==================== design 1
<file path="src/rtl/square_step.sv">
// square_step: sequential 32-bit squarer. It holds an operand that can be loaded
// or stepped up or down. Every accepted command recomputes operand^2 by shift-add.
// BUSY is high during the computation, and DONE pulses for one cycle when SQ
// becomes valid.
// Optional build macro: SQUARE_STEP_EARLY_EXIT_EN. When it is defined, the
// computation stops once the remaining multiplier bits are all zero.
module square_step (
    input  logic        CLK,
    input  logic        RESET,
    input  logic        LOAD,
    input  logic        NEXT,
    input  logic        PREVIOUS,
    input  logic [31:0] N,
    output logic [31:0] VALUE,
    output logic [63:0] SQ,
    output logic        BUSY,
    output logic        DONE
);

    localparam logic [1:0] IDLE = 2'd0;
    localparam logic [1:0] CALC = 2'd1;
    localparam logic [1:0] FIN  = 2'd2;

    logic [1:0]  state;
    logic [63:0] acc;
    logic [63:0] mcand;
    logic [31:0] mplier;
    logic [4:0]  cnt;

    logic        cmd;
    logic [31:0] new_value;
    logic [63:0] acc_sum;
    logic [31:0] mplier_shift;
    logic        calc_last;

    // Command decode, and one shift-add step of the multiplier.
    always_comb begin
        cmd          = LOAD | NEXT | PREVIOUS;
        new_value    = VALUE;
        if (NEXT && PREVIOUS) begin
            new_value = N;
        end else if (LOAD) begin
            new_value = N;
        end else if (NEXT) begin
            new_value = VALUE + 32'd1;
        end else if (PREVIOUS) begin
            new_value = VALUE - 32'd1;
        end
        acc_sum      = mplier[0] ? (acc + mcand) : acc;
        mplier_shift = mplier >> 1;
`ifdef SQUARE_STEP_EARLY_EXIT_EN
        calc_last    = (cnt == 5'd31) || (mplier_shift == 32'd0);
`else
        calc_last    = (cnt == 5'd31);
`endif
    end

    // Sequencer state, operand and datapath registers.
    always_ff @(posedge CLK) begin
        if (RESET) begin
            state  <= IDLE;
            VALUE  <= 32'd0;
            SQ     <= 64'd0;
            acc    <= 64'd0;
            mcand  <= 64'd0;
            mplier <= 32'd0;
            cnt    <= 5'd0;
        end else begin
            case (state)
                IDLE, FIN: begin
                    if (cmd) begin
                        VALUE  <= new_value;
                        acc    <= 64'd0;
                        mcand  <= {32'b0, new_value};
                        mplier <= new_value;
                        cnt    <= 5'd0;
                        state  <= CALC;
                    end else begin
                        state  <= IDLE;
                    end
                end
                CALC: begin
                    acc    <= acc_sum;
                    mcand  <= mcand << 1;
                    mplier <= mplier_shift;
                    cnt    <= cnt + 5'd1;
                    if (calc_last) begin
                        SQ    <= acc_sum;
                        state <= FIN;
                    end
                end
                default: state <= IDLE;
            endcase
        end
    end

    // Handshake flags decode directly from the state.
    always_comb begin
        BUSY = (state == CALC);
        DONE = (state == FIN);
    end

endmodule

</file>
<file path="config.mk">
export PLATFORM = sky130hd
export DESIGN_NAME = square_step
export DESIGN_NICKNAME = d
export VERILOG_FILES = /design/src/rtl/square_step.sv
export SDC_FILE = /design/constraint.sdc
export NUM_CORES = 1
export LEC_CHECK = 0
export ABC_AREA = 1
export CAP_MARGIN = 10
export CORE_MARGIN = 2
export CORE_UTILIZATION = 50
export CTS_CLUSTER_DIAMETER = 150
export DETAILED_ROUTE_END_ITERATION = 12
export GPL_TIMING_DRIVEN = 0
export PLACE_DENSITY = 0.7
export SYNTH_ARGS = -nofsm -noshare
export SYNTH_HDL_FRONTEND = slang
export SYNTH_SLANG_ARGS = --single-unit
</file>
<file path="constraint.sdc">
create_clock -name CLK -period 5.4 [get_ports CLK]
set_input_delay 0.54 -clock CLK [delete_from_list [all_inputs] [get_ports CLK]]
set_output_delay 0.54 -clock CLK [all_outputs]
set_load 0.1 [all_outputs]
</file>
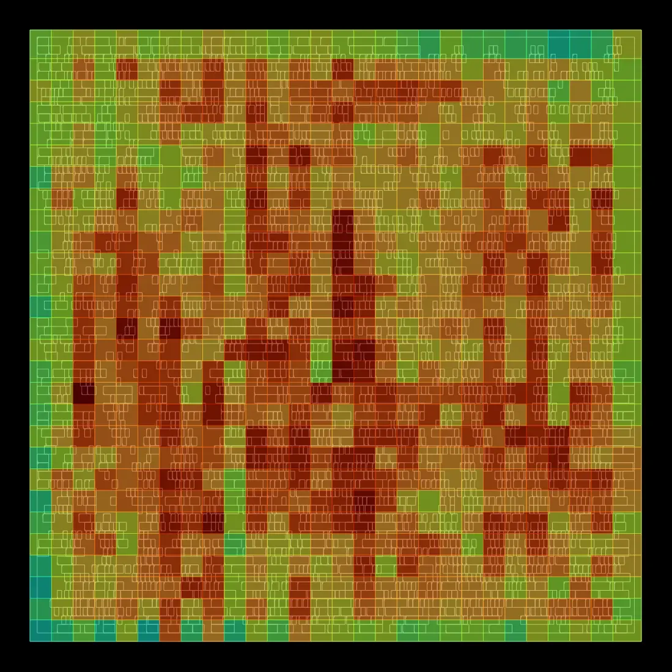
Design 1: routing congestion map
Global Route met2 Usage: 0.6214
Tot GR Track Use: 0.3804
Finished Core Util: 0.5849
routed len/inst: 19.92 um

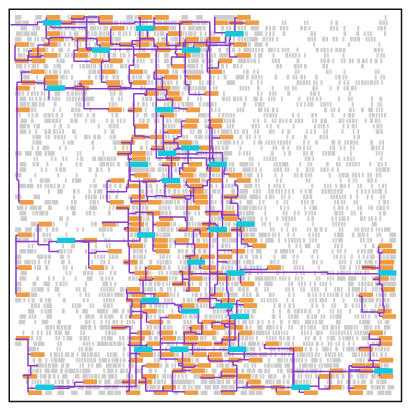
Design 1: clock wires, drivers and flops
Scale: 2 px per um.
[cyan] cells driving clock nets | count: 29
[orange] flip-flops | count: 263
[purple] clock wires | length: 3570 um
routed clock nets: 30
Clk power: 2.16 mW
Clock Latency Late Sink: 570 ps
clk_skew: 15.54 ps
clock network fraction of total power: 0.390

==> flow report <==
YOSYS
--------------------------------------------------------------------
Flop and latch count out of synthesis                            263
Per-instance average area after synthesis                5.978 sq um
Floorplan Nets                                                  3170
Top area cell types                                     sky130_fd_sc_hd__dfxtp_1, sky130_fd_sc_hd__nand2_1, sky130_fd_sc_hd__inv_1
Total of warnings raised by yosys                                  0
Seq/Total Area, Yosys                                         0.2874

DIE
--------------------------------------------------------------------
Vertical die size                                           195.4 um
# IOs                                                            135
Area of the die                                         0.03819 sq mm

WORST SETUP PATH
--------------------------------------------------------------------
Register-to-register path setup slack                        2070 ps
Critical path start-end classification                  register to output pin

STA
--------------------------------------------------------------------
Final worst hold slack                                      468.1 ps
Relative slew margins                                         0.1620
Slack of the critical path                                  915.6 ps

ROUTE
--------------------------------------------------------------------
Routed vias                                                    20790
Number of antenna-violating nets in the routed design              0
Via density per instance                                       5.592
Drt first pass iters                                               8
Detailed Route Iter0 Violations                                 1948

PLACED DESIGN
--------------------------------------------------------------------
Quantity of I/O buffers inserted on ports                        133
HPWL after detailed placement                               60060 um
Post-Place Setup Slack                                       1668 ps

MIN PATH
--------------------------------------------------------------------
Hold path startpoint                                      mplier[31]
Path class of the lowest-slack min-delay path           register to register

GLOBAL ROUTING
--------------------------------------------------------------------
Number of global-route vias before repair                      19350
Residual overflow from global routing                              0

CTS
--------------------------------------------------------------------
Number of levels the H-tree was split into                         1

STATUS
--------------------------------------------------------------------
Result of the run                                       complete, no violations

registers in the layout, indices dropped and copies added (netlist names):
signal,cells
SQ,64
VALUE,32
acc,64
cnt,5
mcand,64
mplier,32
state,2
report_power, final:
group	total (mW)	internal [mW]	leakage, nW	switching (mW)
Clock	2.16	1.29	0.491	0.872
Sequential	2.13	2.03	2.14	0.0994
Combinational	1.25	0.347	7.26	0.902
Total	5.54	3.67	9.89	1.87
kinds of logic (layout without fill, tap and decap cells):
logic type               count (synthesis)  after routing  share of synthesized area
adder cells (fa/ha/maj)                 68             68                    0.04684
buffers and inverters                  611            796                     0.1297
flip-flops                             263            263                     0.2874
AND-OR/OR-AND                          523            523                     0.1625
XOR/XNOR                                48             48                    0.02294
AND/OR/NAND/NOR                       1552           1552                     0.3507
final timing paths:
check                                   to  depth (start not counted)
worst max-delay path                  BUSY                          6
worst min-delay path            mplier[31]                          2
worst max register to register      SQ[62]                         19
worst min register to register  mplier[31]                          2
per-layer routing:
metal,vias to the layer above,share of wire,global-route usage
met2,1028,0.44,0.6214
met3,180,0.093,0.05976
met4,0,0.048,0.1705
met1,9612,0.42,0.4959
li1,9971,-,-
met5,-,0,0

==================== design 2
Design 2, metal layers overlaid:
Scale: 3 px per um.
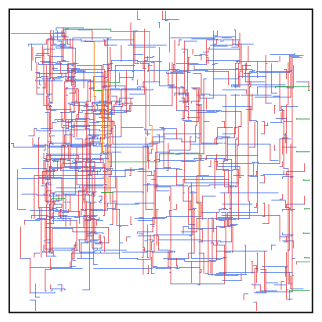
Design 2, routing congestion map:
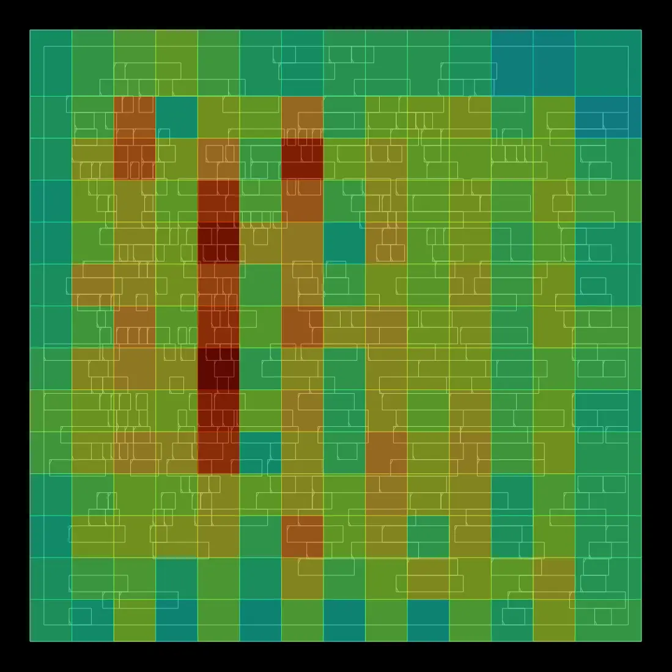
$ cat config.mk
export PLATFORM = sky130hd
export DESIGN_NAME = uart_rx_os
export DESIGN_NICKNAME = d
export VERILOG_FILES = /design/src/rtl/uart_rx_os.sv
export SDC_FILE = /design/constraint.sdc
export NUM_CORES = 1
export LEC_CHECK = 0
export CORE_MARGIN = 2
export CORE_UTILIZATION = 40
export CTS_CLUSTER_DIAMETER = 40
export DETAILED_ROUTE_END_ITERATION = 8
export PLACE_DENSITY_LB_ADDON = 0.05
export SLEW_MARGIN = 20
export SYNTH_ARGS = -nofsm -noshare
export SYNTH_HDL_FRONTEND = slang
export SYNTH_SLANG_ARGS = --single-unit
$ cat constraint.sdc
create_clock -name clk -period 3.4 [get_ports clk]
set_clock_uncertainty 0.05 [all_clocks]
set_input_delay 0.68 -clock clk [delete_from_list [all_inputs] [get_ports clk]]
set_output_delay 0.68 -clock clk [all_outputs]
set_load 0.02 [all_outputs]
$ cat src/rtl/uart_rx_os.sv
// Mid-bit-sampling UART receiver: 5..9 data bits, optional parity, 1..2 stop bits,
// with a first-word-fall-through receive FIFO and one-cycle error pulses.
module uart_rx_os #(
    parameter int unsigned CLK_DIV    = 434,
    parameter int unsigned DATA_BITS  = 8,
    parameter int unsigned PARITY     = 0,
    parameter int unsigned STOP_BITS  = 1,
    parameter int unsigned FIFO_DEPTH = 4
) (
    input  logic                 clk,
    input  logic                 rst,
    input  logic                 pin_i,
    output logic [DATA_BITS-1:0] data_o,
    output logic                 valid_o,
    input  logic                 ready_i,
    output logic                 frame_err_o,
    output logic                 parity_err_o,
    output logic                 overrun_o,
    output logic                 busy_o
);

    localparam int unsigned DW = $clog2(CLK_DIV);
    localparam int unsigned AW = $clog2(FIFO_DEPTH);

    localparam logic [DW-1:0] HalfLoad = DW'(CLK_DIV / 2 - 1);
    localparam logic [DW-1:0] FullLoad = DW'(CLK_DIV - 1);

    typedef enum logic [2:0] {
        StIdle,
        StStart,
        StData,
        StParity,
        StStop,
        StBreak
    } state_e;

    logic                 s1_q, s_q;
    state_e               state_q;
    logic [DW-1:0]        div_q;
    logic [3:0]           bit_q;
    logic [DATA_BITS-1:0] shift_q;
    logic                 perr_q, ferr_q;
    logic                 frame_err_q, parity_err_q, overrun_q;

    logic [DATA_BITS-1:0] mem_q [FIFO_DEPTH];
    logic [AW-1:0]        wr_q, rd_q;
    logic [AW:0]          cnt_q;
    logic [DATA_BITS-1:0] last_q;

    logic tick, full, pop, push, last_stop, ferr_now, good, par_ones, par_bad;

    always_ff @(posedge clk or negedge rst) begin
        if (!rst) begin
            s1_q <= 1'b1;
            s_q  <= 1'b1;
        end else begin
            s1_q <= pin_i;
            s_q  <= s1_q;
        end
    end

    always_comb begin
        tick      = (div_q == '0);
        full      = (cnt_q == (AW + 1)'(FIFO_DEPTH));
        valid_o   = (cnt_q != '0);
        pop       = valid_o & ready_i;
        last_stop = (state_q == StStop) && tick && (bit_q == 4'(STOP_BITS - 1));
        ferr_now  = ferr_q | ~s_q;
        good      = last_stop & ~ferr_now & ~perr_q;
        // A pop on the same edge frees the slot, so a full FIFO still accepts the push.
        push      = good & (~full | pop);
        par_ones  = ^{s_q, shift_q};
        par_bad   = (PARITY == 1) ? ~par_ones : par_ones;
    end

    always_ff @(posedge clk or negedge rst) begin
        if (!rst) begin
            state_q      <= StIdle;
            div_q        <= '0;
            bit_q        <= '0;
            shift_q      <= '0;
            perr_q       <= 1'b0;
            ferr_q       <= 1'b0;
            frame_err_q  <= 1'b0;
            parity_err_q <= 1'b0;
            overrun_q    <= 1'b0;
        end else begin
            frame_err_q  <= last_stop & ferr_now;
            parity_err_q <= last_stop & perr_q;
            overrun_q    <= good & full & ~pop;
            unique case (state_q)
                StIdle: begin
                    if (!s_q) begin
                        state_q <= StStart;
                        div_q   <= HalfLoad;
                        perr_q  <= 1'b0;
                        ferr_q  <= 1'b0;
                    end
                end
                StStart: begin
                    if (!tick) begin
                        div_q <= div_q - 1'b1;
                    end else if (s_q) begin
                        state_q <= StIdle;
                    end else begin
                        state_q <= StData;
                        div_q   <= FullLoad;
                        bit_q   <= '0;
                    end
                end
                StData: begin
                    if (!tick) begin
                        div_q <= div_q - 1'b1;
                    end else begin
                        div_q   <= FullLoad;
                        shift_q <= {s_q, shift_q[DATA_BITS-1:1]};
                        if (bit_q == 4'(DATA_BITS - 1)) begin
                            bit_q   <= '0;
                            state_q <= (PARITY != 0) ? StParity : StStop;
                        end else begin
                            bit_q <= bit_q + 1'b1;
                        end
                    end
                end
                StParity: begin
                    if (!tick) begin
                        div_q <= div_q - 1'b1;
                    end else begin
                        div_q   <= FullLoad;
                        bit_q   <= '0;
                        perr_q  <= par_bad;
                        state_q <= StStop;
                    end
                end
                StStop: begin
                    if (!tick) begin
                        div_q <= div_q - 1'b1;
                    end else begin
                        div_q <= FullLoad;
                        if (!s_q) begin
                            ferr_q <= 1'b1;
                        end
                        if (bit_q == 4'(STOP_BITS - 1)) begin
                            bit_q   <= '0;
                            state_q <= ferr_now ? StBreak : StIdle;
                        end else begin
                            bit_q <= bit_q + 1'b1;
                        end
                    end
                end
                StBreak: begin
                    if (s_q) begin
                        state_q <= StIdle;
                    end
                end
                default: state_q <= StIdle;
            endcase
        end
    end

    always_ff @(posedge clk) begin
        if (push) begin
            mem_q[wr_q] <= shift_q;
        end
    end

    always_ff @(posedge clk or negedge rst) begin
        if (!rst) begin
            wr_q   <= '0;
            rd_q   <= '0;
            cnt_q  <= '0;
            last_q <= '0;
        end else begin
            if (push) begin
                wr_q <= wr_q + 1'b1;
            end
            if (pop) begin
                rd_q   <= rd_q + 1'b1;
                last_q <= mem_q[rd_q];
            end
            if (push && !pop) begin
                cnt_q <= cnt_q + 1'b1;
            end else if (pop && !push) begin
                cnt_q <= cnt_q - 1'b1;
            end
        end
    end

    // Holding the last popped word keeps data stable once the FIFO drains.
    assign data_o       = valid_o ? mem_q[rd_q] : last_q;
    assign frame_err_o  = frame_err_q;
    assign parity_err_o = parity_err_q;
    assign overrun_o    = overrun_q;
    assign busy_o       = (state_q != StIdle);

endmodule

==> flow report <==
WORST SETUP PATH
------------------------------------------------------------------
Register-to-register path setup slack                       380 ps
Startpoint kind of the worst setup timing path            register
Highest fanout seen on the critical path                        10
RR Endpoint                                               cnt_q[2]
Worst path depth                                                12

STATUS
------------------------------------------------------------------
Result of the run                                     complete, no violations

STA
------------------------------------------------------------------
Setup repair after global routing missed its margin             no

YOSYS
------------------------------------------------------------------
Cell accounting for the most synthesized area         sky130_fd_sc_hd__dfrtp_1
Flop and latch count out of synthesis                           78
Total cells reported by yosys after synthesis                  284
XOR-XNOR Cells, Area Fraction                              0.03653
Post-synthesis chip area from yosys                   0.003734 sq mm

DIE
------------------------------------------------------------------
Total number of placement rows                                  35

FINISH
------------------------------------------------------------------
Sequential cells                                                78
Non-clock buffer contribution to total cell area           0.05255

POWER
------------------------------------------------------------------
Power density over the cells                          481.5 mW/mm^2

PLACED DESIGN
------------------------------------------------------------------
HPWL after detailed placement                              4750 um

About 'metal layers overlaid' of design 2:
| colour | layer | wire length |
|---|---|---|
| red | met2 | 3430 um |
| orange | met4 | 141 um |
| green | met3 | 147 um |
| blue | met1 | 3140 um |
routed vias: 2272
routed len/inst: 16.07 um
Tot GR Track Use: 0.1549
drt total wl: 6860 um

About 'routing congestion map' of design 2:
most heavily used metal layer in global routing: met2
met3 capacity usage during global routing: 0.02427

worst reg2reg max path: stages (launching register included):
cell and delay [ps]:
sky130_fd_sc_hd__dfrtp_1 420, sky130_fd_sc_hd__inv_1 90, sky130_fd_sc_hd__ha_1 180, sky130_fd_sc_hd__or4b_4 520, sky130_fd_sc_hd__nor2_8 190, sky130_fd_sc_hd__nand3_4 130
sky130_fd_sc_hd__nor4_4 330, sky130_fd_sc_hd__ha_1 220, sky130_fd_sc_hd__inv_1 60, sky130_fd_sc_hd__fa_1 370, sky130_fd_sc_hd__xor2_1 150, sky130_fd_sc_hd__nor2_1 110
sky130_fd_sc_hd__xor2_1 140
state kept, by name, summed over array words and instances, names as in the netlist:
register      cells
wr_q              2
frame_err_o       1
mem_q            32
shift_q           8
parity_err_o      1
div_q             9
s_q               1
s1_q              1
overrun_o         1
state_q           3
cnt_q             3
rd_q              2
ferr_q            1
bit_q             4
perr_q            1
last_q            8
report_power, final:
| part | switching, mW | internal [mW] |
|---|---|---|
| Clock | 0.348 | 0.416 |
| Combinational | 0.113 | 0.126 |
| Sequential | 0.0529 | 1.01 |

==================== design 3
Design 3, routing congestion map:
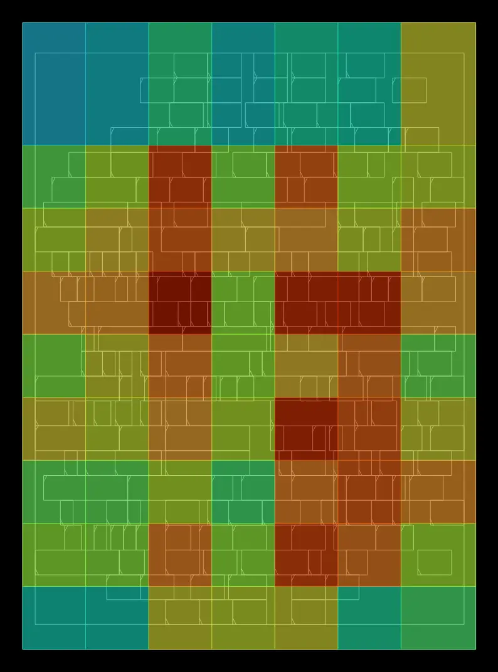
**src/rtl/parity_share_ctrl.sv**
```systemverilog
// parity_share_ctrl: round-robin arbiter in front of one shared bit-serial parity engine.
//
// The engine folds two data bits per cycle into a one-bit accumulator (acc ^ b0 ^ b1).
// Only one word is in flight at a time. The result is held until the consumer takes it.
//
// Ports
//   clk, rst      clock (rising edge), asynchronous active-high reset
//   req_valid     per-requester word valid
//   req_ready     per-requester accept, one-hot or zero, only while idle
//   req_data      word i at [i*DATA_W +: DATA_W]
//   req_par       expected parity bit per requester
//   odd_mode      1 = odd parity, 0 = even; captured with the word
//   res_valid     result valid; res_ready is the consumer accept
//   res_id        requester index the result belongs to
//   res_par       generated parity bit
//   res_err       generated parity differs from the captured expected bit
//   busy          controller not idle
//   err_count     saturating count of accepted error results
//                 (only when PARITY_ERR_CNT_EN is defined)
module parity_share_ctrl #(
  parameter int unsigned NUM_REQ   = 4,
  parameter int unsigned DATA_W    = 8,
  parameter int unsigned ERR_CNT_W = 8
) (
  input  logic                                     clk,
  input  logic                                     rst,
  input  logic [NUM_REQ-1:0]                       req_valid,
  output logic [NUM_REQ-1:0]                       req_ready,
  input  logic [NUM_REQ*DATA_W-1:0]                req_data,
  input  logic [NUM_REQ-1:0]                       req_par,
  input  logic                                     odd_mode,
  output logic                                     res_valid,
  input  logic                                     res_ready,
  output logic [(NUM_REQ > 1 ? $clog2(NUM_REQ) : 1)-1:0] res_id,
  output logic                                     res_par,
  output logic                                     res_err,
  output logic                                     busy
`ifdef PARITY_ERR_CNT_EN
  ,
  output logic [ERR_CNT_W-1:0]                     err_count
`endif
);

  localparam int unsigned IdW   = (NUM_REQ > 1) ? $clog2(NUM_REQ) : 1;
  localparam int unsigned Pairs = DATA_W / 2;
  localparam int unsigned CntW  = $clog2(Pairs) + 1;

  if (NUM_REQ < 2) begin : g_chk_num_req
    $error("NUM_REQ must be at least 2");
  end
  if (DATA_W < 2 || (DATA_W % 2) != 0) begin : g_chk_data_w
    $error("DATA_W must be even and at least 2");
  end
  if (ERR_CNT_W < 1) begin : g_chk_err_cnt_w
    $error("ERR_CNT_W must be at least 1");
  end

  typedef enum logic [1:0] {StIdle, StShift, StResult} state_e;

  state_e              state_q, state_d;
  logic [DATA_W-1:0]   data_q, data_d;
  logic                acc_q, acc_d;
  logic                par_q, par_d;
  logic                odd_q, odd_d;
  logic [IdW-1:0]      id_q, id_d;
  logic [IdW-1:0]      rr_q, rr_d;
  logic [CntW-1:0]     cnt_q, cnt_d;

  logic                win_found;
  logic [IdW-1:0]      win_id;
  logic [IdW-1:0]      idx;
  logic                transfer;

  // First valid requester starting at the round-robin pointer.
  always_comb begin
    win_found = 1'b0;
    win_id    = '0;
    idx       = '0;
    for (int unsigned k = 0; k < NUM_REQ; k++) begin
      idx = IdW'((32'(rr_q) + k) % NUM_REQ);
      if (!win_found && req_valid[idx]) begin
        win_found = 1'b1;
        win_id    = idx;
      end
    end
  end

  // No grant while reset is held, so nothing looks accepted during reset.
  always_comb begin
    req_ready = '0;
    if (state_q == StIdle && win_found && !rst) begin
      req_ready[win_id] = 1'b1;
    end
  end

  assign transfer = |req_ready;

  always_comb begin
    state_d = state_q;
    data_d  = data_q;
    acc_d   = acc_q;
    par_d   = par_q;
    odd_d   = odd_q;
    id_d    = id_q;
    rr_d    = rr_q;
    cnt_d   = cnt_q;
    unique case (state_q)
      StIdle: begin
        if (transfer) begin
          data_d  = req_data[32'(win_id)*DATA_W +: DATA_W];
          par_d   = req_par[win_id];
          odd_d   = odd_mode;
          id_d    = win_id;
          acc_d   = 1'b0;
          cnt_d   = '0;
          rr_d    = (win_id == IdW'(NUM_REQ - 1)) ? '0 : win_id + 1'b1;
          state_d = StShift;
        end
      end
      StShift: begin
        // Consume the lowest pair, then shift the next pair down.
        acc_d  = acc_q ^ data_q[0] ^ data_q[1];
        data_d = data_q >> 2;
        cnt_d  = cnt_q + 1'b1;
        if (cnt_q == CntW'(Pairs - 1)) begin
          state_d = StResult;
        end
      end
      StResult: begin
        if (res_ready) begin
          state_d = StIdle;
        end
      end
      default: state_d = StIdle;
    endcase
  end

  always_ff @(posedge clk or posedge rst) begin
    if (rst) begin
      state_q <= StIdle;
      data_q  <= '0;
      acc_q   <= 1'b0;
      par_q   <= 1'b0;
      odd_q   <= 1'b0;
      id_q    <= '0;
      rr_q    <= '0;
      cnt_q   <= '0;
    end else begin
      state_q <= state_d;
      data_q  <= data_d;
      acc_q   <= acc_d;
      par_q   <= par_d;
      odd_q   <= odd_d;
      id_q    <= id_d;
      rr_q    <= rr_d;
      cnt_q   <= cnt_d;
    end
  end

  always_comb begin
    res_valid = (state_q == StResult);
    res_par   = res_valid & (acc_q ^ odd_q);
    res_err   = res_valid & (acc_q ^ odd_q ^ par_q);
    res_id    = res_valid ? id_q : '0;
    busy      = (state_q != StIdle);
  end

`ifdef PARITY_ERR_CNT_EN
  logic [ERR_CNT_W-1:0] err_cnt_q;

  always_ff @(posedge clk or posedge rst) begin
    if (rst) begin
      err_cnt_q <= '0;
    end else if (res_valid && res_ready && res_err && (err_cnt_q != '1)) begin
      err_cnt_q <= err_cnt_q + 1'b1;
    end
  end

  assign err_count = err_cnt_q;
`endif

endmodule

```
**config.mk**
```make
export PLATFORM = sky130hd
export DESIGN_NAME = parity_share_ctrl
export DESIGN_NICKNAME = d
export VERILOG_FILES = /design/src/rtl/parity_share_ctrl.sv
export SDC_FILE = /design/constraint.sdc
export NUM_CORES = 1
export LEC_CHECK = 0
export CAP_MARGIN = 20
export CORE_ASPECT_RATIO = 1.4
export CORE_MARGIN = 1
export CORE_UTILIZATION = 45
export CTS_BUF_LIST = sky130_fd_sc_hd__clkbuf_2 sky130_fd_sc_hd__clkbuf_4 sky130_fd_sc_hd__clkbuf_8
export CTS_CLUSTER_DIAMETER = 30
export DETAILED_ROUTE_END_ITERATION = 8
export PLACE_DENSITY = 0.82
export SLEW_MARGIN = 20
export SYNTH_ARGS = -nofsm -noshare
export SYNTH_HDL_FRONTEND = slang
export SYNTH_SLANG_ARGS = --single-unit
```
**constraint.sdc**
```tcl
create_clock -name clk -period 3.2 [get_ports clk]
set_clock_uncertainty 0.05 [all_clocks]
set_input_delay 0.32 -clock clk [delete_from_list [all_inputs] [get_ports clk]]
set_output_delay 0.32 -clock clk [all_outputs]
set_load 0.01 [all_outputs]
```
==> flow report <==
DIE
--------------------------------------------------------------------------------------
Total number of placement rows                                                      23
# IOs                                                                               54

STATUS
--------------------------------------------------------------------------------------
Result of the run                                                         complete, no violations

YOSYS
--------------------------------------------------------------------------------------
Number of synthesized flops with an enable pin                                       0
Cells after Synth                                                                  155
Floorplan Nets                                                                     202
Seq/Total Area, Yosys                                                           0.3509
Number of distinct standard cells referenced by the synthesized netlist             42
Total cells reported by yosys after synthesis                                      155
Total of warnings raised by yosys                                                    0

FINISH
--------------------------------------------------------------------------------------
Finished Core Util                                                              0.6939
Clock buffers and inverters, area share                                        0.02703
Flip-flop and latch share of the layout cell area                               0.2457
Sequential cells                                                                    20
Flip-flop count of the largest register, all copies and words added                  8
Final instance area                                                       0.002037 sq mm
Top register by number of flip-flops                                            data_q

GLOBAL ROUTING
--------------------------------------------------------------------------------------
First-pass GRT wire length                                                     6016 um

STA
--------------------------------------------------------------------------------------
Setup repair after global routing missed its margin                                 no
Least-Margin Pin Slew                                                         842.3 ps
Peak Freq                                                                    338.9 MHz

CTS
--------------------------------------------------------------------------------------
Clock Sink Count                                                                    20
Hold Buf Count CTS                                                                   0
Post-cts sizing count                                                                0
TritonCTS Buffers                                                                    3

PLACED DESIGN
--------------------------------------------------------------------------------------
HPWL after detailed placement                                                  3033 um

WORST SETUP PATH
--------------------------------------------------------------------------------------
Slowest cell on crit path                                                 sky130_fd_sc_hd__clkdlybuf4s50_1
WP data arrival                                                                2580 ps

ROUTE
--------------------------------------------------------------------------------------
Top sig layer                                                                     met4

## Picture notes: 'routing congestion map' of design 3
Tot GR Track Use: 0.2400
met3 capacity usage during global routing: 0.04167
most heavily used metal layer in global routing: met2
fraction of met1 tracks used by global routing: 0.2442

synthesized netlist by cell type, drive strengths merged, types with 2 or more instances:
cell type,n,area (sq um)
buf,4,28.78
inv,5,18.77
nor4,2,18.77
nand2,15,56.30
ha,3,37.54
clkbuf,4,15.01
o21ai,12,60.06
mux2i,14,140.1
dfrtp,20,500.5
o211ai,3,22.52
a311o,2,20.02
nand2b,2,12.51
nand3,8,40.04
and2,4,25.02
and2b,2,20.02
a21oi,9,45.04
nor2,15,66.32
and3,5,31.28
o21a,2,15.01
a2111oi,2,30.03
nor2b,3,18.77
a221o,2,20.02
xnor2,2,17.52
mux2,5,56.30
worst min-delay path by stage:
stage,from,end,slack (ps)
after floorplan,rst,acc_q,230
after global placement,id_q[0],id_q[0],420
after detailed placement,id_q[1],id_q[1],430
after CTS,id_q[1],id_q[1],450
after global routing,id_q[1],id_q[1],480
final,id_q[1],id_q[1],440
cells by family (layout without fill, tap and decap cells):
logic type	Yosys count	after routing	synth area share
flip-flops	20	20	0.3509
buffers and inverters	13	65	0.04386
XOR/XNOR	2	2	0.01228
multiplexers	19	19	0.1377
adder cells (fa/ha/maj)	3	3	0.02632
AND/OR/NAND/NOR	61	61	0.2360
AND-OR/OR-AND	37	37	0.1930

==================== design 4
[src/rtl/jpc_pkg.sv]
// Shared constants and types for the jpc core front end.
`timescale 1ns/1ps
package jpc_pkg;

  localparam int JPC_XLEN          = 32;
  localparam int JPC_ADDRESS_WIDTH = 32;

  localparam logic [JPC_XLEN-1:0] JPC_RESET_PC = 32'h0000_0000;
  // addi x0, x0, 0
  localparam logic [JPC_XLEN-1:0] JPC_NOP      = 32'h0000_0013;

  typedef struct packed {
    logic [JPC_XLEN-1:0] pc;
    logic [JPC_XLEN-1:0] instr;
  } jpc_bundle_t;

  function automatic logic [JPC_XLEN-1:0] jpc_align(input logic [JPC_XLEN-1:0] a);
    return {a[JPC_XLEN-1:2], 2'b00};
  endfunction

  function automatic logic [JPC_ADDRESS_WIDTH-1:0] jpc_word_addr(input logic [JPC_XLEN-1:0] a);
    return {2'b00, a[JPC_XLEN-1:2]};
  endfunction

endpackage

[src/rtl/jpc_ifetch_if.sv]
// Fetch-stage bus bundle: instruction BRAM port, redirect input and decode handshake.
`timescale 1ns/1ps
interface jpc_ifetch_if;
  import jpc_pkg::*;

  logic [JPC_ADDRESS_WIDTH-1:0] imem_addr;
  logic [JPC_ADDRESS_WIDTH-1:0] imem_din;
  logic                         imem_we;
  logic [JPC_ADDRESS_WIDTH-1:0] imem_dout;

  logic                         redirect_valid;
  logic [JPC_XLEN-1:0]          redirect_pc;

  logic                         if_valid;
  logic                         if_ready;
  logic [JPC_XLEN-1:0]          if_pc;
  logic [JPC_XLEN-1:0]          if_instr;

  modport master (
    output imem_addr, imem_din, imem_we,
    input  imem_dout,
    input  redirect_valid, redirect_pc,
    output if_valid, if_pc, if_instr,
    input  if_ready
  );

  modport slave (
    input  imem_addr, imem_din, imem_we,
    output imem_dout,
    output redirect_valid, redirect_pc,
    input  if_valid, if_pc, if_instr,
    output if_ready
  );

endinterface

[src/rtl/jpc_ifetch_queue.sv]
// Small circular FIFO of {pc, instr} bundles; flush wins over push and pop.
`timescale 1ns/1ps
module jpc_ifetch_queue
  import jpc_pkg::*;
#(
  parameter  int QDEPTH = 2,
  localparam int PW     = (QDEPTH > 1) ? $clog2(QDEPTH) : 1,
  localparam int CW     = $clog2(QDEPTH + 1)
) (
  input  logic          clk,
  input  logic          rst_n,
  input  logic          push,
  input  logic          pop,
  input  logic          flush,
  input  jpc_bundle_t   din,
  output logic          full,
  output logic          empty,
  output logic [CW-1:0] count,
  output jpc_bundle_t   head
);

  jpc_bundle_t   mem_q [QDEPTH];
  logic [PW-1:0] rd_ptr;
  logic [PW-1:0] wr_ptr;
  logic          do_push;
  logic          do_pop;

  function automatic logic [PW-1:0] next_ptr(input logic [PW-1:0] p);
    return (p == PW'(QDEPTH - 1)) ? '0 : p + 1'b1;
  endfunction

  always_comb begin
    full    = (count == CW'(QDEPTH));
    empty   = (count == '0);
    do_pop  = pop && !empty && !flush;
    // A pop in the same cycle frees the slot the push lands in.
    do_push = push && !flush && (!full || do_pop);
    head    = mem_q[rd_ptr];
  end

  // storage: data only, no reset
  always_ff @(posedge clk) begin
    if (do_push) begin
      mem_q[wr_ptr] <= din;
    end
  end

  // pointers and occupancy
  always_ff @(posedge clk or negedge rst_n) begin
    if (!rst_n) begin
      rd_ptr <= '0;
      wr_ptr <= '0;
      count  <= '0;
    end else if (flush) begin
      rd_ptr <= '0;
      wr_ptr <= '0;
      count  <= '0;
    end else begin
      if (do_push) begin
        wr_ptr <= next_ptr(wr_ptr);
      end
      if (do_pop) begin
        rd_ptr <= next_ptr(rd_ptr);
      end
      count <= count + CW'(do_push) - CW'(do_pop);
    end
  end

endmodule

[src/rtl/jpc_ifetch.sv]
// jpc instruction-fetch stage: owns the PC, drives the BRAM address and queues
// returned words for decode; execute redirects flush everything in flight.
`timescale 1ns/1ps
module jpc_ifetch
  import jpc_pkg::*;
#(
  parameter logic [JPC_XLEN-1:0] RESET_PC = JPC_RESET_PC,
  parameter int                  QDEPTH   = 2
) (
  input logic           clk,
  input logic           rst_n,
  jpc_ifetch_if.master  bus
);

  localparam int CW = $clog2(QDEPTH + 1);

  logic [JPC_XLEN-1:0] pc_p0;
  logic [JPC_XLEN-1:0] ia_p0;
  logic                issue_p0;
  logic [31:0]         occ_p0;

  logic                vld_p1;
  logic [JPC_XLEN-1:0] pc_p1;

  logic                q_push;
  logic                q_pop;
  logic                q_full;
  logic                q_empty;
  logic [CW-1:0]       q_count;
  jpc_bundle_t         q_din;
  jpc_bundle_t         q_head;

  // p0: choose the issue address and decide whether a slot is free for it
  always_comb begin
    ia_p0    = bus.redirect_valid ? jpc_align(bus.redirect_pc) : pc_p0;
    q_pop    = !q_empty && bus.if_ready && !bus.redirect_valid;
    // Queued words plus the one still in the BRAM must leave room for this one.
    occ_p0   = 32'(q_count) + 32'(vld_p1) - 32'(q_pop);
    issue_p0 = bus.redirect_valid || (occ_p0 < 32'(QDEPTH));
  end

  always_ff @(posedge clk or negedge rst_n) begin
    if (!rst_n) begin
      pc_p0  <= jpc_align(RESET_PC);
      vld_p1 <= 1'b0;
    end else begin
      vld_p1 <= issue_p0;
      if (issue_p0) begin
        pc_p0 <= ia_p0 + 32'd4;
      end
    end
  end

  always_ff @(posedge clk) begin
    if (issue_p0) begin
      pc_p1 <= ia_p0;
    end
  end

  // p1: BRAM word is on imem_dout; a redirect this cycle drops it
  always_comb begin
    q_push = vld_p1 && !bus.redirect_valid;
    q_din  = '{pc: pc_p1, instr: bus.imem_dout};
  end

  jpc_ifetch_queue #(
    .QDEPTH (QDEPTH)
  ) u_queue (
    .clk   (clk),
    .rst_n (rst_n),
    .push  (q_push),
    .pop   (q_pop),
    .flush (bus.redirect_valid),
    .din   (q_din),
    .full  (q_full),
    .empty (q_empty),
    .count (q_count),
    .head  (q_head)
  );

  a_no_overflow: assert property (@(posedge clk) disable iff (!rst_n) !(q_push && q_full));

  // p2: queue head toward decode; zeroed while empty so reset shows zeros
  always_comb begin
    bus.imem_addr = jpc_word_addr(ia_p0);
    bus.imem_din  = '0;
    bus.imem_we   = 1'b0;
    bus.if_valid  = !q_empty;
    bus.if_pc     = q_empty ? '0 : q_head.pc;
    bus.if_instr  = q_empty ? '0 : q_head.instr;
  end

endmodule

[src/flat_wrapper.sv]
// flat-port wrapper written by rule: the top's interface ports become plain ports
module jpc_ifetch_flat import jpc_pkg::*;
#(
  parameter logic [JPC_XLEN-1:0] RESET_PC = JPC_RESET_PC,
  parameter int                  QDEPTH   = 2
)
  (clk, rst_n, bus_imem_addr, bus_imem_din, bus_imem_we, bus_imem_dout, bus_redirect_valid, bus_redirect_pc, bus_if_valid, bus_if_pc, bus_if_instr, bus_if_ready);
  jpc_ifetch_if bus_i ();
  input logic clk;
  input logic rst_n;
  output wire logic [$bits(bus_i.imem_addr)-1:0] bus_imem_addr;
  output wire logic [$bits(bus_i.imem_din)-1:0] bus_imem_din;
  output wire logic [$bits(bus_i.imem_we)-1:0] bus_imem_we;
  input wire logic [$bits(bus_i.imem_dout)-1:0] bus_imem_dout;
  input wire logic [$bits(bus_i.redirect_valid)-1:0] bus_redirect_valid;
  input wire logic [$bits(bus_i.redirect_pc)-1:0] bus_redirect_pc;
  output wire logic [$bits(bus_i.if_valid)-1:0] bus_if_valid;
  output wire logic [$bits(bus_i.if_pc)-1:0] bus_if_pc;
  output wire logic [$bits(bus_i.if_instr)-1:0] bus_if_instr;
  input wire logic [$bits(bus_i.if_ready)-1:0] bus_if_ready;
  assign bus_imem_addr = bus_i.imem_addr;
  assign bus_imem_din = bus_i.imem_din;
  assign bus_imem_we = bus_i.imem_we;
  assign bus_i.imem_dout = bus_imem_dout;
  assign bus_i.redirect_valid = bus_redirect_valid;
  assign bus_i.redirect_pc = bus_redirect_pc;
  assign bus_if_valid = bus_i.if_valid;
  assign bus_if_pc = bus_i.if_pc;
  assign bus_if_instr = bus_i.if_instr;
  assign bus_i.if_ready = bus_if_ready;
  jpc_ifetch #(.RESET_PC(RESET_PC), .QDEPTH(QDEPTH)) u_core (.clk(clk), .rst_n(rst_n), .bus(bus_i));
endmodule
[config.mk]
export PLATFORM = sky130hd
export DESIGN_NAME = jpc_ifetch_flat
export DESIGN_NICKNAME = d
export VERILOG_FILES = /design/src/rtl/jpc_pkg.sv /design/src/rtl/jpc_ifetch_if.sv /design/src/rtl/jpc_ifetch_queue.sv /design/src/rtl/jpc_ifetch.sv /design/src/flat_wrapper.sv
export SDC_FILE = /design/constraint.sdc
export NUM_CORES = 1
export LEC_CHECK = 0
export ABC_AREA = 1
export CAP_MARGIN = 10
export CORE_ASPECT_RATIO = 1.4
export CORE_MARGIN = 2
export CORE_UTILIZATION = 45
export CTS_CLUSTER_SIZE = 25
export DETAILED_ROUTE_END_ITERATION = 10
export PLACE_DENSITY = 0.75
export SYNTH_ARGS = -nofsm -noshare
export SYNTH_HDL_FRONTEND = slang
export SYNTH_SLANG_ARGS = --single-unit
[constraint.sdc]
create_clock -name clk -period 4.7 [get_ports clk]
set_input_delay 0.94 -clock clk [delete_from_list [all_inputs] [get_ports clk]]
set_output_delay 0.94 -clock clk [all_outputs]
set_load 0.03 [all_outputs]
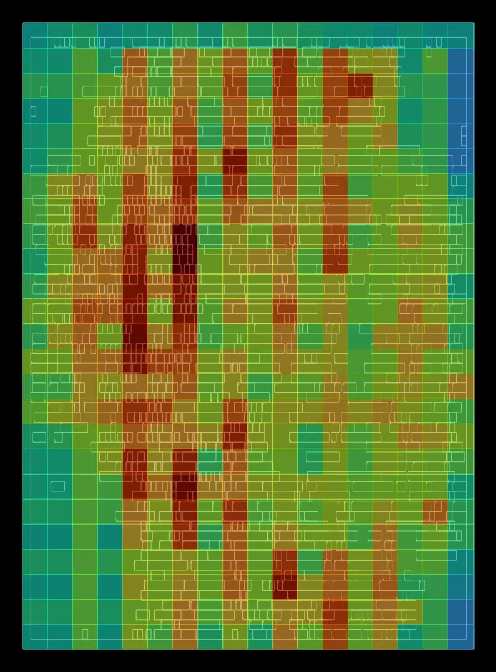
Design 4: routing congestion map
Global Route met2 Usage: 0.3563
routed len/inst: 15.88 um
Tot GR Track Use: 0.1987
fraction of met1 tracks used by global routing: 0.2296
most heavily used metal layer in global routing: met2

==> flow report <==
STATUS
----------------------------------------------------------------------------------
Result of the run                                                     complete, no violations

POWER
----------------------------------------------------------------------------------
Leak pwr                                                                  4.630 nW
Power density over the cells                                          623.6 mW/mm^2

WORST SETUP PATH
----------------------------------------------------------------------------------
Family with the most delay on the worst path                          buffers and inverters
Slowest cell on crit path                                             sky130_fd_sc_hd__clkdlybuf4s50_1

DIE
----------------------------------------------------------------------------------
# IOs                                                                          198

FINISH
----------------------------------------------------------------------------------
Number of nets in the layout                                                  1123
Flip-flop count of the largest register, all copies and words added            128
Top register by number of flip-flops                                  u_core.u_queue.mem_q
Multi-Input Combinational                                                      616
Dominant logic cell types in the final layout                         sky130_fd_sc_hd__nand2_1, sky130_fd_sc_hd__edfxtp_1, sky130_fd_sc_hd__clkdlybuf4s50_1
Number of non-clock buffers in the layout                                      173
Clock buffer instance count of the final layout                                 17

PLACED DESIGN
----------------------------------------------------------------------------------
Global placement routability congestion                                     0.9375
Post-Place Setup Slack                                                    719.7 ps

ROUTE
----------------------------------------------------------------------------------
Drt first pass iters                                                             5

YOSYS
----------------------------------------------------------------------------------
Simple Share, Synth                                                         0.2149
Top area cell types                                                   sky130_fd_sc_hd__edfxtp_1, sky130_fd_sc_hd__nand2_1, sky130_fd_sc_hd__dfrtp_1

RUN
----------------------------------------------------------------------------------
Tool Warnings                                                                   33

GLOBAL ROUTING
----------------------------------------------------------------------------------
Number of antenna violations at the first check in global routing                0

STA
----------------------------------------------------------------------------------
Least-Margin Pin Slew                                                     876.3 ps

CTS
----------------------------------------------------------------------------------
Hold Buf Count CTS                                                               0

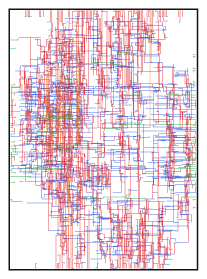
Design 4: metal layers overlaid
Scale: 1.5 px per um.
| colour | layer | wire length |
|---|---|---|
| blue | met1 | 8000 um |
| green | met3 | 785 um |
| orange | met4 | 740 um |
| red | met2 | 11300 um |

[stage by stage]
stage	util	instances	total power [mW]	hold WS, ps	area [sq um]
after CTS	0.5784	1310	7.239	445.2	11520
after floorplan	-	953	4.640	421.5	9274
after detailed placement	0.5482	1279	5.768	429.8	10920
after global placement	0.5482	1279	5.697	423.7	10920
final	0.5784	1310	7.185	444.6	11520
after global routing	0.5784	1310	7.584	456.2	11520
[report_power, final]
group | internal, mW | switching [mW]
Sequential | 2.63 | 0.213
Combinational | 0.999 | 1.88
Clock | 0.839 | 0.627
[worst paths after layout]
kind | cells past startpoint | end | startpoint
max in group asynchronous | 1 | u_core.u_queue.rd_ptr | rst_n
min in group asynchronous | 1 | u_core.pc_p0[22] | rst_n
worst max-delay path | 6 | bus_imem_addr[24] | bus_redirect_valid
worst min-delay path | 0 | u_core.u_queue.mem_q[0][49] | u_core.pc_p1[17]
worst max register to register | 12 | u_core.pc_p0[24] | u_core.u_queue.count[1]
worst min register to register | 0 | u_core.u_queue.mem_q[0][49] | u_core.pc_p1[17]
[per-layer routing]
layer	routed length [um]	up-vias
li1	-	3134
met1	7999	3064
met2	11270	186
met3	785	36
met4	739	0
met5	0	-

==================== design 5
`src/rtl/npu_fifo_pkg.sv`:
```
// Shared definitions for the NPU stream FIFO family: default queue
// geometries, the level-flag bundle and an elaboration-time log2 helper.
package npu_fifo_pkg;

   // Default word widths and address width of the NPU queues
   localparam int NPU_IN_W    = 32;
   localparam int NPU_CFG_W   = 26;
   localparam int NPU_OUT_W   = 32;
   localparam int NPU_FIFO_AW = 4;

   // Level flags decoded from the occupancy count
   typedef struct packed {
      logic full;
      logic afull;
      logic empty;
      logic aempty;
   } fifo_level_t;

   // Ceiling log2, usable in parameter expressions (clog2(1) == 0)
   function automatic int clog2(input int value);
      int result;
      int v;
      result = 0;
      v      = value - 1;
      while (v > 0) begin
         result = result + 1;
         v      = v >> 1;
      end
      return result;
   endfunction

endpackage : npu_fifo_pkg

```
`src/rtl/npu_fifo_mem.sv`:
```
// DATA_W x DEPTH register array with one write port and one read port.
// FWFT=0: the read word is registered on rd_en (latency 1, reset to 0).
// FWFT=1: the read word is a combinational view of mem[rd_addr].
// The owning FIFO never reads a word in its own write cycle, so no
// read-during-write forwarding is needed.
module npu_fifo_mem
   import npu_fifo_pkg::*;
#(
   parameter int DATA_W = NPU_IN_W,
   parameter int DEPTH  = 2 ** NPU_FIFO_AW,
   parameter bit FWFT   = 1'b0,
   localparam int AW    = clog2(DEPTH)
) (
   input  logic              CLK,
   input  logic              RST,
   input  logic              wr_en,
   input  logic [AW-1:0]     wr_addr,
   input  logic [DATA_W-1:0] wr_data,
   input  logic              rd_en,
   input  logic [AW-1:0]     rd_addr,
   output logic [DATA_W-1:0] rd_data
);

   logic [DATA_W-1:0] mem [DEPTH];

   // Write port; storage is deliberately not reset
   always_ff @(posedge CLK) begin
      if (wr_en) begin
         mem[wr_addr] <= wr_data;
      end
   end

   generate
      if (FWFT) begin : g_comb_read
         // Head word is always visible; control inputs only matter in registered mode
         logic unused_rd_ctrl;
         assign unused_rd_ctrl = RST ^ rd_en;
         assign rd_data = mem[rd_addr];
      end else begin : g_reg_read
         logic [DATA_W-1:0] rd_q;
         // Registered read: capture the addressed word when a pop is accepted
         always_ff @(posedge CLK) begin
            if (RST) begin
               rd_q <= '0;
            end else if (rd_en) begin
               rd_q <= mem[rd_addr];
            end
         end
         assign rd_data = rd_q;
      end
   endgenerate

endmodule : npu_fifo_mem

```
`src/rtl/npu_stream_fifo.sv`:
```
// Parametrised synchronous FIFO used for all processor<->NPU queues.
// Handshake: a write is accepted when wr_en & ~full, a read/pop when
// rd_en & ~empty, both judged on the registered count of the current
// cycle; flush suppresses both. Standard mode presents the popped word
// with a one-cycle rd_valid pulse the cycle after acceptance; FWFT mode
// presents the head word whenever rd_valid (= ~empty) is high and rd_en
// acknowledges it. Rejected requests set sticky overflow/underflow flags.
module npu_stream_fifo
   import npu_fifo_pkg::*;
#(
   parameter int DATA_W    = NPU_IN_W,
   parameter int ADDR_W    = NPU_FIFO_AW,
   parameter bit FWFT      = 1'b0,
   parameter int AFULL_TH  = (2 ** ADDR_W) - 2,
   parameter int AEMPTY_TH = 2
) (
   input  logic              CLK,
   input  logic              RST,
   input  logic              flush,
   input  logic              err_clr,
   input  logic              wr_en,
   input  logic [DATA_W-1:0] wr_data,
   output logic              full,
   output logic              afull,
   input  logic              rd_en,
   output logic [DATA_W-1:0] rd_data,
   output logic              rd_valid,
   output logic              empty,
   output logic              aempty,
   output logic [ADDR_W:0]   count,
   output logic              overflow,
   output logic              underflow
);

   localparam int DEPTH = 2 ** ADDR_W;

   // Thresholds sized to the count register so the decodes compare like widths
   localparam logic [ADDR_W:0] FULL_CNT   = {1'b1, {ADDR_W{1'b0}}};
   localparam logic [ADDR_W:0] AFULL_CNT  = AFULL_TH[ADDR_W:0];
   localparam logic [ADDR_W:0] AEMPTY_CNT = AEMPTY_TH[ADDR_W:0];

   logic [ADDR_W:0]   wr_ptr;
   logic [ADDR_W:0]   rd_ptr;
   logic [ADDR_W:0]   count_q;
   logic              overflow_q;
   logic              underflow_q;
   logic              wr_acc;
   logic              rd_acc;
   logic              wr_reject;
   logic              rd_reject;
   logic [DATA_W-1:0] mem_rd_data;
   fifo_level_t       level;

   // Level flags come only from the registered count, never from pointer compare
   always_comb begin
      level        = '0;
      level.full   = (count_q == FULL_CNT);
      level.afull  = (count_q >= AFULL_CNT);
      level.empty  = (count_q == '0);
      level.aempty = (count_q <= AEMPTY_CNT);
   end

   // Accept/reject decisions; flush swallows both requests without error
   always_comb begin
      wr_acc    = 1'b0;
      rd_acc    = 1'b0;
      wr_reject = 1'b0;
      rd_reject = 1'b0;
      if (!flush) begin
         wr_acc    = wr_en & ~level.full;
         rd_acc    = rd_en & ~level.empty;
         wr_reject = wr_en & level.full;
         rd_reject = rd_en & level.empty;
      end
   end

   // Pointers advance on accepted operations; wrap is natural at 2**(ADDR_W+1)
   always_ff @(posedge CLK) begin
      if (RST || flush) begin
         wr_ptr <= '0;
         rd_ptr <= '0;
      end else begin
         if (wr_acc) begin
            wr_ptr <= wr_ptr + 1'b1;
         end
         if (rd_acc) begin
            rd_ptr <= rd_ptr + 1'b1;
         end
      end
   end

   // Occupancy register: +1 write only, -1 read only, hold otherwise
   always_ff @(posedge CLK) begin
      if (RST || flush) begin
         count_q <= '0;
      end else begin
         case ({wr_acc, rd_acc})
            2'b10:   count_q <= count_q + 1'b1;
            2'b01:   count_q <= count_q - 1'b1;
            default: count_q <= count_q;
         endcase
      end
   end

   // Sticky error flags: a new event beats err_clr; flush leaves them alone
   always_ff @(posedge CLK) begin
      if (RST) begin
         overflow_q  <= 1'b0;
         underflow_q <= 1'b0;
      end else begin
         if (wr_reject) begin
            overflow_q <= 1'b1;
         end else if (err_clr) begin
            overflow_q <= 1'b0;
         end
         if (rd_reject) begin
            underflow_q <= 1'b1;
         end else if (err_clr) begin
            underflow_q <= 1'b0;
         end
      end
   end

   npu_fifo_mem #(
      .DATA_W (DATA_W),
      .DEPTH  (DEPTH),
      .FWFT   (FWFT)
   ) u_mem (
      .CLK     (CLK),
      .RST     (RST),
      .wr_en   (wr_acc),
      .wr_addr (wr_ptr[ADDR_W-1:0]),
      .wr_data (wr_data),
      .rd_en   (rd_acc),
      .rd_addr (rd_ptr[ADDR_W-1:0]),
      .rd_data (mem_rd_data)
   );

   generate
      if (FWFT) begin : g_fwft
         // Head word is valid whenever data is queued; masked to 0 while empty
         assign rd_valid = ~level.empty;
         assign rd_data  = level.empty ? '0 : mem_rd_data;
      end else begin : g_std
         logic rd_valid_q;
         // One-cycle valid pulse per accepted read; reset/flush kill a pending pulse
         always_ff @(posedge CLK) begin
            if (RST || flush) begin
               rd_valid_q <= 1'b0;
            end else begin
               rd_valid_q <= rd_acc;
            end
         end
         assign rd_valid = rd_valid_q;
         assign rd_data  = mem_rd_data;
      end
   endgenerate

   assign full      = level.full;
   assign afull     = level.afull;
   assign empty     = level.empty;
   assign aempty    = level.aempty;
   assign count     = count_q;
   assign overflow  = overflow_q;
   assign underflow = underflow_q;

endmodule : npu_stream_fifo

```
`config.mk`:
```
export PLATFORM = sky130hd
export DESIGN_NAME = npu_stream_fifo
export DESIGN_NICKNAME = d
export VERILOG_FILES = /design/src/rtl/npu_fifo_pkg.sv /design/src/rtl/npu_fifo_mem.sv /design/src/rtl/npu_stream_fifo.sv
export SDC_FILE = /design/constraint.sdc
export NUM_CORES = 1
export LEC_CHECK = 0
export CAP_MARGIN = 5
export CORE_MARGIN = 3
export CORE_UTILIZATION = 40
export CTS_CLUSTER_DIAMETER = 40
export DETAILED_ROUTE_END_ITERATION = 10
export PLACE_DENSITY = 0.56
export SYNTH_ARGS = -nofsm -noshare
export SYNTH_HDL_FRONTEND = slang
export SYNTH_SLANG_ARGS = --single-unit
```
`constraint.sdc`:
```
create_clock -name CLK -period 4.2 [get_ports CLK]
set_clock_uncertainty 0.05 [all_clocks]
set_input_delay 0.42 -clock CLK [delete_from_list [all_inputs] [get_ports CLK]]
set_output_delay 0.42 -clock CLK [all_outputs]
set_load 0.005 [all_outputs]
```
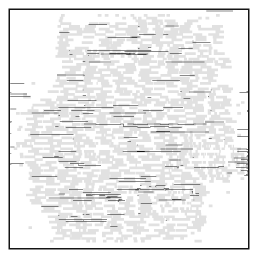
Design 5: the metal 3 layer
Scale: 1 px per um. Cells faint in the background.
longest straight run: 63.5 um
main direction: horizontal
met3 capacity usage during global routing: 0.03086
drt total wl: 48230 um
routed vias: 10390

==> flow report <==
FINISH
-------------------------------------------------------------------
Layout cell share with drive strength beyond 1               0.2605
Number of antenna repair diodes                                   1
Non-clock buffer contribution to total cell area            0.04460
Multi-Input Combinational                                       385
Largest area class, layout                             flip-flops and latches
Fill cell instance count of the final layout                   4277

POWER
-------------------------------------------------------------------
Switching part of the total power                            0.2079
Combinational share of power                                  0.016
Power density over the cells                           502.9 mW/mm^2

ROUTE
-------------------------------------------------------------------
Drt first pass iters                                              5
Detailed Route Iter0 Violations                                 754

YOSYS
-------------------------------------------------------------------
Cells after Synth                                              1011
Post-synthesis instance area                           0.02154 sq mm
Post-synthesis async set-or-reset flop share                      0
Top flip-flop cell by instance count after synthesis   sky130_fd_sc_hd__edfxtp_1
Total of warnings raised by yosys                                 0

STATUS
-------------------------------------------------------------------
Result of the run                                      complete, no violations

STA
-------------------------------------------------------------------
Minimum clock period                                        2944 ps
Aggregate negative setup slack                                 0 ps
Max-slew violation count                                          0
Least-Margin Pin Slew                                      934.9 ps

DIE
-------------------------------------------------------------------
Vertical die size                                          238.0 um

CTS
-------------------------------------------------------------------
Number of post-CTS setup repair buffers                           0
Clock Sink Count                                                560

WORST SETUP PATH
-------------------------------------------------------------------
Largest stage delay on the critical path                     500 ps

PLACED DESIGN
-------------------------------------------------------------------
Post-Place Cell Area                                   0.02328 sq mm

-- registers in the layout, summed over array words and instances, names as in the netlist --
| signal | cells |
|---|---|
| u_mem.mem | 512 |
| u_mem.rd_data | 32 |
| count | 5 |
| rd_ptr | 4 |
| wr_ptr | 4 |
| overflow | 1 |
| rd_valid | 1 |
| underflow | 1 |
-- cell families (layout without fill, tap and decap cells) --
kind of cell | Yosys count | in the layout | share of synthesized area
flip-flops | 560 | 560 | 0.7585
multiplexers | 198 | 198 | 0.1604
AND/OR/NAND/NOR | 104 | 104 | 0.02655
buffers and inverters | 66 | 272 | 0.01999
AND-OR/OR-AND | 65 | 65 | 0.02516
adder cells (fa/ha/maj) | 10 | 10 | 0.006159
XOR/XNOR | 8 | 8 | 0.003254
other | 0 | 1 | 0
-- worst paths after layout --
| path | start | to | slack [ps] | cells past startpoint |
|---|---|---|---|---|
| max | count[0] | count[4] | 1260 | 9 |
| min | RST | underflow | 340 | 2 |
| max reg2reg | count[0] | count[4] | 1260 | 9 |
| min reg2reg | underflow | underflow | 450 | 2 |

==================== design 6
Design 6, the metal 3 layer:
Scale: 4 px per um. Cells faint in the background.
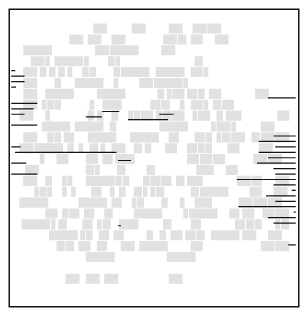
===== config.mk =====
export PLATFORM = sky130hd
export DESIGN_NAME = pic_inta_sequencer
export DESIGN_NICKNAME = d
export VERILOG_FILES = /design/src/rtl/pic_inta_sequencer.sv
export SDC_FILE = /design/constraint.sdc
export NUM_CORES = 1
export LEC_CHECK = 0
export CAP_MARGIN = 20
export CORE_AREA = 2 2 70 72
export DETAILED_ROUTE_END_ITERATION = 7
export DIE_AREA = 0 0 72 74
export GPL_ROUTABILITY_DRIVEN = 0
export PLACE_DENSITY = 0.61
export SYNTH_ARGS = -nofsm -noshare
export SYNTH_HDL_FRONTEND = slang
export SYNTH_SLANG_ARGS = --single-unit
export TNS_END_PERCENT = 100

===== constraint.sdc =====
create_clock -name clk -period 2.9 [get_ports clk]
set_input_delay 0.87 -clock clk [delete_from_list [all_inputs] [get_ports clk]]
set_output_delay 0.87 -clock clk [all_outputs]
set_load 0.05 [all_outputs]

===== src/rtl/pic_inta_sequencer.sv =====
// CPU-facing 8259 acknowledge sequencer: raises INT, runs the two-pulse INTA cycle, owns the ISR.
// Optional macro PIC_ROTATE_EN enables automatic priority rotation on EOI.
module pic_inta_sequencer #(
    parameter logic [2:0] SPURIOUS_IDX = 3'd7
) (
    input  logic       clk,
    input  logic       rst_n,
    input  logic [7:0] irq_status,
    input  logic [7:0] imr,
    input  logic [4:0] vector_base,
    input  logic       auto_eoi,
    input  logic       eoi,
    input  logic       inta_n,
    output logic       int_out,
    output logic       inta,
    output logic [2:0] highest_priority_idx,
    output logic [7:0] isr,
    output logic [7:0] data_out,
    output logic       data_oe
);

    typedef enum logic [2:0] {IDLE, REQ, ACK1, WAIT2, ACK2} state_t;

    state_t     state_q, state_d;
    logic       prev_inta_n_q;
    logic       int_out_q, int_out_d;
    logic       inta_q, inta_d;
    logic [2:0] idx_q, idx_d;
    logic [7:0] isr_q, isr_d;
    logic [7:0] data_out_q, data_out_d;
    logic       data_oe_q, data_oe_d;
    logic       spurious_q, spurious_d;

    logic [7:0] eligible;
    logic [2:0] start_idx;
    logic [2:0] pos;
    logic       cand_valid, isr_valid;
    logic [2:0] cand_idx, isr_idx;
    logic       fall, rise;
    logic [7:0] set_mask, eoi_clr, auto_clr;

`ifdef PIC_ROTATE_EN
    logic [2:0] lowest_ptr_q, lowest_ptr_d;
    assign start_idx = lowest_ptr_q + 3'd1;
`else
    assign start_idx = 3'd0;
`endif

    assign eligible = irq_status & ~imr;
    assign fall     = prev_inta_n_q & ~inta_n;
    assign rise     = ~prev_inta_n_q & inta_n;

    // Walk the priority order once; the first in-service level blocks itself and everything after it.
    always_comb begin
        cand_valid = 1'b0;
        cand_idx   = 3'd0;
        isr_valid  = 1'b0;
        isr_idx    = 3'd0;
        pos        = start_idx;
        for (int k = 0; k < 8; k++) begin
            pos = start_idx + 3'(k);
            if (!isr_valid && isr_q[pos]) begin
                isr_valid = 1'b1;
                isr_idx   = pos;
            end
            if (!isr_valid && !cand_valid && eligible[pos]) begin
                cand_valid = 1'b1;
                cand_idx   = pos;
            end
        end
    end

    always_comb begin
        state_d    = state_q;
        int_out_d  = int_out_q;
        inta_d     = 1'b0;
        idx_d      = idx_q;
        data_out_d = data_out_q;
        data_oe_d  = data_oe_q;
        spurious_d = spurious_q;
        set_mask   = 8'h00;
        auto_clr   = 8'h00;
        eoi_clr    = (eoi && isr_valid) ? (8'h01 << isr_idx) : 8'h00;

        unique case (state_q)
            IDLE: begin
                if (cand_valid) begin
                    int_out_d = 1'b1;
                    state_d   = REQ;
                end
            end
            REQ: begin
                if (fall) begin
                    int_out_d = 1'b0;
                    state_d   = ACK1;
                    if (cand_valid) begin
                        idx_d      = cand_idx;
                        set_mask   = 8'h01 << cand_idx;
                        inta_d     = 1'b1;
                        spurious_d = 1'b0;
                    end else begin
                        idx_d      = SPURIOUS_IDX;
                        spurious_d = 1'b1;
                    end
                end else if (!cand_valid) begin
                    int_out_d = 1'b0;
                    state_d   = IDLE;
                end
            end
            ACK1: begin
                if (rise) state_d = WAIT2;
            end
            WAIT2: begin
                if (fall) begin
                    data_out_d = {vector_base, idx_q};
                    data_oe_d  = 1'b1;
                    state_d    = ACK2;
                end
            end
            ACK2: begin
                if (rise) begin
                    data_out_d = 8'h00;
                    data_oe_d  = 1'b0;
                    state_d    = IDLE;
                    if (auto_eoi && !spurious_q) auto_clr = 8'h01 << idx_q;
                end
            end
            default: state_d = IDLE;
        endcase

        // EOI uses the pre-set ISR so a coincident first INTA still lands its bit.
        isr_d = (isr_q & ~eoi_clr & ~auto_clr) | set_mask;
    end

`ifdef PIC_ROTATE_EN
    always_comb begin
        lowest_ptr_d = lowest_ptr_q;
        if (eoi && isr_valid) lowest_ptr_d = isr_idx;
        if (auto_clr != 8'h00) lowest_ptr_d = idx_q;
    end

    always_ff @(posedge clk) begin
        if (!rst_n) lowest_ptr_q <= 3'd7;
        else        lowest_ptr_q <= lowest_ptr_d;
    end
`endif

    always_ff @(posedge clk) begin
        if (!rst_n) begin
            state_q       <= IDLE;
            prev_inta_n_q <= 1'b1;
            int_out_q     <= 1'b0;
            inta_q        <= 1'b0;
            idx_q         <= 3'd0;
            isr_q         <= 8'h00;
            data_out_q    <= 8'h00;
            data_oe_q     <= 1'b0;
            spurious_q    <= 1'b0;
        end else begin
            state_q       <= state_d;
            prev_inta_n_q <= inta_n;
            int_out_q     <= int_out_d;
            inta_q        <= inta_d;
            idx_q         <= idx_d;
            isr_q         <= isr_d;
            data_out_q    <= data_out_d;
            data_oe_q     <= data_oe_d;
            spurious_q    <= spurious_d;
        end
    end

    assign int_out              = int_out_q;
    assign inta                 = inta_q;
    assign highest_priority_idx = idx_q;
    assign isr                  = isr_q;
    assign data_out             = data_out_q;
    assign data_oe              = data_oe_q;

endmodule

==> flow report <==
GLOBAL ROUTING
---------------------------------------------------------------------------
Number of global-route vias before repair                              1390
First-pass GRT wire length                                          6492 um
Maximum number of pins on one net before global-route repair             16

ROUTE
---------------------------------------------------------------------------
DR DRC count                                                              0
Via density per instance                                              5.273

PLACED DESIGN
---------------------------------------------------------------------------
Post-Place Setup Slack                                             19.61 ps

CTS
---------------------------------------------------------------------------
Clock Latency Late Sink                                              270 ps

STA
---------------------------------------------------------------------------
Final worst hold slack                                             461.0 ps
Final Hold Violation Tally                                                0
Slack of the critical path                                         302.8 ps

STATUS
---------------------------------------------------------------------------
Result of the run                                              complete, no violations

POWER
---------------------------------------------------------------------------
Sequential share of power                                             0.486
Combinational share of power                                          0.259

FINISH
---------------------------------------------------------------------------
Sequential cells                                                         27

YOSYS
---------------------------------------------------------------------------
Flop and latch count out of synthesis                                    27
Top flip-flop cell by instance count after synthesis           sky130_fd_sc_hd__dfxtp_1

WORST SETUP PATH
---------------------------------------------------------------------------
Slowest cell on crit path                                      sky130_fd_sc_hd__or4_4
Family with the most delay on the worst path                   simple AND/OR/NAND/NOR gates

MIN PATH
---------------------------------------------------------------------------
Path class of the lowest-slack min-delay path                  register to register

Notes on 'the metal 3 layer' of design 6 above:
share of all routed wire: 5.2%
main direction: horizontal
nets with wire on the layer: 34
wire length on this layer: 210 um
longest straight run: 25.1 um
drt total wl: 4028 um
met3 capacity usage during global routing: 0.02033
routed vias: 1508

-- through the flow --
stage	area, sq um	cells
global placement	2019	282
floorplan	1501	183
global route	2066	286
detailed placement	2019	282
CTS	2066	286
finish	2066	286
-- cell usage in the layout (no fill, tap or decap), types with 3 or more instances in the layout --
cell type,n
sky130_fd_sc_hd__a21oi_1,12
sky130_fd_sc_hd__a31oi_1,3
sky130_fd_sc_hd__buf_4,7
sky130_fd_sc_hd__clkbuf_8,3
sky130_fd_sc_hd__clkdlybuf4s50_1,47
sky130_fd_sc_hd__dfxtp_1,27
sky130_fd_sc_hd__inv_1,6
sky130_fd_sc_hd__nand2_1,16
sky130_fd_sc_hd__nand2b_1,9
sky130_fd_sc_hd__nand3_1,15
sky130_fd_sc_hd__nor2_1,16
sky130_fd_sc_hd__nor2b_1,3
sky130_fd_sc_hd__nor3_1,3
sky130_fd_sc_hd__nor4_1,3
sky130_fd_sc_hd__o2111ai_1,4
sky130_fd_sc_hd__o21a_1,3
sky130_fd_sc_hd__o21ai_0,6
sky130_fd_sc_hd__o31ai_1,3
-- path summary, 6_finish.rpt --
kind         slack, ps     endpoint
max                300       isr[4]
min                460  data_out[7]
max reg2reg        640       isr[4]
min reg2reg        460  data_out[7]

==================== design 7
[config.mk]
export PLATFORM = sky130hd
export DESIGN_NAME = vsim_recv_dispatch
export DESIGN_NICKNAME = d
export VERILOG_FILES = /design/src/rtl/vsim_recv_dispatch.sv
export SDC_FILE = /design/constraint.sdc
export NUM_CORES = 1
export LEC_CHECK = 0
export CORE_ASPECT_RATIO = 2
export CORE_UTILIZATION = 50
export CTS_BUF_LIST = sky130_fd_sc_hd__clkbuf_8
export DETAILED_ROUTE_END_ITERATION = 7
export PLACE_DENSITY = 0.78
export SETUP_SLACK_MARGIN = 0.3
export SYNTH_ARGS = -nofsm -noshare
export SYNTH_HDL_FRONTEND = slang
export SYNTH_SLANG_ARGS = --single-unit
[constraint.sdc]
create_clock -name CLK -period 4.75 [get_ports CLK]
set_clock_uncertainty 0.15 [all_clocks]
set_input_delay 0.475 -clock CLK [delete_from_list [all_inputs] [get_ports CLK]]
set_output_delay 0.475 -clock CLK [all_outputs]
set_load 0.01 [all_outputs]
[src/rtl/vsim_recv_dispatch.sv]
// vsim_recv_dispatch: paces the simulation beat receiver into a small
// credit-tracked FIFO, parses message headers and routes payload beats to
// one of NPORTAL portal decoders over valid/ready.
//
// Optional build macro: VSIM_RECV_LENCHECK_EN (cross-checks the last flag
// against the header length field).
//
// Ports:
//   CLK, nRST            clock, asynchronous active-low reset
//   RDY_beat             registered credit; a beat may arrive next cycle
//   EN_beat/beat/last    incoming beat (one cycle after RDY_beat)
//   out_valid[NPORTAL]   one-hot payload valid (combinational)
//   out_ready[NPORTAL]   per-portal ready
//   out_data/out_method  payload beat and method id (combinational)
//   out_first/out_last   message delimiters (combinational)
//   err_count            saturating protocol-error count
//   err_pulse            one pulse per detected error (combinational)
module vsim_recv_dispatch #(
  parameter int unsigned width      = 32,
  parameter int unsigned NPORTAL    = 4,
  parameter int unsigned FIFO_DEPTH = 4
) (
  input  logic               CLK,
  input  logic               nRST,
  output logic               RDY_beat,
  input  logic               EN_beat,
  input  logic [width-1:0]   beat,
  input  logic               last,
  output logic [NPORTAL-1:0] out_valid,
  input  logic [NPORTAL-1:0] out_ready,
  output logic [width-1:0]   out_data,
  output logic [7:0]         out_method,
  output logic               out_first,
  output logic               out_last,
  output logic [15:0]        err_count,
  output logic               err_pulse
);

  localparam int unsigned AW = $clog2(FIFO_DEPTH);
  localparam int unsigned CW = AW + 1;
  localparam int unsigned PW = (NPORTAL > 1) ? $clog2(NPORTAL) : 1;
  localparam logic [CW-1:0] DEPTH_C = CW'(FIFO_DEPTH);
  localparam logic [7:0]    NP8     = 8'(NPORTAL);

  typedef enum logic [1:0] {IDLE, HDRONLY, PAYLOAD, DROP} state_t;

  // ---------------------------------------------------------------------------
  // Input FIFO: entries hold {last, beat}
  // ---------------------------------------------------------------------------
  logic [width:0]  mem [FIFO_DEPTH];
  logic [AW-1:0]   rd_ptr, wr_ptr;
  logic [CW-1:0]   count, count_next;
  logic            empty, full, push, pop, ovf_err;
  logic [width:0]  head;
  logic            head_last;
  logic [width-1:0] head_data;
  logic [15:0]     hdr_len;
  logic [7:0]      hdr_portal;
  logic [7:0]      hdr_method;

  assign empty      = (count == '0);
  assign full       = (count == DEPTH_C);
  assign head       = mem[rd_ptr];
  assign head_last  = head[width];
  assign head_data  = head[width-1:0];
  assign hdr_len    = head_data[15:0];
  assign hdr_portal = head_data[23:16];
  assign hdr_method = head_data[31:24];

  // A pop in the same cycle frees the slot, so a full FIFO can still accept.
  assign push       = EN_beat && (!full || pop);
  assign ovf_err    = EN_beat && full && !pop;
  assign count_next = count + CW'(push) - CW'(pop);

  // Storage array, no reset needed
  always_ff @(posedge CLK) begin
    if (push) mem[wr_ptr] <= {last, beat};
  end

  // Pointers, occupancy and credit; the beat already granted by the current
  // RDY_beat is counted as occupying a slot.
  always_ff @(posedge CLK or negedge nRST) begin
    if (!nRST) begin
      rd_ptr   <= '0;
      wr_ptr   <= '0;
      count    <= '0;
      RDY_beat <= 1'b0;
    end else begin
      if (push) wr_ptr <= wr_ptr + AW'(1);
      if (pop)  rd_ptr <= rd_ptr + AW'(1);
      count    <= count_next;
      RDY_beat <= (count_next + CW'(RDY_beat)) < DEPTH_C;
    end
  end

  // ---------------------------------------------------------------------------
  // Dispatch FSM
  // ---------------------------------------------------------------------------
  state_t          state, state_next;
  logic [7:0]      method_q, method_next;
  logic [PW-1:0]   portal_q, portal_next;
  logic [15:0]     rem_q, rem_next;
  logic            first_q, first_next;
  logic            fsm_err;
  logic [NPORTAL-1:0] sel;
  logic            sel_ready;

  assign sel       = NPORTAL'(1) << portal_q;
  assign sel_ready = |(out_ready & sel);

  // State and message context registers
  always_ff @(posedge CLK or negedge nRST) begin
    if (!nRST) begin
      state    <= IDLE;
      method_q <= '0;
      portal_q <= '0;
      rem_q    <= '0;
      first_q  <= 1'b0;
    end else begin
      state    <= state_next;
      method_q <= method_next;
      portal_q <= portal_next;
      rem_q    <= rem_next;
      first_q  <= first_next;
    end
  end

  // Next-state, FIFO pop and combinational portal outputs
  always_comb begin
    state_next  = state;
    method_next = method_q;
    portal_next = portal_q;
    rem_next    = rem_q;
    first_next  = first_q;
    pop         = 1'b0;
    fsm_err     = 1'b0;
    out_valid   = '0;
    out_data    = '0;
    out_method  = '0;
    out_first   = 1'b0;
    out_last    = 1'b0;

    case (state)
      IDLE: begin
        if (!empty) begin
          pop         = 1'b1;
          method_next = hdr_method;
          portal_next = PW'(hdr_portal);
          rem_next    = hdr_len - 16'd1;
          first_next  = 1'b1;
          // A bad header whose own word carries last has nothing to drop.
          if (hdr_len == 16'd0 || hdr_portal >= NP8) begin
            fsm_err    = 1'b1;
            state_next = head_last ? IDLE : DROP;
          end
`ifdef VSIM_RECV_LENCHECK_EN
          else if (head_last && hdr_len > 16'd1) begin
            fsm_err    = 1'b1;
            state_next = IDLE;
          end
`endif
          else if (hdr_len == 16'd1) begin
            state_next = HDRONLY;
          end else begin
            state_next = PAYLOAD;
          end
        end
      end

      HDRONLY: begin
        out_valid  = sel;
        out_method = method_q;
        out_first  = 1'b1;
        out_last   = 1'b1;
        if (sel_ready) state_next = IDLE;
      end

      PAYLOAD: begin
        if (!empty) begin
          out_valid  = sel;
          out_data   = head_data;
          out_method = method_q;
          out_first  = first_q;
          out_last   = (rem_q == 16'd1);
`ifdef VSIM_RECV_LENCHECK_EN
          if (head_last) out_last = 1'b1;
`endif
          if (sel_ready) begin
            pop        = 1'b1;
            first_next = 1'b0;
            rem_next   = rem_q - 16'd1;
            if (rem_q == 16'd1) begin
              state_next = IDLE;
`ifdef VSIM_RECV_LENCHECK_EN
              // Length exhausted but sender has not closed the message
              if (!head_last) begin
                fsm_err    = 1'b1;
                state_next = DROP;
              end
`endif
            end
`ifdef VSIM_RECV_LENCHECK_EN
            else if (head_last) begin
              fsm_err    = 1'b1;
              state_next = IDLE;
            end
`endif
          end
        end
      end

      DROP: begin
        if (!empty) begin
          pop = 1'b1;
          if (head_last) state_next = IDLE;
        end
      end

      default: state_next = IDLE;
    endcase
  end

  // ---------------------------------------------------------------------------
  // Error accounting; overflow and a header/length error may coincide
  // ---------------------------------------------------------------------------
  logic [16:0] err_sum;

  assign err_pulse = ovf_err | fsm_err;
  assign err_sum   = {1'b0, err_count} + 17'(ovf_err) + 17'(fsm_err);

  always_ff @(posedge CLK or negedge nRST) begin
    if (!nRST) begin
      err_count <= '0;
    end else begin
      err_count <= err_sum[16] ? 16'hFFFF : err_sum[15:0];
    end
  end

endmodule
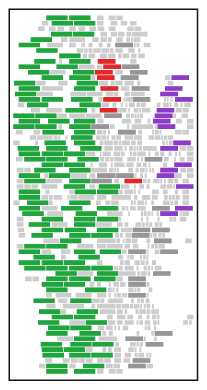
Design 7: sequential cells grouped by signal name
Scale: 2 px per um. Other sequential cells in the stronger grey, the rest of the logic in the fainter grey.
| colour | signal | placed flops |
|---|---|---|
| red | method_q | 8 |
| green | mem | 132 |
| purple | err_count | 16 |

==> flow report <==
YOSYS
--------------------------------------------------------------------------------
Post-synthesis compound-gate area fraction                               0.04149
Adder-cell share of the synthesized area                                 0.03176
Prevailing logic family in the synthesized netlist                  simple AND/OR/NAND/NOR gates
Seq/Total Area, Yosys                                                     0.6333

FINISH
--------------------------------------------------------------------------------
Number of nets in the layout                                                 754
Fill cell instance count of the final layout                                1186

CTS
--------------------------------------------------------------------------------
Clock Sink Count                                                             185

WORST SETUP PATH
--------------------------------------------------------------------------------
Highest fanout seen on the critical path                                      13
Slowest cell on crit path                                           sky130_fd_sc_hd__or4_1
RR Endpoint                                                         err_count[1]

DIE
--------------------------------------------------------------------------------
Total number of placement rows                                                66

ROUTE
--------------------------------------------------------------------------------
DR DRC count                                                                   0

GLOBAL ROUTING
--------------------------------------------------------------------------------
Number of antenna violations at the first check in global routing              0
Global Route met2 Usage                                                   0.4094
Number of global-route vias before repair                                   5649

POWER
--------------------------------------------------------------------------------
Power density over the cells                                        628.9 mW/mm^2

MIN PATH
--------------------------------------------------------------------------------
Worst Hold Endpoint                                                      first_q

STATUS
--------------------------------------------------------------------------------
Result of the run                                                   complete, no violations

STA
--------------------------------------------------------------------------------
Aggregate negative setup slack                                              0 ps

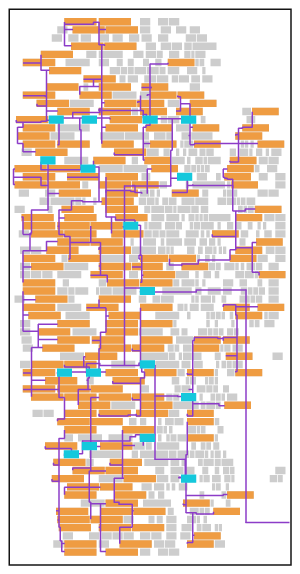
Design 7: clock wires, drivers and flops
Scale: 3 px per um.
[orange] flip-flops | count: 185
[purple] clock wires | length: 1850 um
[cyan] cells driving clock nets | count: 17
routed clock nets: 18
flops lie: spread over the die

==> worst max-delay path by stage <==
| stage | startpoint | to |
|---|---|---|
| 2_1_floorplan | rd_ptr[1] | err_count[10] |
| 3_3_place_gp | rd_ptr[0] | err_count[4] |
| 3_5_place_dp | rd_ptr[0] | err_count[1] |
| 4_1_cts | rd_ptr[0] | err_count[1] |
| 5_1_grt | rd_ptr[0] | err_count[4] |
| 6_report | rd_ptr[0] | err_count[1] |
==> power groups by stage <==
stage	clock (mW)	sequential [mW]	combinational (mW)
6_report	1.09	2.46	2.82
5_1_grt	1.18	2.51	3.07
4_1_cts	1.12	2.49	2.76
3_5_place_dp	0	2.52	2.74
3_3_place_gp	0	2.48	2.64
2_1_floorplan	0	2.41	1.86
==> area by class of cell <==
type	instances	area share
repair buffers	127	0.1195
flip-flops and latches	185	0.5220
well taps	204	0.02516
inverters	22	0.008141
clock inverters	15	0.01838
clock buffers	17	0.02307
multi-input cells	341	0.2837
==> flip-flops by register name (all words and copies together), names as in the netlist, 2 cells and up <==
register	count
wr_ptr	2
method_q	8
err_count	16
count	3
rem_q	16
state	2
rd_ptr	2
portal_q	2
mem	132

==================== design 8
Design 8, routing congestion map:
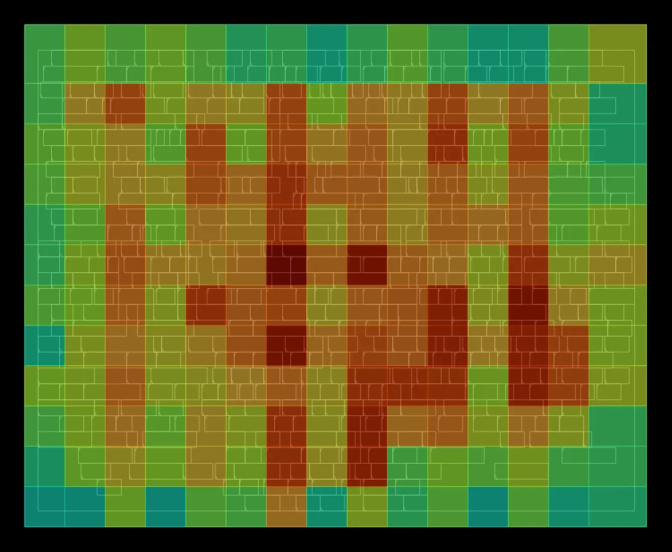
Design 8, sequential cells grouped by signal name:
Scale: 2 px per um. Other sequential cells in the stronger grey, the rest of the logic in the fainter grey.
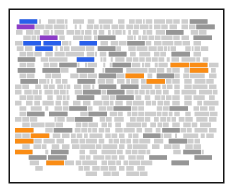
**config.mk**
```make
export PLATFORM = sky130hd
export DESIGN_NAME = mslot_hazard_fwd_unit
export DESIGN_NICKNAME = d
export VERILOG_FILES = /design/src/rtl/mslot_pkg.sv /design/src/rtl/mslot_fwd_select.sv /design/src/rtl/mslot_hazard_fwd_unit.sv
export SDC_FILE = /design/constraint.sdc
export NUM_CORES = 1
export LEC_CHECK = 0
export CAP_MARGIN = 10
export CORE_ASPECT_RATIO = 0.8
export CORE_MARGIN = 2
export CORE_UTILIZATION = 51
export CTS_CLUSTER_DIAMETER = 40
export DETAILED_ROUTE_END_ITERATION = 7
export GPL_TIMING_DRIVEN = 0
export PLACE_DENSITY = 0.77
export SYNTH_ARGS = -nofsm -noshare
export SYNTH_HDL_FRONTEND = slang
export SYNTH_SLANG_ARGS = --single-unit
```
**constraint.sdc**
```tcl
create_clock -name clk -period 1.6 [get_ports clk]
set_input_delay 0.16 -clock clk [delete_from_list [all_inputs] [get_ports clk]]
set_output_delay 0.16 -clock clk [all_outputs]
set_load 0.03 [all_outputs]
```
**src/rtl/mslot_pkg.sv**
```systemverilog
// Shared constants and records for the multi-slot hazard/forwarding unit.
// Select encoding: RF, then M-stage slots, then W-stage slots.
package mslot_pkg;

   localparam int unsigned MSLOT_NUM_SLOTS = 2;
   localparam int unsigned MSLOT_REG_AW    = 5;

   localparam int unsigned FWD_RF     = 0;
   localparam int unsigned FWD_M_BASE = 1;
   localparam int unsigned FWD_W_BASE = FWD_M_BASE + MSLOT_NUM_SLOTS;

   // Per-stage control record shadowed alongside the register tags.
   typedef struct packed {
      logic valid;
      logic regwrite;
      logic memtoreg;
   } stage_ctl_t;

endpackage

```
**src/rtl/mslot_fwd_select.sv**
```systemverilog
// Priority match of one source tag against the M and W producer tags.
// M beats W; within a stage the higher (younger) slot wins.
module mslot_fwd_select
   import mslot_pkg::*;
#(
   parameter int unsigned NUM_SLOTS = MSLOT_NUM_SLOTS,
   parameter int unsigned REG_AW    = MSLOT_REG_AW,
   parameter int unsigned SELW      = $clog2(2*NUM_SLOTS+1)
) (
   input  logic [REG_AW-1:0]           src,
   input  logic [NUM_SLOTS-1:0]        m_we,
   input  logic [NUM_SLOTS*REG_AW-1:0] m_dst,
   input  logic [NUM_SLOTS-1:0]        w_we,
   input  logic [NUM_SLOTS*REG_AW-1:0] w_dst,
   output logic [SELW-1:0]             sel_c
);

   // W base rebased to this instance's slot count.
   localparam int unsigned W_BASE = FWD_W_BASE - MSLOT_NUM_SLOTS + NUM_SLOTS;

   // Later assignments win: W ascending, then M ascending overrides W.
   always_comb begin
      sel_c = SELW'(FWD_RF);
      for (int unsigned k = 0; k < NUM_SLOTS; k++) begin
         if (w_we[k] && (src != '0) && (w_dst[k*REG_AW +: REG_AW] == src))
            sel_c = SELW'(W_BASE + k);
      end
      for (int unsigned k = 0; k < NUM_SLOTS; k++) begin
         if (m_we[k] && (src != '0) && (m_dst[k*REG_AW +: REG_AW] == src))
            sel_c = SELW'(FWD_M_BASE + k);
      end
   end

endmodule

```
**src/rtl/mslot_hazard_fwd_unit.sv**
```systemverilog
// N-slot hazard/forwarding unit: E/M/W tag shadows, E-stage selects, load-use and split issue.
// Optional MSLOT_BRANCH_FWD_EN adds D-stage branch selects and branch stalls.
module mslot_hazard_fwd_unit
   import mslot_pkg::*;
#(
   parameter int unsigned NUM_SLOTS = MSLOT_NUM_SLOTS,
   parameter int unsigned REG_AW    = MSLOT_REG_AW,
   parameter int unsigned SELW      = $clog2(2*NUM_SLOTS+1)
) (
   input  logic                        clk,
   input  logic                        reset,
   input  logic [NUM_SLOTS-1:0]        d_valid,
   input  logic [NUM_SLOTS*REG_AW-1:0] d_rs,
   input  logic [NUM_SLOTS*REG_AW-1:0] d_rt,
   input  logic [NUM_SLOTS*REG_AW-1:0] d_dst,
   input  logic [NUM_SLOTS-1:0]        d_regwrite,
   input  logic [NUM_SLOTS-1:0]        d_memtoreg,
   input  logic                        flush_e,
   input  logic                        stall_ext,
`ifdef MSLOT_BRANCH_FWD_EN
   input  logic [NUM_SLOTS-1:0]        d_branch,
   output logic [NUM_SLOTS*SELW-1:0]   fwd_a_d,
   output logic [NUM_SLOTS*SELW-1:0]   fwd_b_d,
`endif
   output logic [NUM_SLOTS*SELW-1:0]   fwd_a_e,
   output logic [NUM_SLOTS*SELW-1:0]   fwd_b_e,
   output logic                        stall_d,
   output logic [NUM_SLOTS-1:0]        issue_mask
);

   localparam int unsigned TW = NUM_SLOTS * REG_AW;

   stage_ctl_t [NUM_SLOTS-1:0] e_ctl;
   logic [TW-1:0]              e_dst, e_rs, e_rt;
   logic [NUM_SLOTS-1:0]       m_we, w_we;
   logic [TW-1:0]              m_dst, w_dst;
   logic [NUM_SLOTS-1:0]       done_q;
`ifdef MSLOT_BRANCH_FWD_EN
   logic [NUM_SLOTS-1:0]       m_ld;
`endif

   logic [REG_AW-1:0]    rs_d [NUM_SLOTS];
   logic [REG_AW-1:0]    rt_d [NUM_SLOTS];
   logic [REG_AW-1:0]    dst_d [NUM_SLOTS];
   logic [REG_AW-1:0]    dst_e [NUM_SLOTS];
   logic [NUM_SLOTS-1:0] pending, dep, issue, done_nxt;
   logic                 hazard, split, blocked, flush_eff;

   function automatic logic reads_tag(input logic [REG_AW-1:0] a,
                                      input logic [REG_AW-1:0] b,
                                      input logic [REG_AW-1:0] t);
      return (t != '0) && ((a == t) || (b == t));
   endfunction

   always_comb begin
      for (int unsigned k = 0; k < NUM_SLOTS; k++) begin
         rs_d[k]  = d_rs[k*REG_AW +: REG_AW];
         rt_d[k]  = d_rt[k*REG_AW +: REG_AW];
         dst_d[k] = d_dst[k*REG_AW +: REG_AW];
         dst_e[k] = e_dst[k*REG_AW +: REG_AW];
      end
   end

   // Hazard detection over the slots still waiting to issue.
   always_comb begin
      pending = d_valid & ~done_q;
      hazard  = 1'b0;
      for (int unsigned k = 0; k < NUM_SLOTS; k++) begin
         for (int unsigned j = 0; j < NUM_SLOTS; j++) begin
            if (pending[k] && e_ctl[j].valid && e_ctl[j].regwrite && e_ctl[j].memtoreg &&
                reads_tag(rs_d[k], rt_d[k], dst_e[j]))
               hazard = 1'b1;
`ifdef MSLOT_BRANCH_FWD_EN
            if (pending[k] && d_branch[k] && e_ctl[j].valid && e_ctl[j].regwrite &&
                reads_tag(rs_d[k], rt_d[k], dst_e[j]))
               hazard = 1'b1;
            if (pending[k] && d_branch[k] && m_ld[j] &&
                reads_tag(rs_d[k], rt_d[k], m_dst[j*REG_AW +: REG_AW]))
               hazard = 1'b1;
`endif
         end
      end

      dep = '0;
      for (int unsigned j = 1; j < NUM_SLOTS; j++) begin
         for (int unsigned i = 0; i < j; i++) begin
            if (pending[i] && pending[j] && d_regwrite[i] &&
                reads_tag(rs_d[j], rt_d[j], dst_d[i]))
               dep[j] = 1'b1;
         end
      end
      split = |dep;

      // Issue stops at the first dependent slot.
      blocked = 1'b0;
      issue   = '0;
      for (int unsigned k = 0; k < NUM_SLOTS; k++) begin
         blocked  = blocked | dep[k];
         issue[k] = pending[k] & ~blocked;
      end
   end

   // Issue control; reset and flush override any hazard.
   always_comb begin
      flush_eff  = flush_e & ~stall_ext;
      stall_d    = 1'b0;
      issue_mask = pending;
      done_nxt   = '0;
      if (reset) begin
         issue_mask = d_valid;
      end else if (flush_eff) begin
         issue_mask = '0;
      end else if (hazard) begin
         stall_d    = 1'b1;
         issue_mask = '0;
         done_nxt   = done_q;
      end else if (split) begin
         stall_d    = 1'b1;
         issue_mask = issue;
         done_nxt   = done_q | issue;
      end
   end

   always_ff @(posedge clk or posedge reset) begin
      if (reset) begin
         e_ctl  <= '0;
         e_dst  <= '0;
         e_rs   <= '0;
         e_rt   <= '0;
         m_we   <= '0;
         m_dst  <= '0;
         w_we   <= '0;
         w_dst  <= '0;
         done_q <= '0;
`ifdef MSLOT_BRANCH_FWD_EN
         m_ld   <= '0;
`endif
      end else if (!stall_ext) begin
         for (int unsigned k = 0; k < NUM_SLOTS; k++) begin
            e_ctl[k].valid    <= issue_mask[k];
            e_ctl[k].regwrite <= d_regwrite[k];
            e_ctl[k].memtoreg <= d_memtoreg[k];
            m_we[k]           <= e_ctl[k].valid & e_ctl[k].regwrite;
`ifdef MSLOT_BRANCH_FWD_EN
            m_ld[k]           <= e_ctl[k].valid & e_ctl[k].regwrite & e_ctl[k].memtoreg;
`endif
         end
         e_dst  <= d_dst;
         e_rs   <= d_rs;
         e_rt   <= d_rt;
         m_dst  <= e_dst;
         w_we   <= m_we;
         w_dst  <= m_dst;
         done_q <= done_nxt;
      end
   end

   for (genvar k = 0; k < NUM_SLOTS; k++) begin : g_fwd
      mslot_fwd_select #(.NUM_SLOTS(NUM_SLOTS), .REG_AW(REG_AW), .SELW(SELW)) u_fwd_a (
         .src   (e_rs[k*REG_AW +: REG_AW]),
         .m_we  (m_we),
         .m_dst (m_dst),
         .w_we  (w_we),
         .w_dst (w_dst),
         .sel_c (fwd_a_e[k*SELW +: SELW])
      );
      mslot_fwd_select #(.NUM_SLOTS(NUM_SLOTS), .REG_AW(REG_AW), .SELW(SELW)) u_fwd_b (
         .src   (e_rt[k*REG_AW +: REG_AW]),
         .m_we  (m_we),
         .m_dst (m_dst),
         .w_we  (w_we),
         .w_dst (w_dst),
         .sel_c (fwd_b_e[k*SELW +: SELW])
      );
`ifdef MSLOT_BRANCH_FWD_EN
      mslot_fwd_select #(.NUM_SLOTS(NUM_SLOTS), .REG_AW(REG_AW), .SELW(SELW)) u_fwd_a_d (
         .src   (d_rs[k*REG_AW +: REG_AW]),
         .m_we  (m_we),
         .m_dst (m_dst),
         .w_we  (w_we),
         .w_dst (w_dst),
         .sel_c (fwd_a_d[k*SELW +: SELW])
      );
      mslot_fwd_select #(.NUM_SLOTS(NUM_SLOTS), .REG_AW(REG_AW), .SELW(SELW)) u_fwd_b_d (
         .src   (d_rt[k*REG_AW +: REG_AW]),
         .m_we  (m_we),
         .m_dst (m_dst),
         .w_we  (w_we),
         .w_dst (w_dst),
         .sel_c (fwd_b_d[k*SELW +: SELW])
      );
`endif
   end

endmodule

```
==> flow report <==
WORST SETUP PATH
--------------------------------------------------------------
Worst EP required                                      1440 ps
Worst Setup End Kind                                output pin
Worst setup path start                                w_dst[9]

YOSYS
--------------------------------------------------------------
Post-synthesis compound-gate area fraction             0.04585
Simple Share, Synth                                     0.1157
Commonest cells in the netlist                    sky130_fd_sc_hd__xnor2_1, sky130_fd_sc_hd__dfrtp_1, sky130_fd_sc_hd__mux2_2, sky130_fd_sc_hd__xor2_1, sky130_fd_sc_hd__clkbuf_1
Flop and latch count out of synthesis                       62

STATUS
--------------------------------------------------------------
Violations in the final reports                   negative setup slack
Result of the run                                 finished, violations left

DIE
--------------------------------------------------------------
Well Taps                                                  108
Area inside the core boundary                     0.008055 sq mm

FINISH
--------------------------------------------------------------
Clock buffer instance count of the final layout             12
Number of antenna repair diodes                              0
Sequential cells                                            62
Largest area class, layout                        combinational gates

MIN PATH
--------------------------------------------------------------
Hold path startpoint                                   d_rt[9]

PLACED DESIGN
--------------------------------------------------------------
Post-Place Setup Slack                                -1213 ps
HPWL after detailed placement                          8667 um

CTS
--------------------------------------------------------------
Clock Sink Count                                            62

POWER
--------------------------------------------------------------
Max VDD drop                                       0.0006439 V

STA
--------------------------------------------------------------
Slack of the critical path                           -758.4 ps
Setup violations, final                                     19

GLOBAL ROUTING
--------------------------------------------------------------
Number of global-route vias before repair                 3540

RUN
--------------------------------------------------------------
Tool Warnings                                               29
Max-cap violations                                           0

ROUTE
--------------------------------------------------------------
Via density per instance                                 5.681

## Picture notes: 'routing congestion map' of design 8
most heavily used metal layer in global routing: met2
Tot GR Track Use: 0.2787
Finished Core Util: 0.7769

## Picture notes: 'sequential cells grouped by signal name' of design 8
| colour | signal | placed flops |
|---|---|---|
| purple | done_q | 2 |
| blue | e_ctl | 6 |
| orange | e_rt | 10 |
not coloured: 44

-- power by group --
group / leakage [nW] / switching, mW / internal, mW
Sequential: 0.721 / 0.364 / 1.77
Clock: 0.103 / 0.645 / 0.810
Combinational: 1.53 / 0.893 / 1.03
Total: 2.35 / 1.90 / 3.60
-- layer usage --
layer | vias up | GRT usage | wire length (um)
li1 | 1604 | - | -
met4 | 0 | 0.07910 | 250
met2 | 119 | 0.4371 | 6116
met1 | 1782 | 0.3934 | 5384
met3 | 23 | 0.05851 | 872
met5 | - | 0 | 0
-- cells in the final DEF (no fill, tap or decap), drive strengths merged, types with 12 or more instances in the layout --
cell type,instances
buf,77
clkbuf,21
clkdlybuf4s50,37
dfrtp,62
mux2,58
nand2,22
nand3,12
nand4,16
nor4,12
xnor2,94
xor2,36
-- per-stage QoR --
stage	std cells	utilization	total power [mW]
after floorplan	430	-	3.225
after global placement	591	0.6612	3.626
after detailed placement	592	0.6637	3.700
after CTS	609	0.7425	5.319
after global routing	621	0.7769	5.719
final	621	0.7769	5.505
-- sequential cells by signal (all words and copies together) (netlist names) --
name,flops
w_we,2
done_q,2
e_rt,10
e_dst,10
e_ctl,6
m_dst,10
e_rs,10
w_dst,10
m_we,2

==================== design 9
Design 9, routing congestion map:
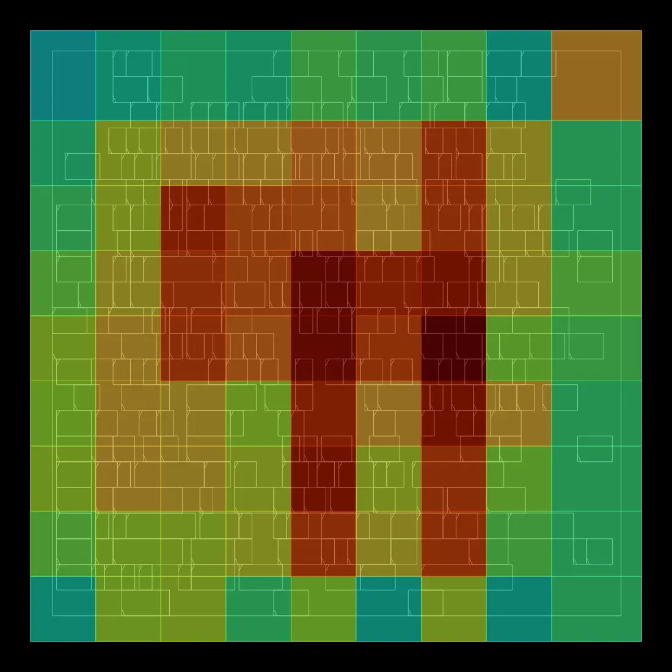
Design 9, metal layers overlaid:
Scale: 4 px per um.
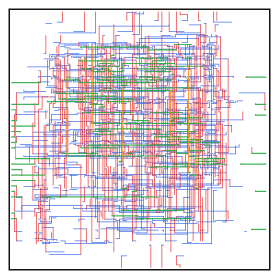
File: config.mk
export PLATFORM = sky130hd
export DESIGN_NAME = curve_const_rom
export DESIGN_NICKNAME = d
export VERILOG_FILES = /design/src/rtl/curve_const_pkg.sv /design/src/rtl/curve_const_mux.sv /design/src/rtl/curve_const_rom.sv
export SDC_FILE = /design/constraint.sdc
export NUM_CORES = 1
export LEC_CHECK = 0
export CORE_MARGIN = 2
export CORE_UTILIZATION = 45
export CTS_BUF_LIST = sky130_fd_sc_hd__clkbuf_8
export DETAILED_ROUTE_END_ITERATION = 12
export GPL_TIMING_DRIVEN = 0
export PLACE_DENSITY = 0.75
export RECOVER_POWER = 100
export SLEW_MARGIN = 30
export SYNTH_ARGS = -nofsm -noshare
export SYNTH_HDL_FRONTEND = slang
export SYNTH_SLANG_ARGS = --single-unit
File: constraint.sdc
create_clock -name clk -period 4.55 [get_ports clk]
set_input_delay 0.91 -clock clk [delete_from_list [all_inputs] [get_ports clk]]
set_output_delay 0.91 -clock clk [all_outputs]
set_load 0.02 [all_outputs]
File: src/rtl/curve_const_pkg.sv
//==============================================================================
// Module      : curve_const_pkg
// Description : Shared definitions for the elliptic-curve constant ROM:
//               256-bit curve constants, request-select encoding and the
//               streaming FSM state type.
//               P-256 constants exist only when CURVE_CONST_P256_EN is defined.
// Revision    : 1.0 - initial release
//==============================================================================
`default_nettype none

package curve_const_pkg;

    // secp256k1 field prime and base point
    localparam logic [255:0] C_SECP_P  =
        256'hffffffff_ffffffff_ffffffff_ffffffff_ffffffff_ffffffff_fffffffe_fffffc2f;
    localparam logic [255:0] C_SECP_GX =
        256'h79be667e_f9dcbbac_55a06295_ce870b07_029bfcdb_2dce28d9_59f2815b_16f81798;
    localparam logic [255:0] C_SECP_GY =
        256'h483ada77_26a3c465_5da4fbfc_0e1108a8_fd17b448_a6855419_9c47d08f_fb10d4b8;

`ifdef CURVE_CONST_P256_EN
    // NIST P-256 field prime and base point
    localparam logic [255:0] C_P256_P  =
        256'hffffffff_00000001_00000000_00000000_00000000_ffffffff_ffffffff_ffffffff;
    localparam logic [255:0] C_P256_GX =
        256'h6b17d1f2_e12c4247_f8bce6e5_63a440f2_77037d81_2deb33a0_f4a13945_d898c296;
    localparam logic [255:0] C_P256_GY =
        256'h4fe342e2_fe1a7f9b_8ee7eb4a_7c0f9e16_2bce3357_6b315ece_cbb64068_37bf51f5;
`endif

    // Which constant of the selected curve is requested
    typedef enum logic [1:0] {
        SEL_P    = 2'd0,
        SEL_GX   = 2'd1,
        SEL_GY   = 2'd2,
        SEL_RSVD = 2'd3
    } sel_e;

    // Streaming FSM states
    typedef enum logic {
        IDLE   = 1'b0,
        STREAM = 1'b1
    } state_e;

endpackage

`default_nettype wire

File: src/rtl/curve_const_mux.sv
//==============================================================================
// Module      : curve_const_mux
// Description : Combinational selection of the 256-bit constant and the error
//               flag from the latched constant/curve selects.
//               CURVE_CONST_P256_EN adds the P-256 constant set; without it a
//               P-256 request is reported as an error with a zero constant.
// Revision    : 1.0 - initial release
//==============================================================================
`default_nettype none

module curve_const_mux
    import curve_const_pkg::*;
(
    input  logic [1:0]   sel,
    input  logic         curve,
    output logic [255:0] const_val,
    output logic         err
);

    // Pick the constant; unknown selects or unsupported curves give zero + err
    always_comb begin
        const_val = '0;
        err       = 1'b0;
`ifdef CURVE_CONST_P256_EN
        if (curve) begin
            case (sel_e'(sel))
                SEL_P:   const_val = C_P256_P;
                SEL_GX:  const_val = C_P256_GX;
                SEL_GY:  const_val = C_P256_GY;
                default: err       = 1'b1;
            endcase
        end else begin
            case (sel_e'(sel))
                SEL_P:   const_val = C_SECP_P;
                SEL_GX:  const_val = C_SECP_GX;
                SEL_GY:  const_val = C_SECP_GY;
                default: err       = 1'b1;
            endcase
        end
`else
        if (curve) begin
            err = 1'b1;
        end else begin
            case (sel_e'(sel))
                SEL_P:   const_val = C_SECP_P;
                SEL_GX:  const_val = C_SECP_GX;
                SEL_GY:  const_val = C_SECP_GY;
                default: err       = 1'b1;
            endcase
        end
`endif
    end

endmodule

`default_nettype wire

File: src/rtl/curve_const_rom.sv
//==============================================================================
// Module      : curve_const_rom
// Description : Streams a 256-bit elliptic-curve constant as NWORDS words of
//               WORD_W bits, least-significant word first, over a
//               valid/ready interface. Error responses are one zero word.
//               Optional feature macro: CURVE_CONST_P256_EN (P-256 constants).
// Revision    : 1.0 - initial release
//==============================================================================
`default_nettype none

module curve_const_rom
    import curve_const_pkg::*;
#(
    // Must divide 256: one of 32, 64, 128, 256
    parameter int WORD_W = 32
) (
    input  logic              clk,
    input  logic              rst,
    input  logic              req_valid,
    output logic              req_ready,
    input  logic [1:0]        req_sel,
    input  logic              curve_sel,
    output logic              out_valid,
    input  logic              out_ready,
    output logic [WORD_W-1:0] out_data,
    output logic              out_last,
    output logic              out_err,
    output logic              carry_in_n,
    output logic              carry_in_2
);

    localparam int NWORDS = 256 / WORD_W;
    localparam int IDX_W  = (NWORDS > 1) ? $clog2(NWORDS) : 1;
    localparam logic [IDX_W-1:0] LAST_IDX = IDX_W'(NWORDS - 1);

    state_e             r_state;
    state_e             w_next_state;
    logic [1:0]         r_sel;
    logic               r_curve;
    logic [IDX_W-1:0]   r_idx;

    logic [255:0]       w_const;
    logic               w_err;
    logic               w_accept;
    logic               w_fire;
    logic               w_last;
    logic [WORD_W-1:0]  w_word;

    // Fixed carry-in strap values, independent of reset
    assign carry_in_n = 1'b0;
    assign carry_in_2 = 1'b1;

    curve_const_mux u_mux (
        .sel       (r_sel),
        .curve     (r_curve),
        .const_val (w_const),
        .err       (w_err)
    );

    // Word slicing: error responses are a single word, so they are always last
    generate
        if (NWORDS > 1) begin : g_multi
            logic [NWORDS-1:0][WORD_W-1:0] w_words;
            assign w_words = w_const;
            assign w_word  = w_words[r_idx];
        end else begin : g_single
            assign w_word = w_const;
        end
    endgenerate

    assign w_last    = w_err || (r_idx == LAST_IDX);
    assign req_ready = (r_state == IDLE);
    assign out_valid = (r_state == STREAM);
    assign w_accept  = req_valid && req_ready;
    assign w_fire    = out_valid && out_ready;

    // Outputs read as zero whenever no word is being presented
    assign out_data  = out_valid ? w_word : '0;
    assign out_last  = out_valid && w_last;
    assign out_err   = out_valid && w_err;

    // Next-state: accept in IDLE, return to IDLE when the last word is taken
    always_comb begin
        w_next_state = r_state;
        case (r_state)
            IDLE:    if (req_valid) w_next_state = STREAM;
            STREAM:  if (w_fire && w_last) w_next_state = IDLE;
            default: w_next_state = IDLE;
        endcase
    end

    // State, latched selects and word index registers
    always_ff @(posedge clk) begin
        if (rst) begin
            r_state <= IDLE;
            r_sel   <= 2'd0;
            r_curve <= 1'b0;
            r_idx   <= '0;
        end else begin
            r_state <= w_next_state;
            if (w_accept) begin
                r_sel   <= req_sel;
                r_curve <= curve_sel;
                r_idx   <= '0;
            end else if (w_fire) begin
                r_idx   <= w_last ? '0 : r_idx + 1'b1;
            end
        end
    end

endmodule

`default_nettype wire

==> flow report <==
MIN PATH
-------------------------------------------------------------
Hold path startpoint                                 r_idx[1]
Worst Hold Path Cells                                       3

YOSYS
-------------------------------------------------------------
Post-synthesis compound-gate area fraction             0.4367
Total of warnings raised by yosys                           0
Total cells reported by yosys after synthesis             247
Post-synthesis chip area from yosys              0.001659 sq mm
XOR-XNOR Cells, Area Fraction                         0.01056

FINISH
-------------------------------------------------------------
Register area                                     140.1 sq um
Fill cell instance count of the final layout              369
Dominant logic cell types in the final layout    sky130_fd_sc_hd__dlygate4sd3_1, sky130_fd_sc_hd__a21oi_1, sky130_fd_sc_hd__nor2_1

POWER
-------------------------------------------------------------
Max VDD drop                                      0.0001565 V

CTS
-------------------------------------------------------------
TritonCTS Buffers                                           3
Number of levels the H-tree was split into                  1

ROUTE
-------------------------------------------------------------
Met2 wire length                                      2818 um

PLACED DESIGN
-------------------------------------------------------------
Placed Instances                                          337
Global placement routability congestion                0.9495

WORST SETUP PATH
-------------------------------------------------------------
Number of cells on the worst reg-to-reg path                6
RR Endpoint                                          r_idx[2]

RUN
-------------------------------------------------------------
Max-cap violations                                          0

STATUS
-------------------------------------------------------------
Result of the run                                complete, no violations

GLOBAL ROUTING
-------------------------------------------------------------
Fraction of met1 tracks used by global routing         0.3966
Tot GR Track Use                                       0.3098

STA
-------------------------------------------------------------
Final Hold Violation Tally                                  0

DIE
-------------------------------------------------------------
Area of the die                                  0.004189 sq mm

Notes on 'routing congestion map' of design 9 above:
Global Route met2 Usage: 0.4987
Finished Core Util: 0.6037
routed len/inst: 18.13 um
most heavily used metal layer in global routing: met2

Notes on 'metal layers overlaid' of design 9 above:
| colour | layer | wire length |
|---|---|---|
| blue | met1 | 2520 um |
| red | met2 | 2820 um |
| green | met3 | 658 um |
| orange | met4 | 184 um |

## worst max-delay path, cell delays in order, from the launching register on
cell and delay (ps):
sky130_fd_sc_hd__dfxtp_1 390, sky130_fd_sc_hd__buf_6 170, sky130_fd_sc_hd__inv_1 130, sky130_fd_sc_hd__ha_1 270
sky130_fd_sc_hd__nor2_1 760, sky130_fd_sc_hd__a221oi_4 190, sky130_fd_sc_hd__a21o_1 210, sky130_fd_sc_hd__a211o_1 270
sky130_fd_sc_hd__dlygate4sd3_1 650
## area by class of cell
type / count / share of cell area
buffer: 24 / 0.07011
clock buffer: 3 / 0.01897
clock inverter: 1 / 0.001724
inverter: 8 / 0.01379
multi-input combinational: 208 / 0.6103
sequential: 7 / 0.06437
tap: 48 / 0.02759
timing repair buffer: 42 / 0.1931
## flip-flops by register name, indices dropped and copies added, names as in the netlist
register   count
out_valid      1
r_sel          2
r_idx          3
r_curve        1
## worst max-delay path by stage
stage / start / endpoint / depth (start not counted)
after floorplan: r_sel[0] / out_data[1] / 7
after global routing: r_sel[0] / out_data[27] / 8
final: r_sel[0] / out_data[27] / 8
after CTS: r_sel[0] / out_data[25] / 9
after detailed placement: r_sel[0] / out_data[25] / 9
after global placement: r_sel[0] / out_data[22] / 8

==================== design 10
==> src/rtl/pipe_skid_reg.sv <==
`default_nettype none
// ============================================================================
//  Module   : pipe_skid_reg
//  Purpose  : Two-entry pipeline skid register with hold/clear control and an
//             optional back-pressure cycle counter (macro PIPE_SKID_PERF_EN).
//  Revision : 1.0  initial release
// ============================================================================
module pipe_skid_reg #(
    parameter int              DW      = 32,
    parameter logic [DW-1:0]   CLR_VAL = {DW{1'b0}}
) (
    input  logic            clk_100M,
    input  logic            arst_n,
    input  logic            clear,
    input  logic            hold,
    input  logic            in_valid,
    output logic            in_ready,
    input  logic [DW-1:0]   in_data,
    output logic            out_valid,
    input  logic            out_ready,
    output logic [DW-1:0]   out_data,
    output logic [1:0]      level,
    output logic [15:0]     stall_cnt
);

    // State encoding doubles as the occupancy count.
    typedef enum logic [1:0] {
        ST_EMPTY = 2'd0,
        ST_ONE   = 2'd1,
        ST_FULL  = 2'd2
    } state_t;

    state_t          r_state;
    logic [DW-1:0]   r_head;
    logic [DW-1:0]   r_skid;
    logic            w_push;
    logic            w_pop;

    // in_ready is built from registered state and hold only, never out_ready.
    assign in_ready  = (r_state != ST_FULL) && !hold;
    assign out_valid = (r_state != ST_EMPTY) && !hold;
    assign w_push    = in_valid && in_ready;
    assign w_pop     = out_valid && out_ready;
    assign out_data  = r_head;
    assign level     = r_state;

    always_ff @(posedge clk_100M or negedge arst_n) begin
        if (!arst_n) begin
            r_state <= ST_EMPTY;
            r_head  <= CLR_VAL;
            r_skid  <= CLR_VAL;
        end else if (clear) begin
            r_state <= ST_EMPTY;
            r_head  <= CLR_VAL;
            r_skid  <= CLR_VAL;
        end else if (!hold) begin
            case (r_state)
                ST_EMPTY: begin
                    if (w_push) begin
                        r_head  <= in_data;
                        r_state <= ST_ONE;
                    end
                end
                ST_ONE: begin
                    if (w_push && w_pop) begin
                        r_head <= in_data;
                    end else if (w_push) begin
                        r_skid  <= in_data;
                        r_state <= ST_FULL;
                    end else if (w_pop) begin
                        r_head  <= CLR_VAL;
                        r_state <= ST_EMPTY;
                    end
                end
                ST_FULL: begin
                    if (w_pop) begin
                        r_head  <= r_skid;
                        r_skid  <= CLR_VAL;
                        r_state <= ST_ONE;
                    end
                end
                default: begin
                    r_state <= ST_EMPTY;
                    r_head  <= CLR_VAL;
                    r_skid  <= CLR_VAL;
                end
            endcase
        end
    end

`ifdef PIPE_SKID_PERF_EN
    // Saturating stall counter; only the asynchronous reset clears it.
    logic [15:0] r_stall_cnt;

    always_ff @(posedge clk_100M or negedge arst_n) begin
        if (!arst_n) begin
            r_stall_cnt <= 16'h0000;
        end else if (out_valid && !out_ready && (r_stall_cnt != 16'hFFFF)) begin
            r_stall_cnt <= r_stall_cnt + 16'd1;
        end
    end

    assign stall_cnt = r_stall_cnt;
`else
    assign stall_cnt = 16'h0000;
`endif

endmodule
`default_nettype wire

==> config.mk <==
export PLATFORM = sky130hd
export DESIGN_NAME = pipe_skid_reg
export DESIGN_NICKNAME = d
export VERILOG_FILES = /design/src/rtl/pipe_skid_reg.sv
export SDC_FILE = /design/constraint.sdc
export NUM_CORES = 1
export LEC_CHECK = 0
export CAP_MARGIN = 10
export CORE_ASPECT_RATIO = 0.8
export CORE_MARGIN = 2
export CORE_UTILIZATION = 49
export CTS_BUF_LIST = sky130_fd_sc_hd__clkbuf_16
export CTS_CLUSTER_DIAMETER = 30
export DETAILED_ROUTE_END_ITERATION = 7
export HOLD_SLACK_MARGIN = 0.03
export PLACE_DENSITY = 0.83
export SLEW_MARGIN = 20
export SYNTH_ARGS = -nofsm -noshare
export SYNTH_HDL_FRONTEND = slang
export SYNTH_SLANG_ARGS = --single-unit
==> constraint.sdc <==
create_clock -name clk_100M -period 2.29 [get_ports clk_100M]
set_input_delay 0.229 -clock clk_100M [delete_from_list [all_inputs] [get_ports clk_100M]]
set_output_delay 0.229 -clock clk_100M [all_outputs]
set_load 0.01 [all_outputs]
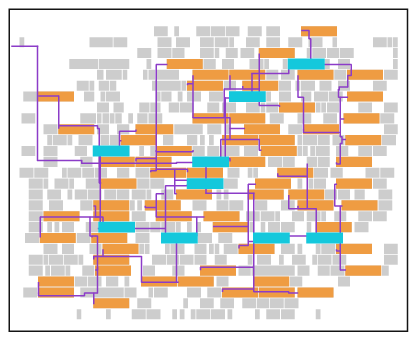
Design 10: clock wires, drivers and flops
Scale: 4 px per um.
[purple] clock wires | length: 815 um
[orange] flip-flops | count: 66
[cyan] cells driving clock nets | count: 9
flops lie: spread over the die
clk_skew: 2.380 ps
Clk power: 1.48 mW
clock network fraction of total power: 0.466

==> flow report <==
PLACED DESIGN
--------------------------------------------------------------------------------------
Quantity of I/O buffers inserted on ports                                           73

YOSYS
--------------------------------------------------------------------------------------
Per-instance average area after synthesis                                  10.86 sq um
Number of distinct standard cells referenced by the synthesized netlist             23
Post-synthesis cell type with the largest instance count                  sky130_fd_sc_hd__dfrtp_1

FINISH
--------------------------------------------------------------------------------------
Number of nets in the layout                                                       436
Number of non-clock buffers in the layout                                           87
Clock buffers and inverters, area share                                        0.07020
Fraction of area in multi-input gates                                           0.3357

STA
--------------------------------------------------------------------------------------
Slack of the critical path                                                    430.9 ps

GLOBAL ROUTING
--------------------------------------------------------------------------------------
Residual overflow from global routing                                                0
Number of global-route vias before repair                                         2655
Tot GR Track Use                                                                0.2109

STATUS
--------------------------------------------------------------------------------------
Result of the run                                                         complete, no violations

DIE
--------------------------------------------------------------------------------------
Well Taps                                                                           87
Area inside the core boundary                                             0.006959 sq mm

ROUTE
--------------------------------------------------------------------------------------
Routed len/inst                                                               16.33 um

WORST SETUP PATH
--------------------------------------------------------------------------------------
Worst EP required                                                              2060 ps
Worst Setup End Kind                                                        output pin

POWER
--------------------------------------------------------------------------------------
Max VDD drop                                                               0.0004519 V

CTS
--------------------------------------------------------------------------------------
CTS tree                                                                           yes
Clock Latency Late Sink                                                         320 ps

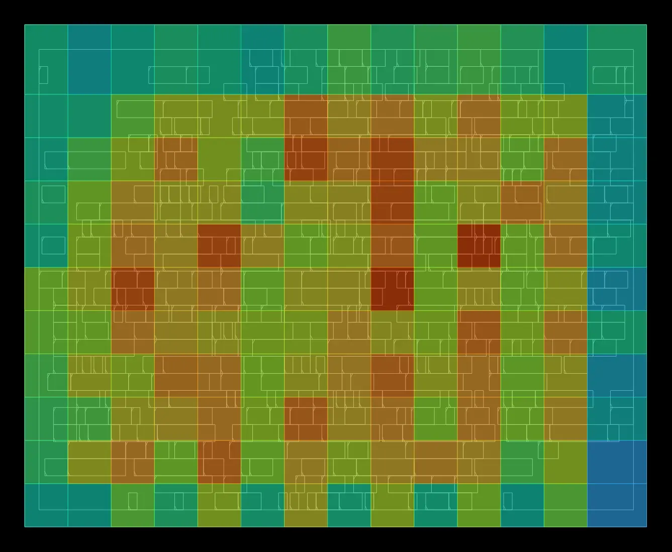
Design 10: routing congestion map
Global Route met2 Usage: 0.3520
Finished Core Util: 0.6685

## power by group
group          switching (mW)  internal, mW  leakage, nW
combinational           0.225         0.223        0.905
clock                   0.523         0.961        0.153
sequential             0.0320          1.22        0.905
total                   0.779          2.40         1.96
## kinds of logic (layout without fill, tap and decap cells)
family | count (synthesis) | after routing | synth area share
AND-OR/OR-AND | 73 | 73 | 0.1773
XOR/XNOR | 1 | 1 | 0.002468
buffers and inverters | 77 | 138 | 0.1153
flip-flops | 66 | 66 | 0.4653
multiplexers | 65 | 65 | 0.1833
other | 1 | 16 | 0.001056
AND/OR/NAND/NOR | 44 | 44 | 0.05534
## metrics by stage
stage / cell area, sq um / cells
4_1_cts: 4652 / 490
6_report: 4652 / 490
2_1_floorplan: 3606 / 342
3_3_place_gp: 4315 / 473
5_1_grt: 4652 / 490
3_5_place_dp: 4315 / 473
## final timing paths
kind	from	endpoint	slack, ps	depth (start not counted)
worst max-delay path	level[1]	level[1]	430	2
worst min-delay path	arst_n	out_data[28]	410	2
worst max register to register	level[1]	out_data[0]	510	6
worst min register to register	out_data[29]	out_data[29]	500	1
max in group asynchronous	arst_n	out_data[30]	1220	3
min in group clk_100M	out_data[29]	out_data[29]	500	1

==================== design 11
<file path="config.mk">
export PLATFORM = sky130hd
export DESIGN_NAME = fpu_sched
export DESIGN_NICKNAME = d
export VERILOG_FILES = /design/src/rtl/fpu_sched_pkg.sv /design/src/rtl/fpu_sched_wb_slot_ring.sv /design/src/rtl/fpu_sched.sv
export SDC_FILE = /design/constraint.sdc
export NUM_CORES = 1
export LEC_CHECK = 0
export CELL_PAD_IN_SITES_DETAIL_PLACEMENT = 1
export CELL_PAD_IN_SITES_GLOBAL_PLACEMENT = 1
export CORE_ASPECT_RATIO = 0.8
export CORE_MARGIN = 8
export CORE_UTILIZATION = 25
export DETAILED_ROUTE_END_ITERATION = 6
export PLACE_DENSITY_LB_ADDON = 0.25
export SYNTH_ARGS = -nofsm -noshare
export SYNTH_HDL_FRONTEND = slang
export SYNTH_SLANG_ARGS = --single-unit
</file>
<file path="constraint.sdc">
create_clock -name clk -period 4.41 [get_ports clk]
set_clock_uncertainty 0.2 [all_clocks]
set_input_delay 1.1025 -clock clk [delete_from_list [all_inputs] [get_ports clk]]
set_output_delay 1.1025 -clock clk [all_outputs]
set_load 0.02 [all_outputs]
</file>
<file path="src/rtl/fpu_sched_pkg.sv">
// Shared types and constants for the multi-cycle issue scheduler.
package fpu_sched_pkg;

    localparam int DEF_MAXLAT       = 8;
    localparam int DEF_FDIV_INV_LAT = 4;
    localparam int LATW             = 4;

    typedef enum logic [3:0] {
        OP_NOWB  = 4'd0,
        OP_ALU   = 4'd1,
        OP_FTOI  = 4'd2,
        OP_LOAD  = 4'd3,
        OP_FLOOR = 4'd4,
        OP_ITOF  = 4'd5,
        OP_FADD  = 4'd6,
        OP_FMUL  = 4'd7,
        OP_SQRT  = 4'd8,
        OP_FDIV  = 4'd9
    } op_class_t;

    // One reservation on the shared register write port.
    typedef struct packed {
        logic      valid;
        logic [4:0] rd;
        logic      f;
        op_class_t op;
    } wb_entry_t;

    // Edges from issue to writeback; unknown encodings behave as NOWB.
    function automatic logic [LATW-1:0] lat_of(input op_class_t op);
        logic [LATW-1:0] lat;
        case (op)
            OP_NOWB:  lat = 4'd0;
            OP_ALU:   lat = 4'd1;
            OP_FTOI:  lat = 4'd1;
            OP_LOAD:  lat = 4'd2;
            OP_FLOOR: lat = 4'd2;
            OP_ITOF:  lat = 4'd2;
            OP_FADD:  lat = 4'd4;
            OP_FMUL:  lat = 4'd4;
            OP_SQRT:  lat = 4'd6;
            OP_FDIV:  lat = 4'd8;
            default:  lat = 4'd0;
        endcase
        return lat;
    endfunction

endpackage

</file>
<file path="src/rtl/fpu_sched_wb_slot_ring.sv">
// Write-slot reservation ring: entry j reaches the write port j edges later.
module wb_slot_ring
    import fpu_sched_pkg::*;
#(
    parameter int DEPTH = DEF_MAXLAT
) (
    input  logic            clk,
    input  logic            rstn,
    input  logic            rsv_valid,
    input  logic [LATW-1:0] rsv_lat,
    input  wb_entry_t       rsv_entry,
    input  logic            q_valid,
    input  logic [LATW-1:0] q_lat,
    output logic            q_conf,
    output wb_entry_t       head,
    output logic            any_valid
);

    wb_entry_t ring_r     [1:DEPTH];
    wb_entry_t shift_s    [1:DEPTH];
    wb_entry_t ring_nxt_s [1:DEPTH];

    // Shift toward the output and drop a new reservation into its latency slot.
    always_comb begin
        for (int j = 1; j < DEPTH; j++) begin
            shift_s[j] = ring_r[j+1];
        end
        shift_s[DEPTH] = '0;
        for (int j = 1; j <= DEPTH; j++) begin
            ring_nxt_s[j] = (rsv_valid && (int'(rsv_lat) == j)) ? rsv_entry : shift_s[j];
        end
    end

    // A slot at latency L is taken if the entry one place further up is valid,
    // since it shifts into position L at the same edge.
    always_comb begin
        q_conf    = 1'b0;
        any_valid = 1'b0;
        for (int j = 2; j <= DEPTH; j++) begin
            q_conf = q_conf | (q_valid && ((int'(q_lat) + 1) == j) && ring_r[j].valid);
        end
        for (int j = 1; j <= DEPTH; j++) begin
            any_valid = any_valid | ring_r[j].valid;
        end
    end

    assign head = ring_r[1];

    // Ring storage with synchronous clear.
    always_ff @(posedge clk) begin
        if (!rstn) begin
            for (int j = 1; j <= DEPTH; j++) begin
                ring_r[j] <= '0;
            end
        end else begin
            for (int j = 1; j <= DEPTH; j++) begin
                ring_r[j] <= ring_nxt_s[j];
            end
        end
    end

endmodule

</file>
<file path="src/rtl/fpu_sched.sv">
// Issue scheduler: hazard checks, write-port slot allocation and fmul sharing
// between FMUL and the second phase of FDIV.
module fpu_sched
    import fpu_sched_pkg::*;
#(
    parameter int MAXLAT       = DEF_MAXLAT,
    parameter int FDIV_INV_LAT = DEF_FDIV_INV_LAT
) (
    input  logic       clk,
    input  logic       rstn,
    input  logic       issue_valid,
    input  logic [3:0] issue_op,
    input  logic [4:0] issue_rd,
    input  logic       issue_rd_f,
    input  logic [4:0] issue_rs,
    input  logic [4:0] issue_rt,
    input  logic       issue_rs_f,
    input  logic       issue_rt_f,
    input  logic       issue_rs_used,
    input  logic       issue_rt_used,
    output logic       issue_ready,
    output logic       fmul_sel_div,
    output logic       wb_valid,
    output logic [4:0] wb_rd,
    output logic       wb_f,
    output logic [3:0] wb_op,
    output logic       idle
);

    logic [63:0]           pend_r;
    logic [FDIV_INV_LAT:1] fc_r;
    logic                  wb_valid_r;
    logic [4:0]            wb_rd_r;
    logic                  wb_f_r;
    op_class_t             wb_op_r;

    op_class_t       op_s;
    logic [LATW-1:0] lat_s;
    logic            wr_x0_s;
    logic            needs_slot_s;
    logic            raw_s;
    logic            waw_s;
    logic            wb_conf_s;
    logic            fmul_conf_s;
    logic            accept_s;
    logic            reserve_s;
    logic [63:0]     set_mask_s;
    logic [63:0]     clr_mask_s;
    wb_entry_t       rsv_entry_s;
    wb_entry_t       head_s;
    logic            ring_any_s;

    // Decode the offered op and evaluate all hazards against pre-edge state.
    always_comb begin
        op_s         = op_class_t'(issue_op);
        lat_s        = lat_of(op_s);
        wr_x0_s      = !issue_rd_f && (issue_rd == 5'd0);
        needs_slot_s = (lat_s != 4'd0) && !wr_x0_s;
        raw_s        = (issue_rs_used && pend_r[{issue_rs_f, issue_rs}]) ||
                       (issue_rt_used && pend_r[{issue_rt_f, issue_rt}]);
        waw_s        = needs_slot_s && pend_r[{issue_rd_f, issue_rd}];
        fmul_conf_s  = (op_s == OP_FMUL) && fc_r[1];
        accept_s     = rstn && issue_valid && !raw_s && !waw_s && !wb_conf_s && !fmul_conf_s;
        reserve_s    = accept_s && needs_slot_s;
        rsv_entry_s  = '{valid: 1'b1, rd: issue_rd, f: issue_rd_f, op: op_s};
    end

    // Pending-bit update masks: retire the op leaving the ring, add the new one.
    always_comb begin
        set_mask_s = 64'd0;
        clr_mask_s = 64'd0;
        if (reserve_s) begin
            set_mask_s[{issue_rd_f, issue_rd}] = 1'b1;
        end else begin
            set_mask_s = 64'd0;
        end
        if (head_s.valid) begin
            clr_mask_s[{head_s.f, head_s.rd}] = 1'b1;
        end else begin
            clr_mask_s = 64'd0;
        end
    end

    wb_slot_ring #(.DEPTH(MAXLAT)) u_ring (
        .clk       (clk),
        .rstn      (rstn),
        .rsv_valid (reserve_s),
        .rsv_lat   (lat_s),
        .rsv_entry (rsv_entry_s),
        .q_valid   (needs_slot_s),
        .q_lat     (lat_s),
        .q_conf    (wb_conf_s),
        .head      (head_s),
        .any_valid (ring_any_s)
    );

    // Pending destination bitmap.
    always_ff @(posedge clk) begin
        if (!rstn) begin
            pend_r <= 64'd0;
        end else begin
            pend_r <= (pend_r & ~clr_mask_s) | set_mask_s;
        end
    end

    // fmul claim chain: bit 1 means FDIV phase 2 owns fmul at the next edge.
    always_ff @(posedge clk) begin
        if (!rstn) begin
            fc_r <= '0;
        end else begin
            for (int j = 1; j < FDIV_INV_LAT; j++) begin
                fc_r[j] <= fc_r[j+1];
            end
            fc_r[FDIV_INV_LAT] <= accept_s && (op_s == OP_FDIV);
        end
    end

    // Register the ring head onto the write port.
    always_ff @(posedge clk) begin
        if (!rstn) begin
            wb_valid_r <= 1'b0;
            wb_rd_r    <= 5'd0;
            wb_f_r     <= 1'b0;
            wb_op_r    <= OP_NOWB;
        end else begin
            wb_valid_r <= head_s.valid;
            wb_rd_r    <= head_s.rd;
            wb_f_r     <= head_s.f;
            wb_op_r    <= head_s.op;
        end
    end

    assign issue_ready  = accept_s;
    assign fmul_sel_div = fc_r[1];
    assign wb_valid     = wb_valid_r;
    assign wb_rd        = wb_rd_r;
    assign wb_f         = wb_f_r;
    assign wb_op        = wb_op_r;
    assign idle         = !(|pend_r) && !ring_any_s && !(|fc_r);

endmodule

</file>
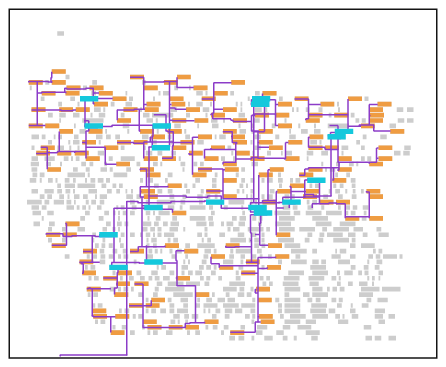
Design 11: clock wires, drivers and flops
Scale: 2 px per um.
[orange] flip-flops | count: 167
[cyan] cells driving clock nets | count: 17
[purple] clock wires | length: 2250 um
routed clock nets: 18

==> flow report <==
CTS
--------------------------------------------------------------------------------------------------
CTS tree                                                                                       yes
Clock transition time at the flip-flop clock pins of the worst setup and hold paths          60 ps
Clock Sink Count                                                                               167
Clock Latency Late Sink                                                                     440 ps
Clock root cell                                                                       sky130_fd_sc_hd__clkbuf_16

MIN PATH
--------------------------------------------------------------------------------------------------
Hold path startpoint                                                                  u_ring.ring_r[0][25]

ROUTE
--------------------------------------------------------------------------------------------------
Drt first pass iters                                                                             7
Top sig layer                                                                                 met4

YOSYS
--------------------------------------------------------------------------------------------------
Post-synthesis instance area                                                          0.007759 sq mm
Number of synthesized flops with an enable pin                                                   0
Per-instance average area after synthesis                                              10.08 sq um
Post-synthesis async set-or-reset flop share                                                     0

WORST SETUP PATH
--------------------------------------------------------------------------------------------------
Highest fanout seen on the critical path                                                         7
Worst setup path start                                                                 issue_rt[1]
R2R Path Start                                                                          pend_r[60]
Register-to-register path setup slack                                                       900 ps

DIE
--------------------------------------------------------------------------------------------------
Total number of placement rows                                                                  57
Width of the chip                                                                         213.0 um

GLOBAL ROUTING
--------------------------------------------------------------------------------------------------
Most heavily used metal layer in global routing                                               met1
Met3 capacity usage during global routing                                                  0.04445

STATUS
--------------------------------------------------------------------------------------------------
Result of the run                                                                     complete, no violations

RUN
--------------------------------------------------------------------------------------------------
Tool Warnings                                                                                   30

POWER
--------------------------------------------------------------------------------------------------
Leak pwr                                                                                  3.918 nW
Clk power                                                                                  1.55 mW
Sequential group power                                                                     1.52 mW
Sum of internal, switching and leakage power                                              3.414 mW
Comb pwr                                                                                  0.343 mW
Clock network fraction of total power                                                        0.454

FINISH
--------------------------------------------------------------------------------------------------
Most instantiated logic cell after routing                                            sky130_fd_sc_hd__dfxtp_1

kinds of logic after synthesis:
kind of cell | Yosys count | share of synthesized area
other cells | 1 | 0.0004833
simple gates | 252 | 0.1747
buf+inv | 73 | 0.03999
compound gates | 167 | 0.1430
fa+ha+maj | 3 | 0.004838
mux | 107 | 0.2061
flops | 167 | 0.4309
final cells by class:
cell class                 count  area (sq um)
tap                          413         516.7
fill                        3427         20070
sequential                   167          3343
clock inverter                14         170.2
inverter                      14         52.55
clock buffer                  17         425.4
multi-input combinational    530          4393
timing repair buffer         158          1479
through the flow:
| stage | setup WS, ps | hold WS [ps] | instance area, sq um | utilization |
|---|---|---|---|---|
| after detailed placement | -1246 | 213.4 | 9258 | 0.3040 |
| after floorplan | 41.65 | 204.5 | 7776 | - |
| after global routing | -53.94 | 239.3 | 10380 | 0.3409 |
| after CTS | -94.53 | 222.7 | 10080 | 0.3309 |
| final | 54.78 | 219.1 | 10380 | 0.3409 |
| after global placement | -1268 | 208.3 | 9258 | 0.3040 |
critical path: cells and delay by family:
family | cells | cell delay (ps)
and+or+nand+nor | 4 | 430
buffers and inverters | 4 | 530
muxes | 2 | 990


==> notes/layouts.md <==
Pictures saved along the way, in no particular order.

Routing congestion map.
Plate I
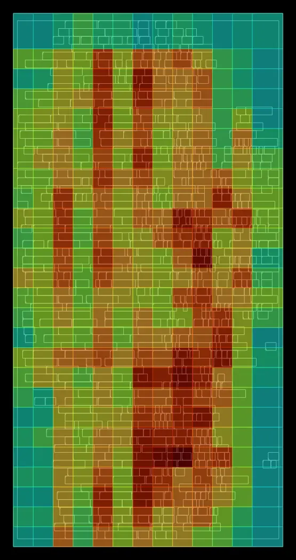
Plate II
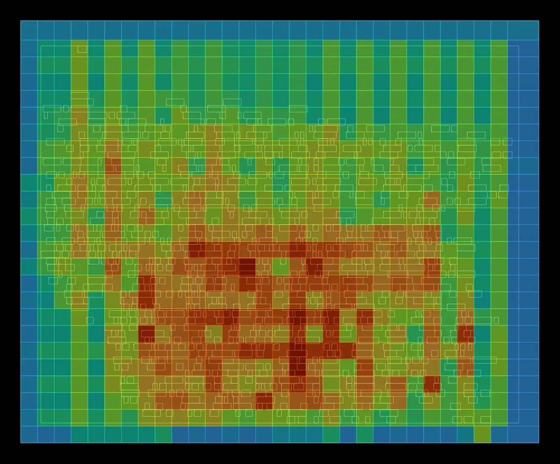
Plate III
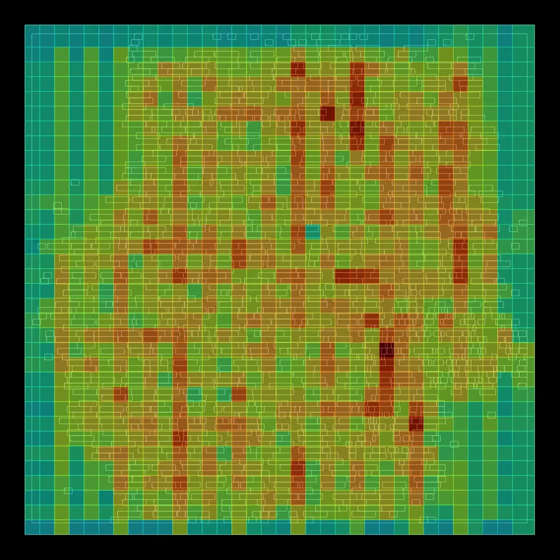
Plate IV
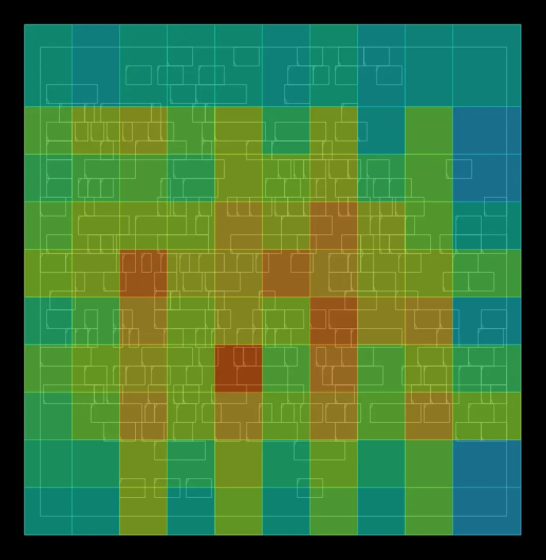
Plate II: design 11
Plate IV: design 6
Plate III: design 5
Plate I: design 7


## Gallery

Sequential cells grouped by signal name.
(a)
Scale: 4 px per um. Other sequential cells in the stronger grey, the rest of the logic in the fainter grey.
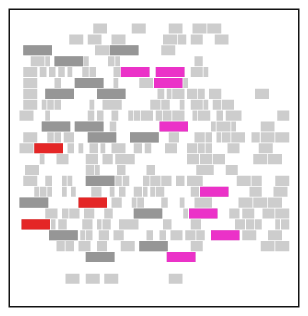
(b)
Scale: 4 px per um. Other sequential cells in the stronger grey, the rest of the logic in the fainter grey.
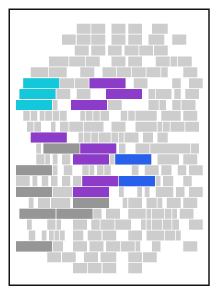
(c)
Scale: 3 px per um. Other sequential cells in the stronger grey, the rest of the logic in the fainter grey.
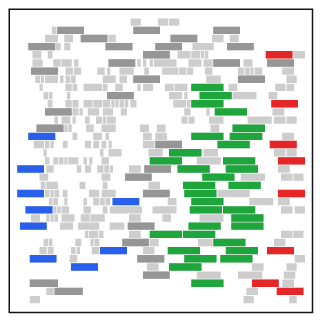
(d)
Scale: 3 px per um. Other sequential cells in the stronger grey, the rest of the logic in the fainter grey.
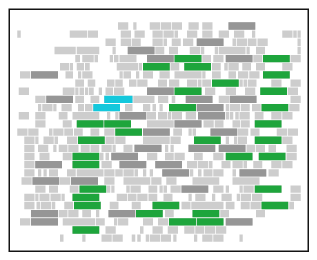
(e)
Scale: 4 px per um. Other sequential cells in the stronger grey, the rest of the logic in the fainter grey.
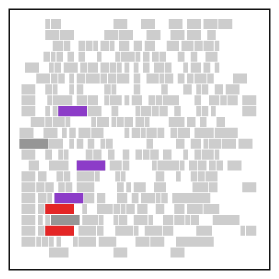
(f)
Scale: 1 px per um. Other sequential cells in the stronger grey, the rest of the logic in the fainter grey.
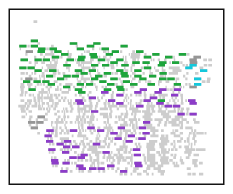
| picture | from |
|---|---|
| (e) | design 9 |
| (b) | design 3 |
| (c) | design 2 |
| (d) | design 10 |
| (a) | design 6 |
| (f) | design 11 |
The one with the most cells is (f).
The one with the smallest die is (b).

Power figures rest on the tool's default switching activity, not on a simulated workload.
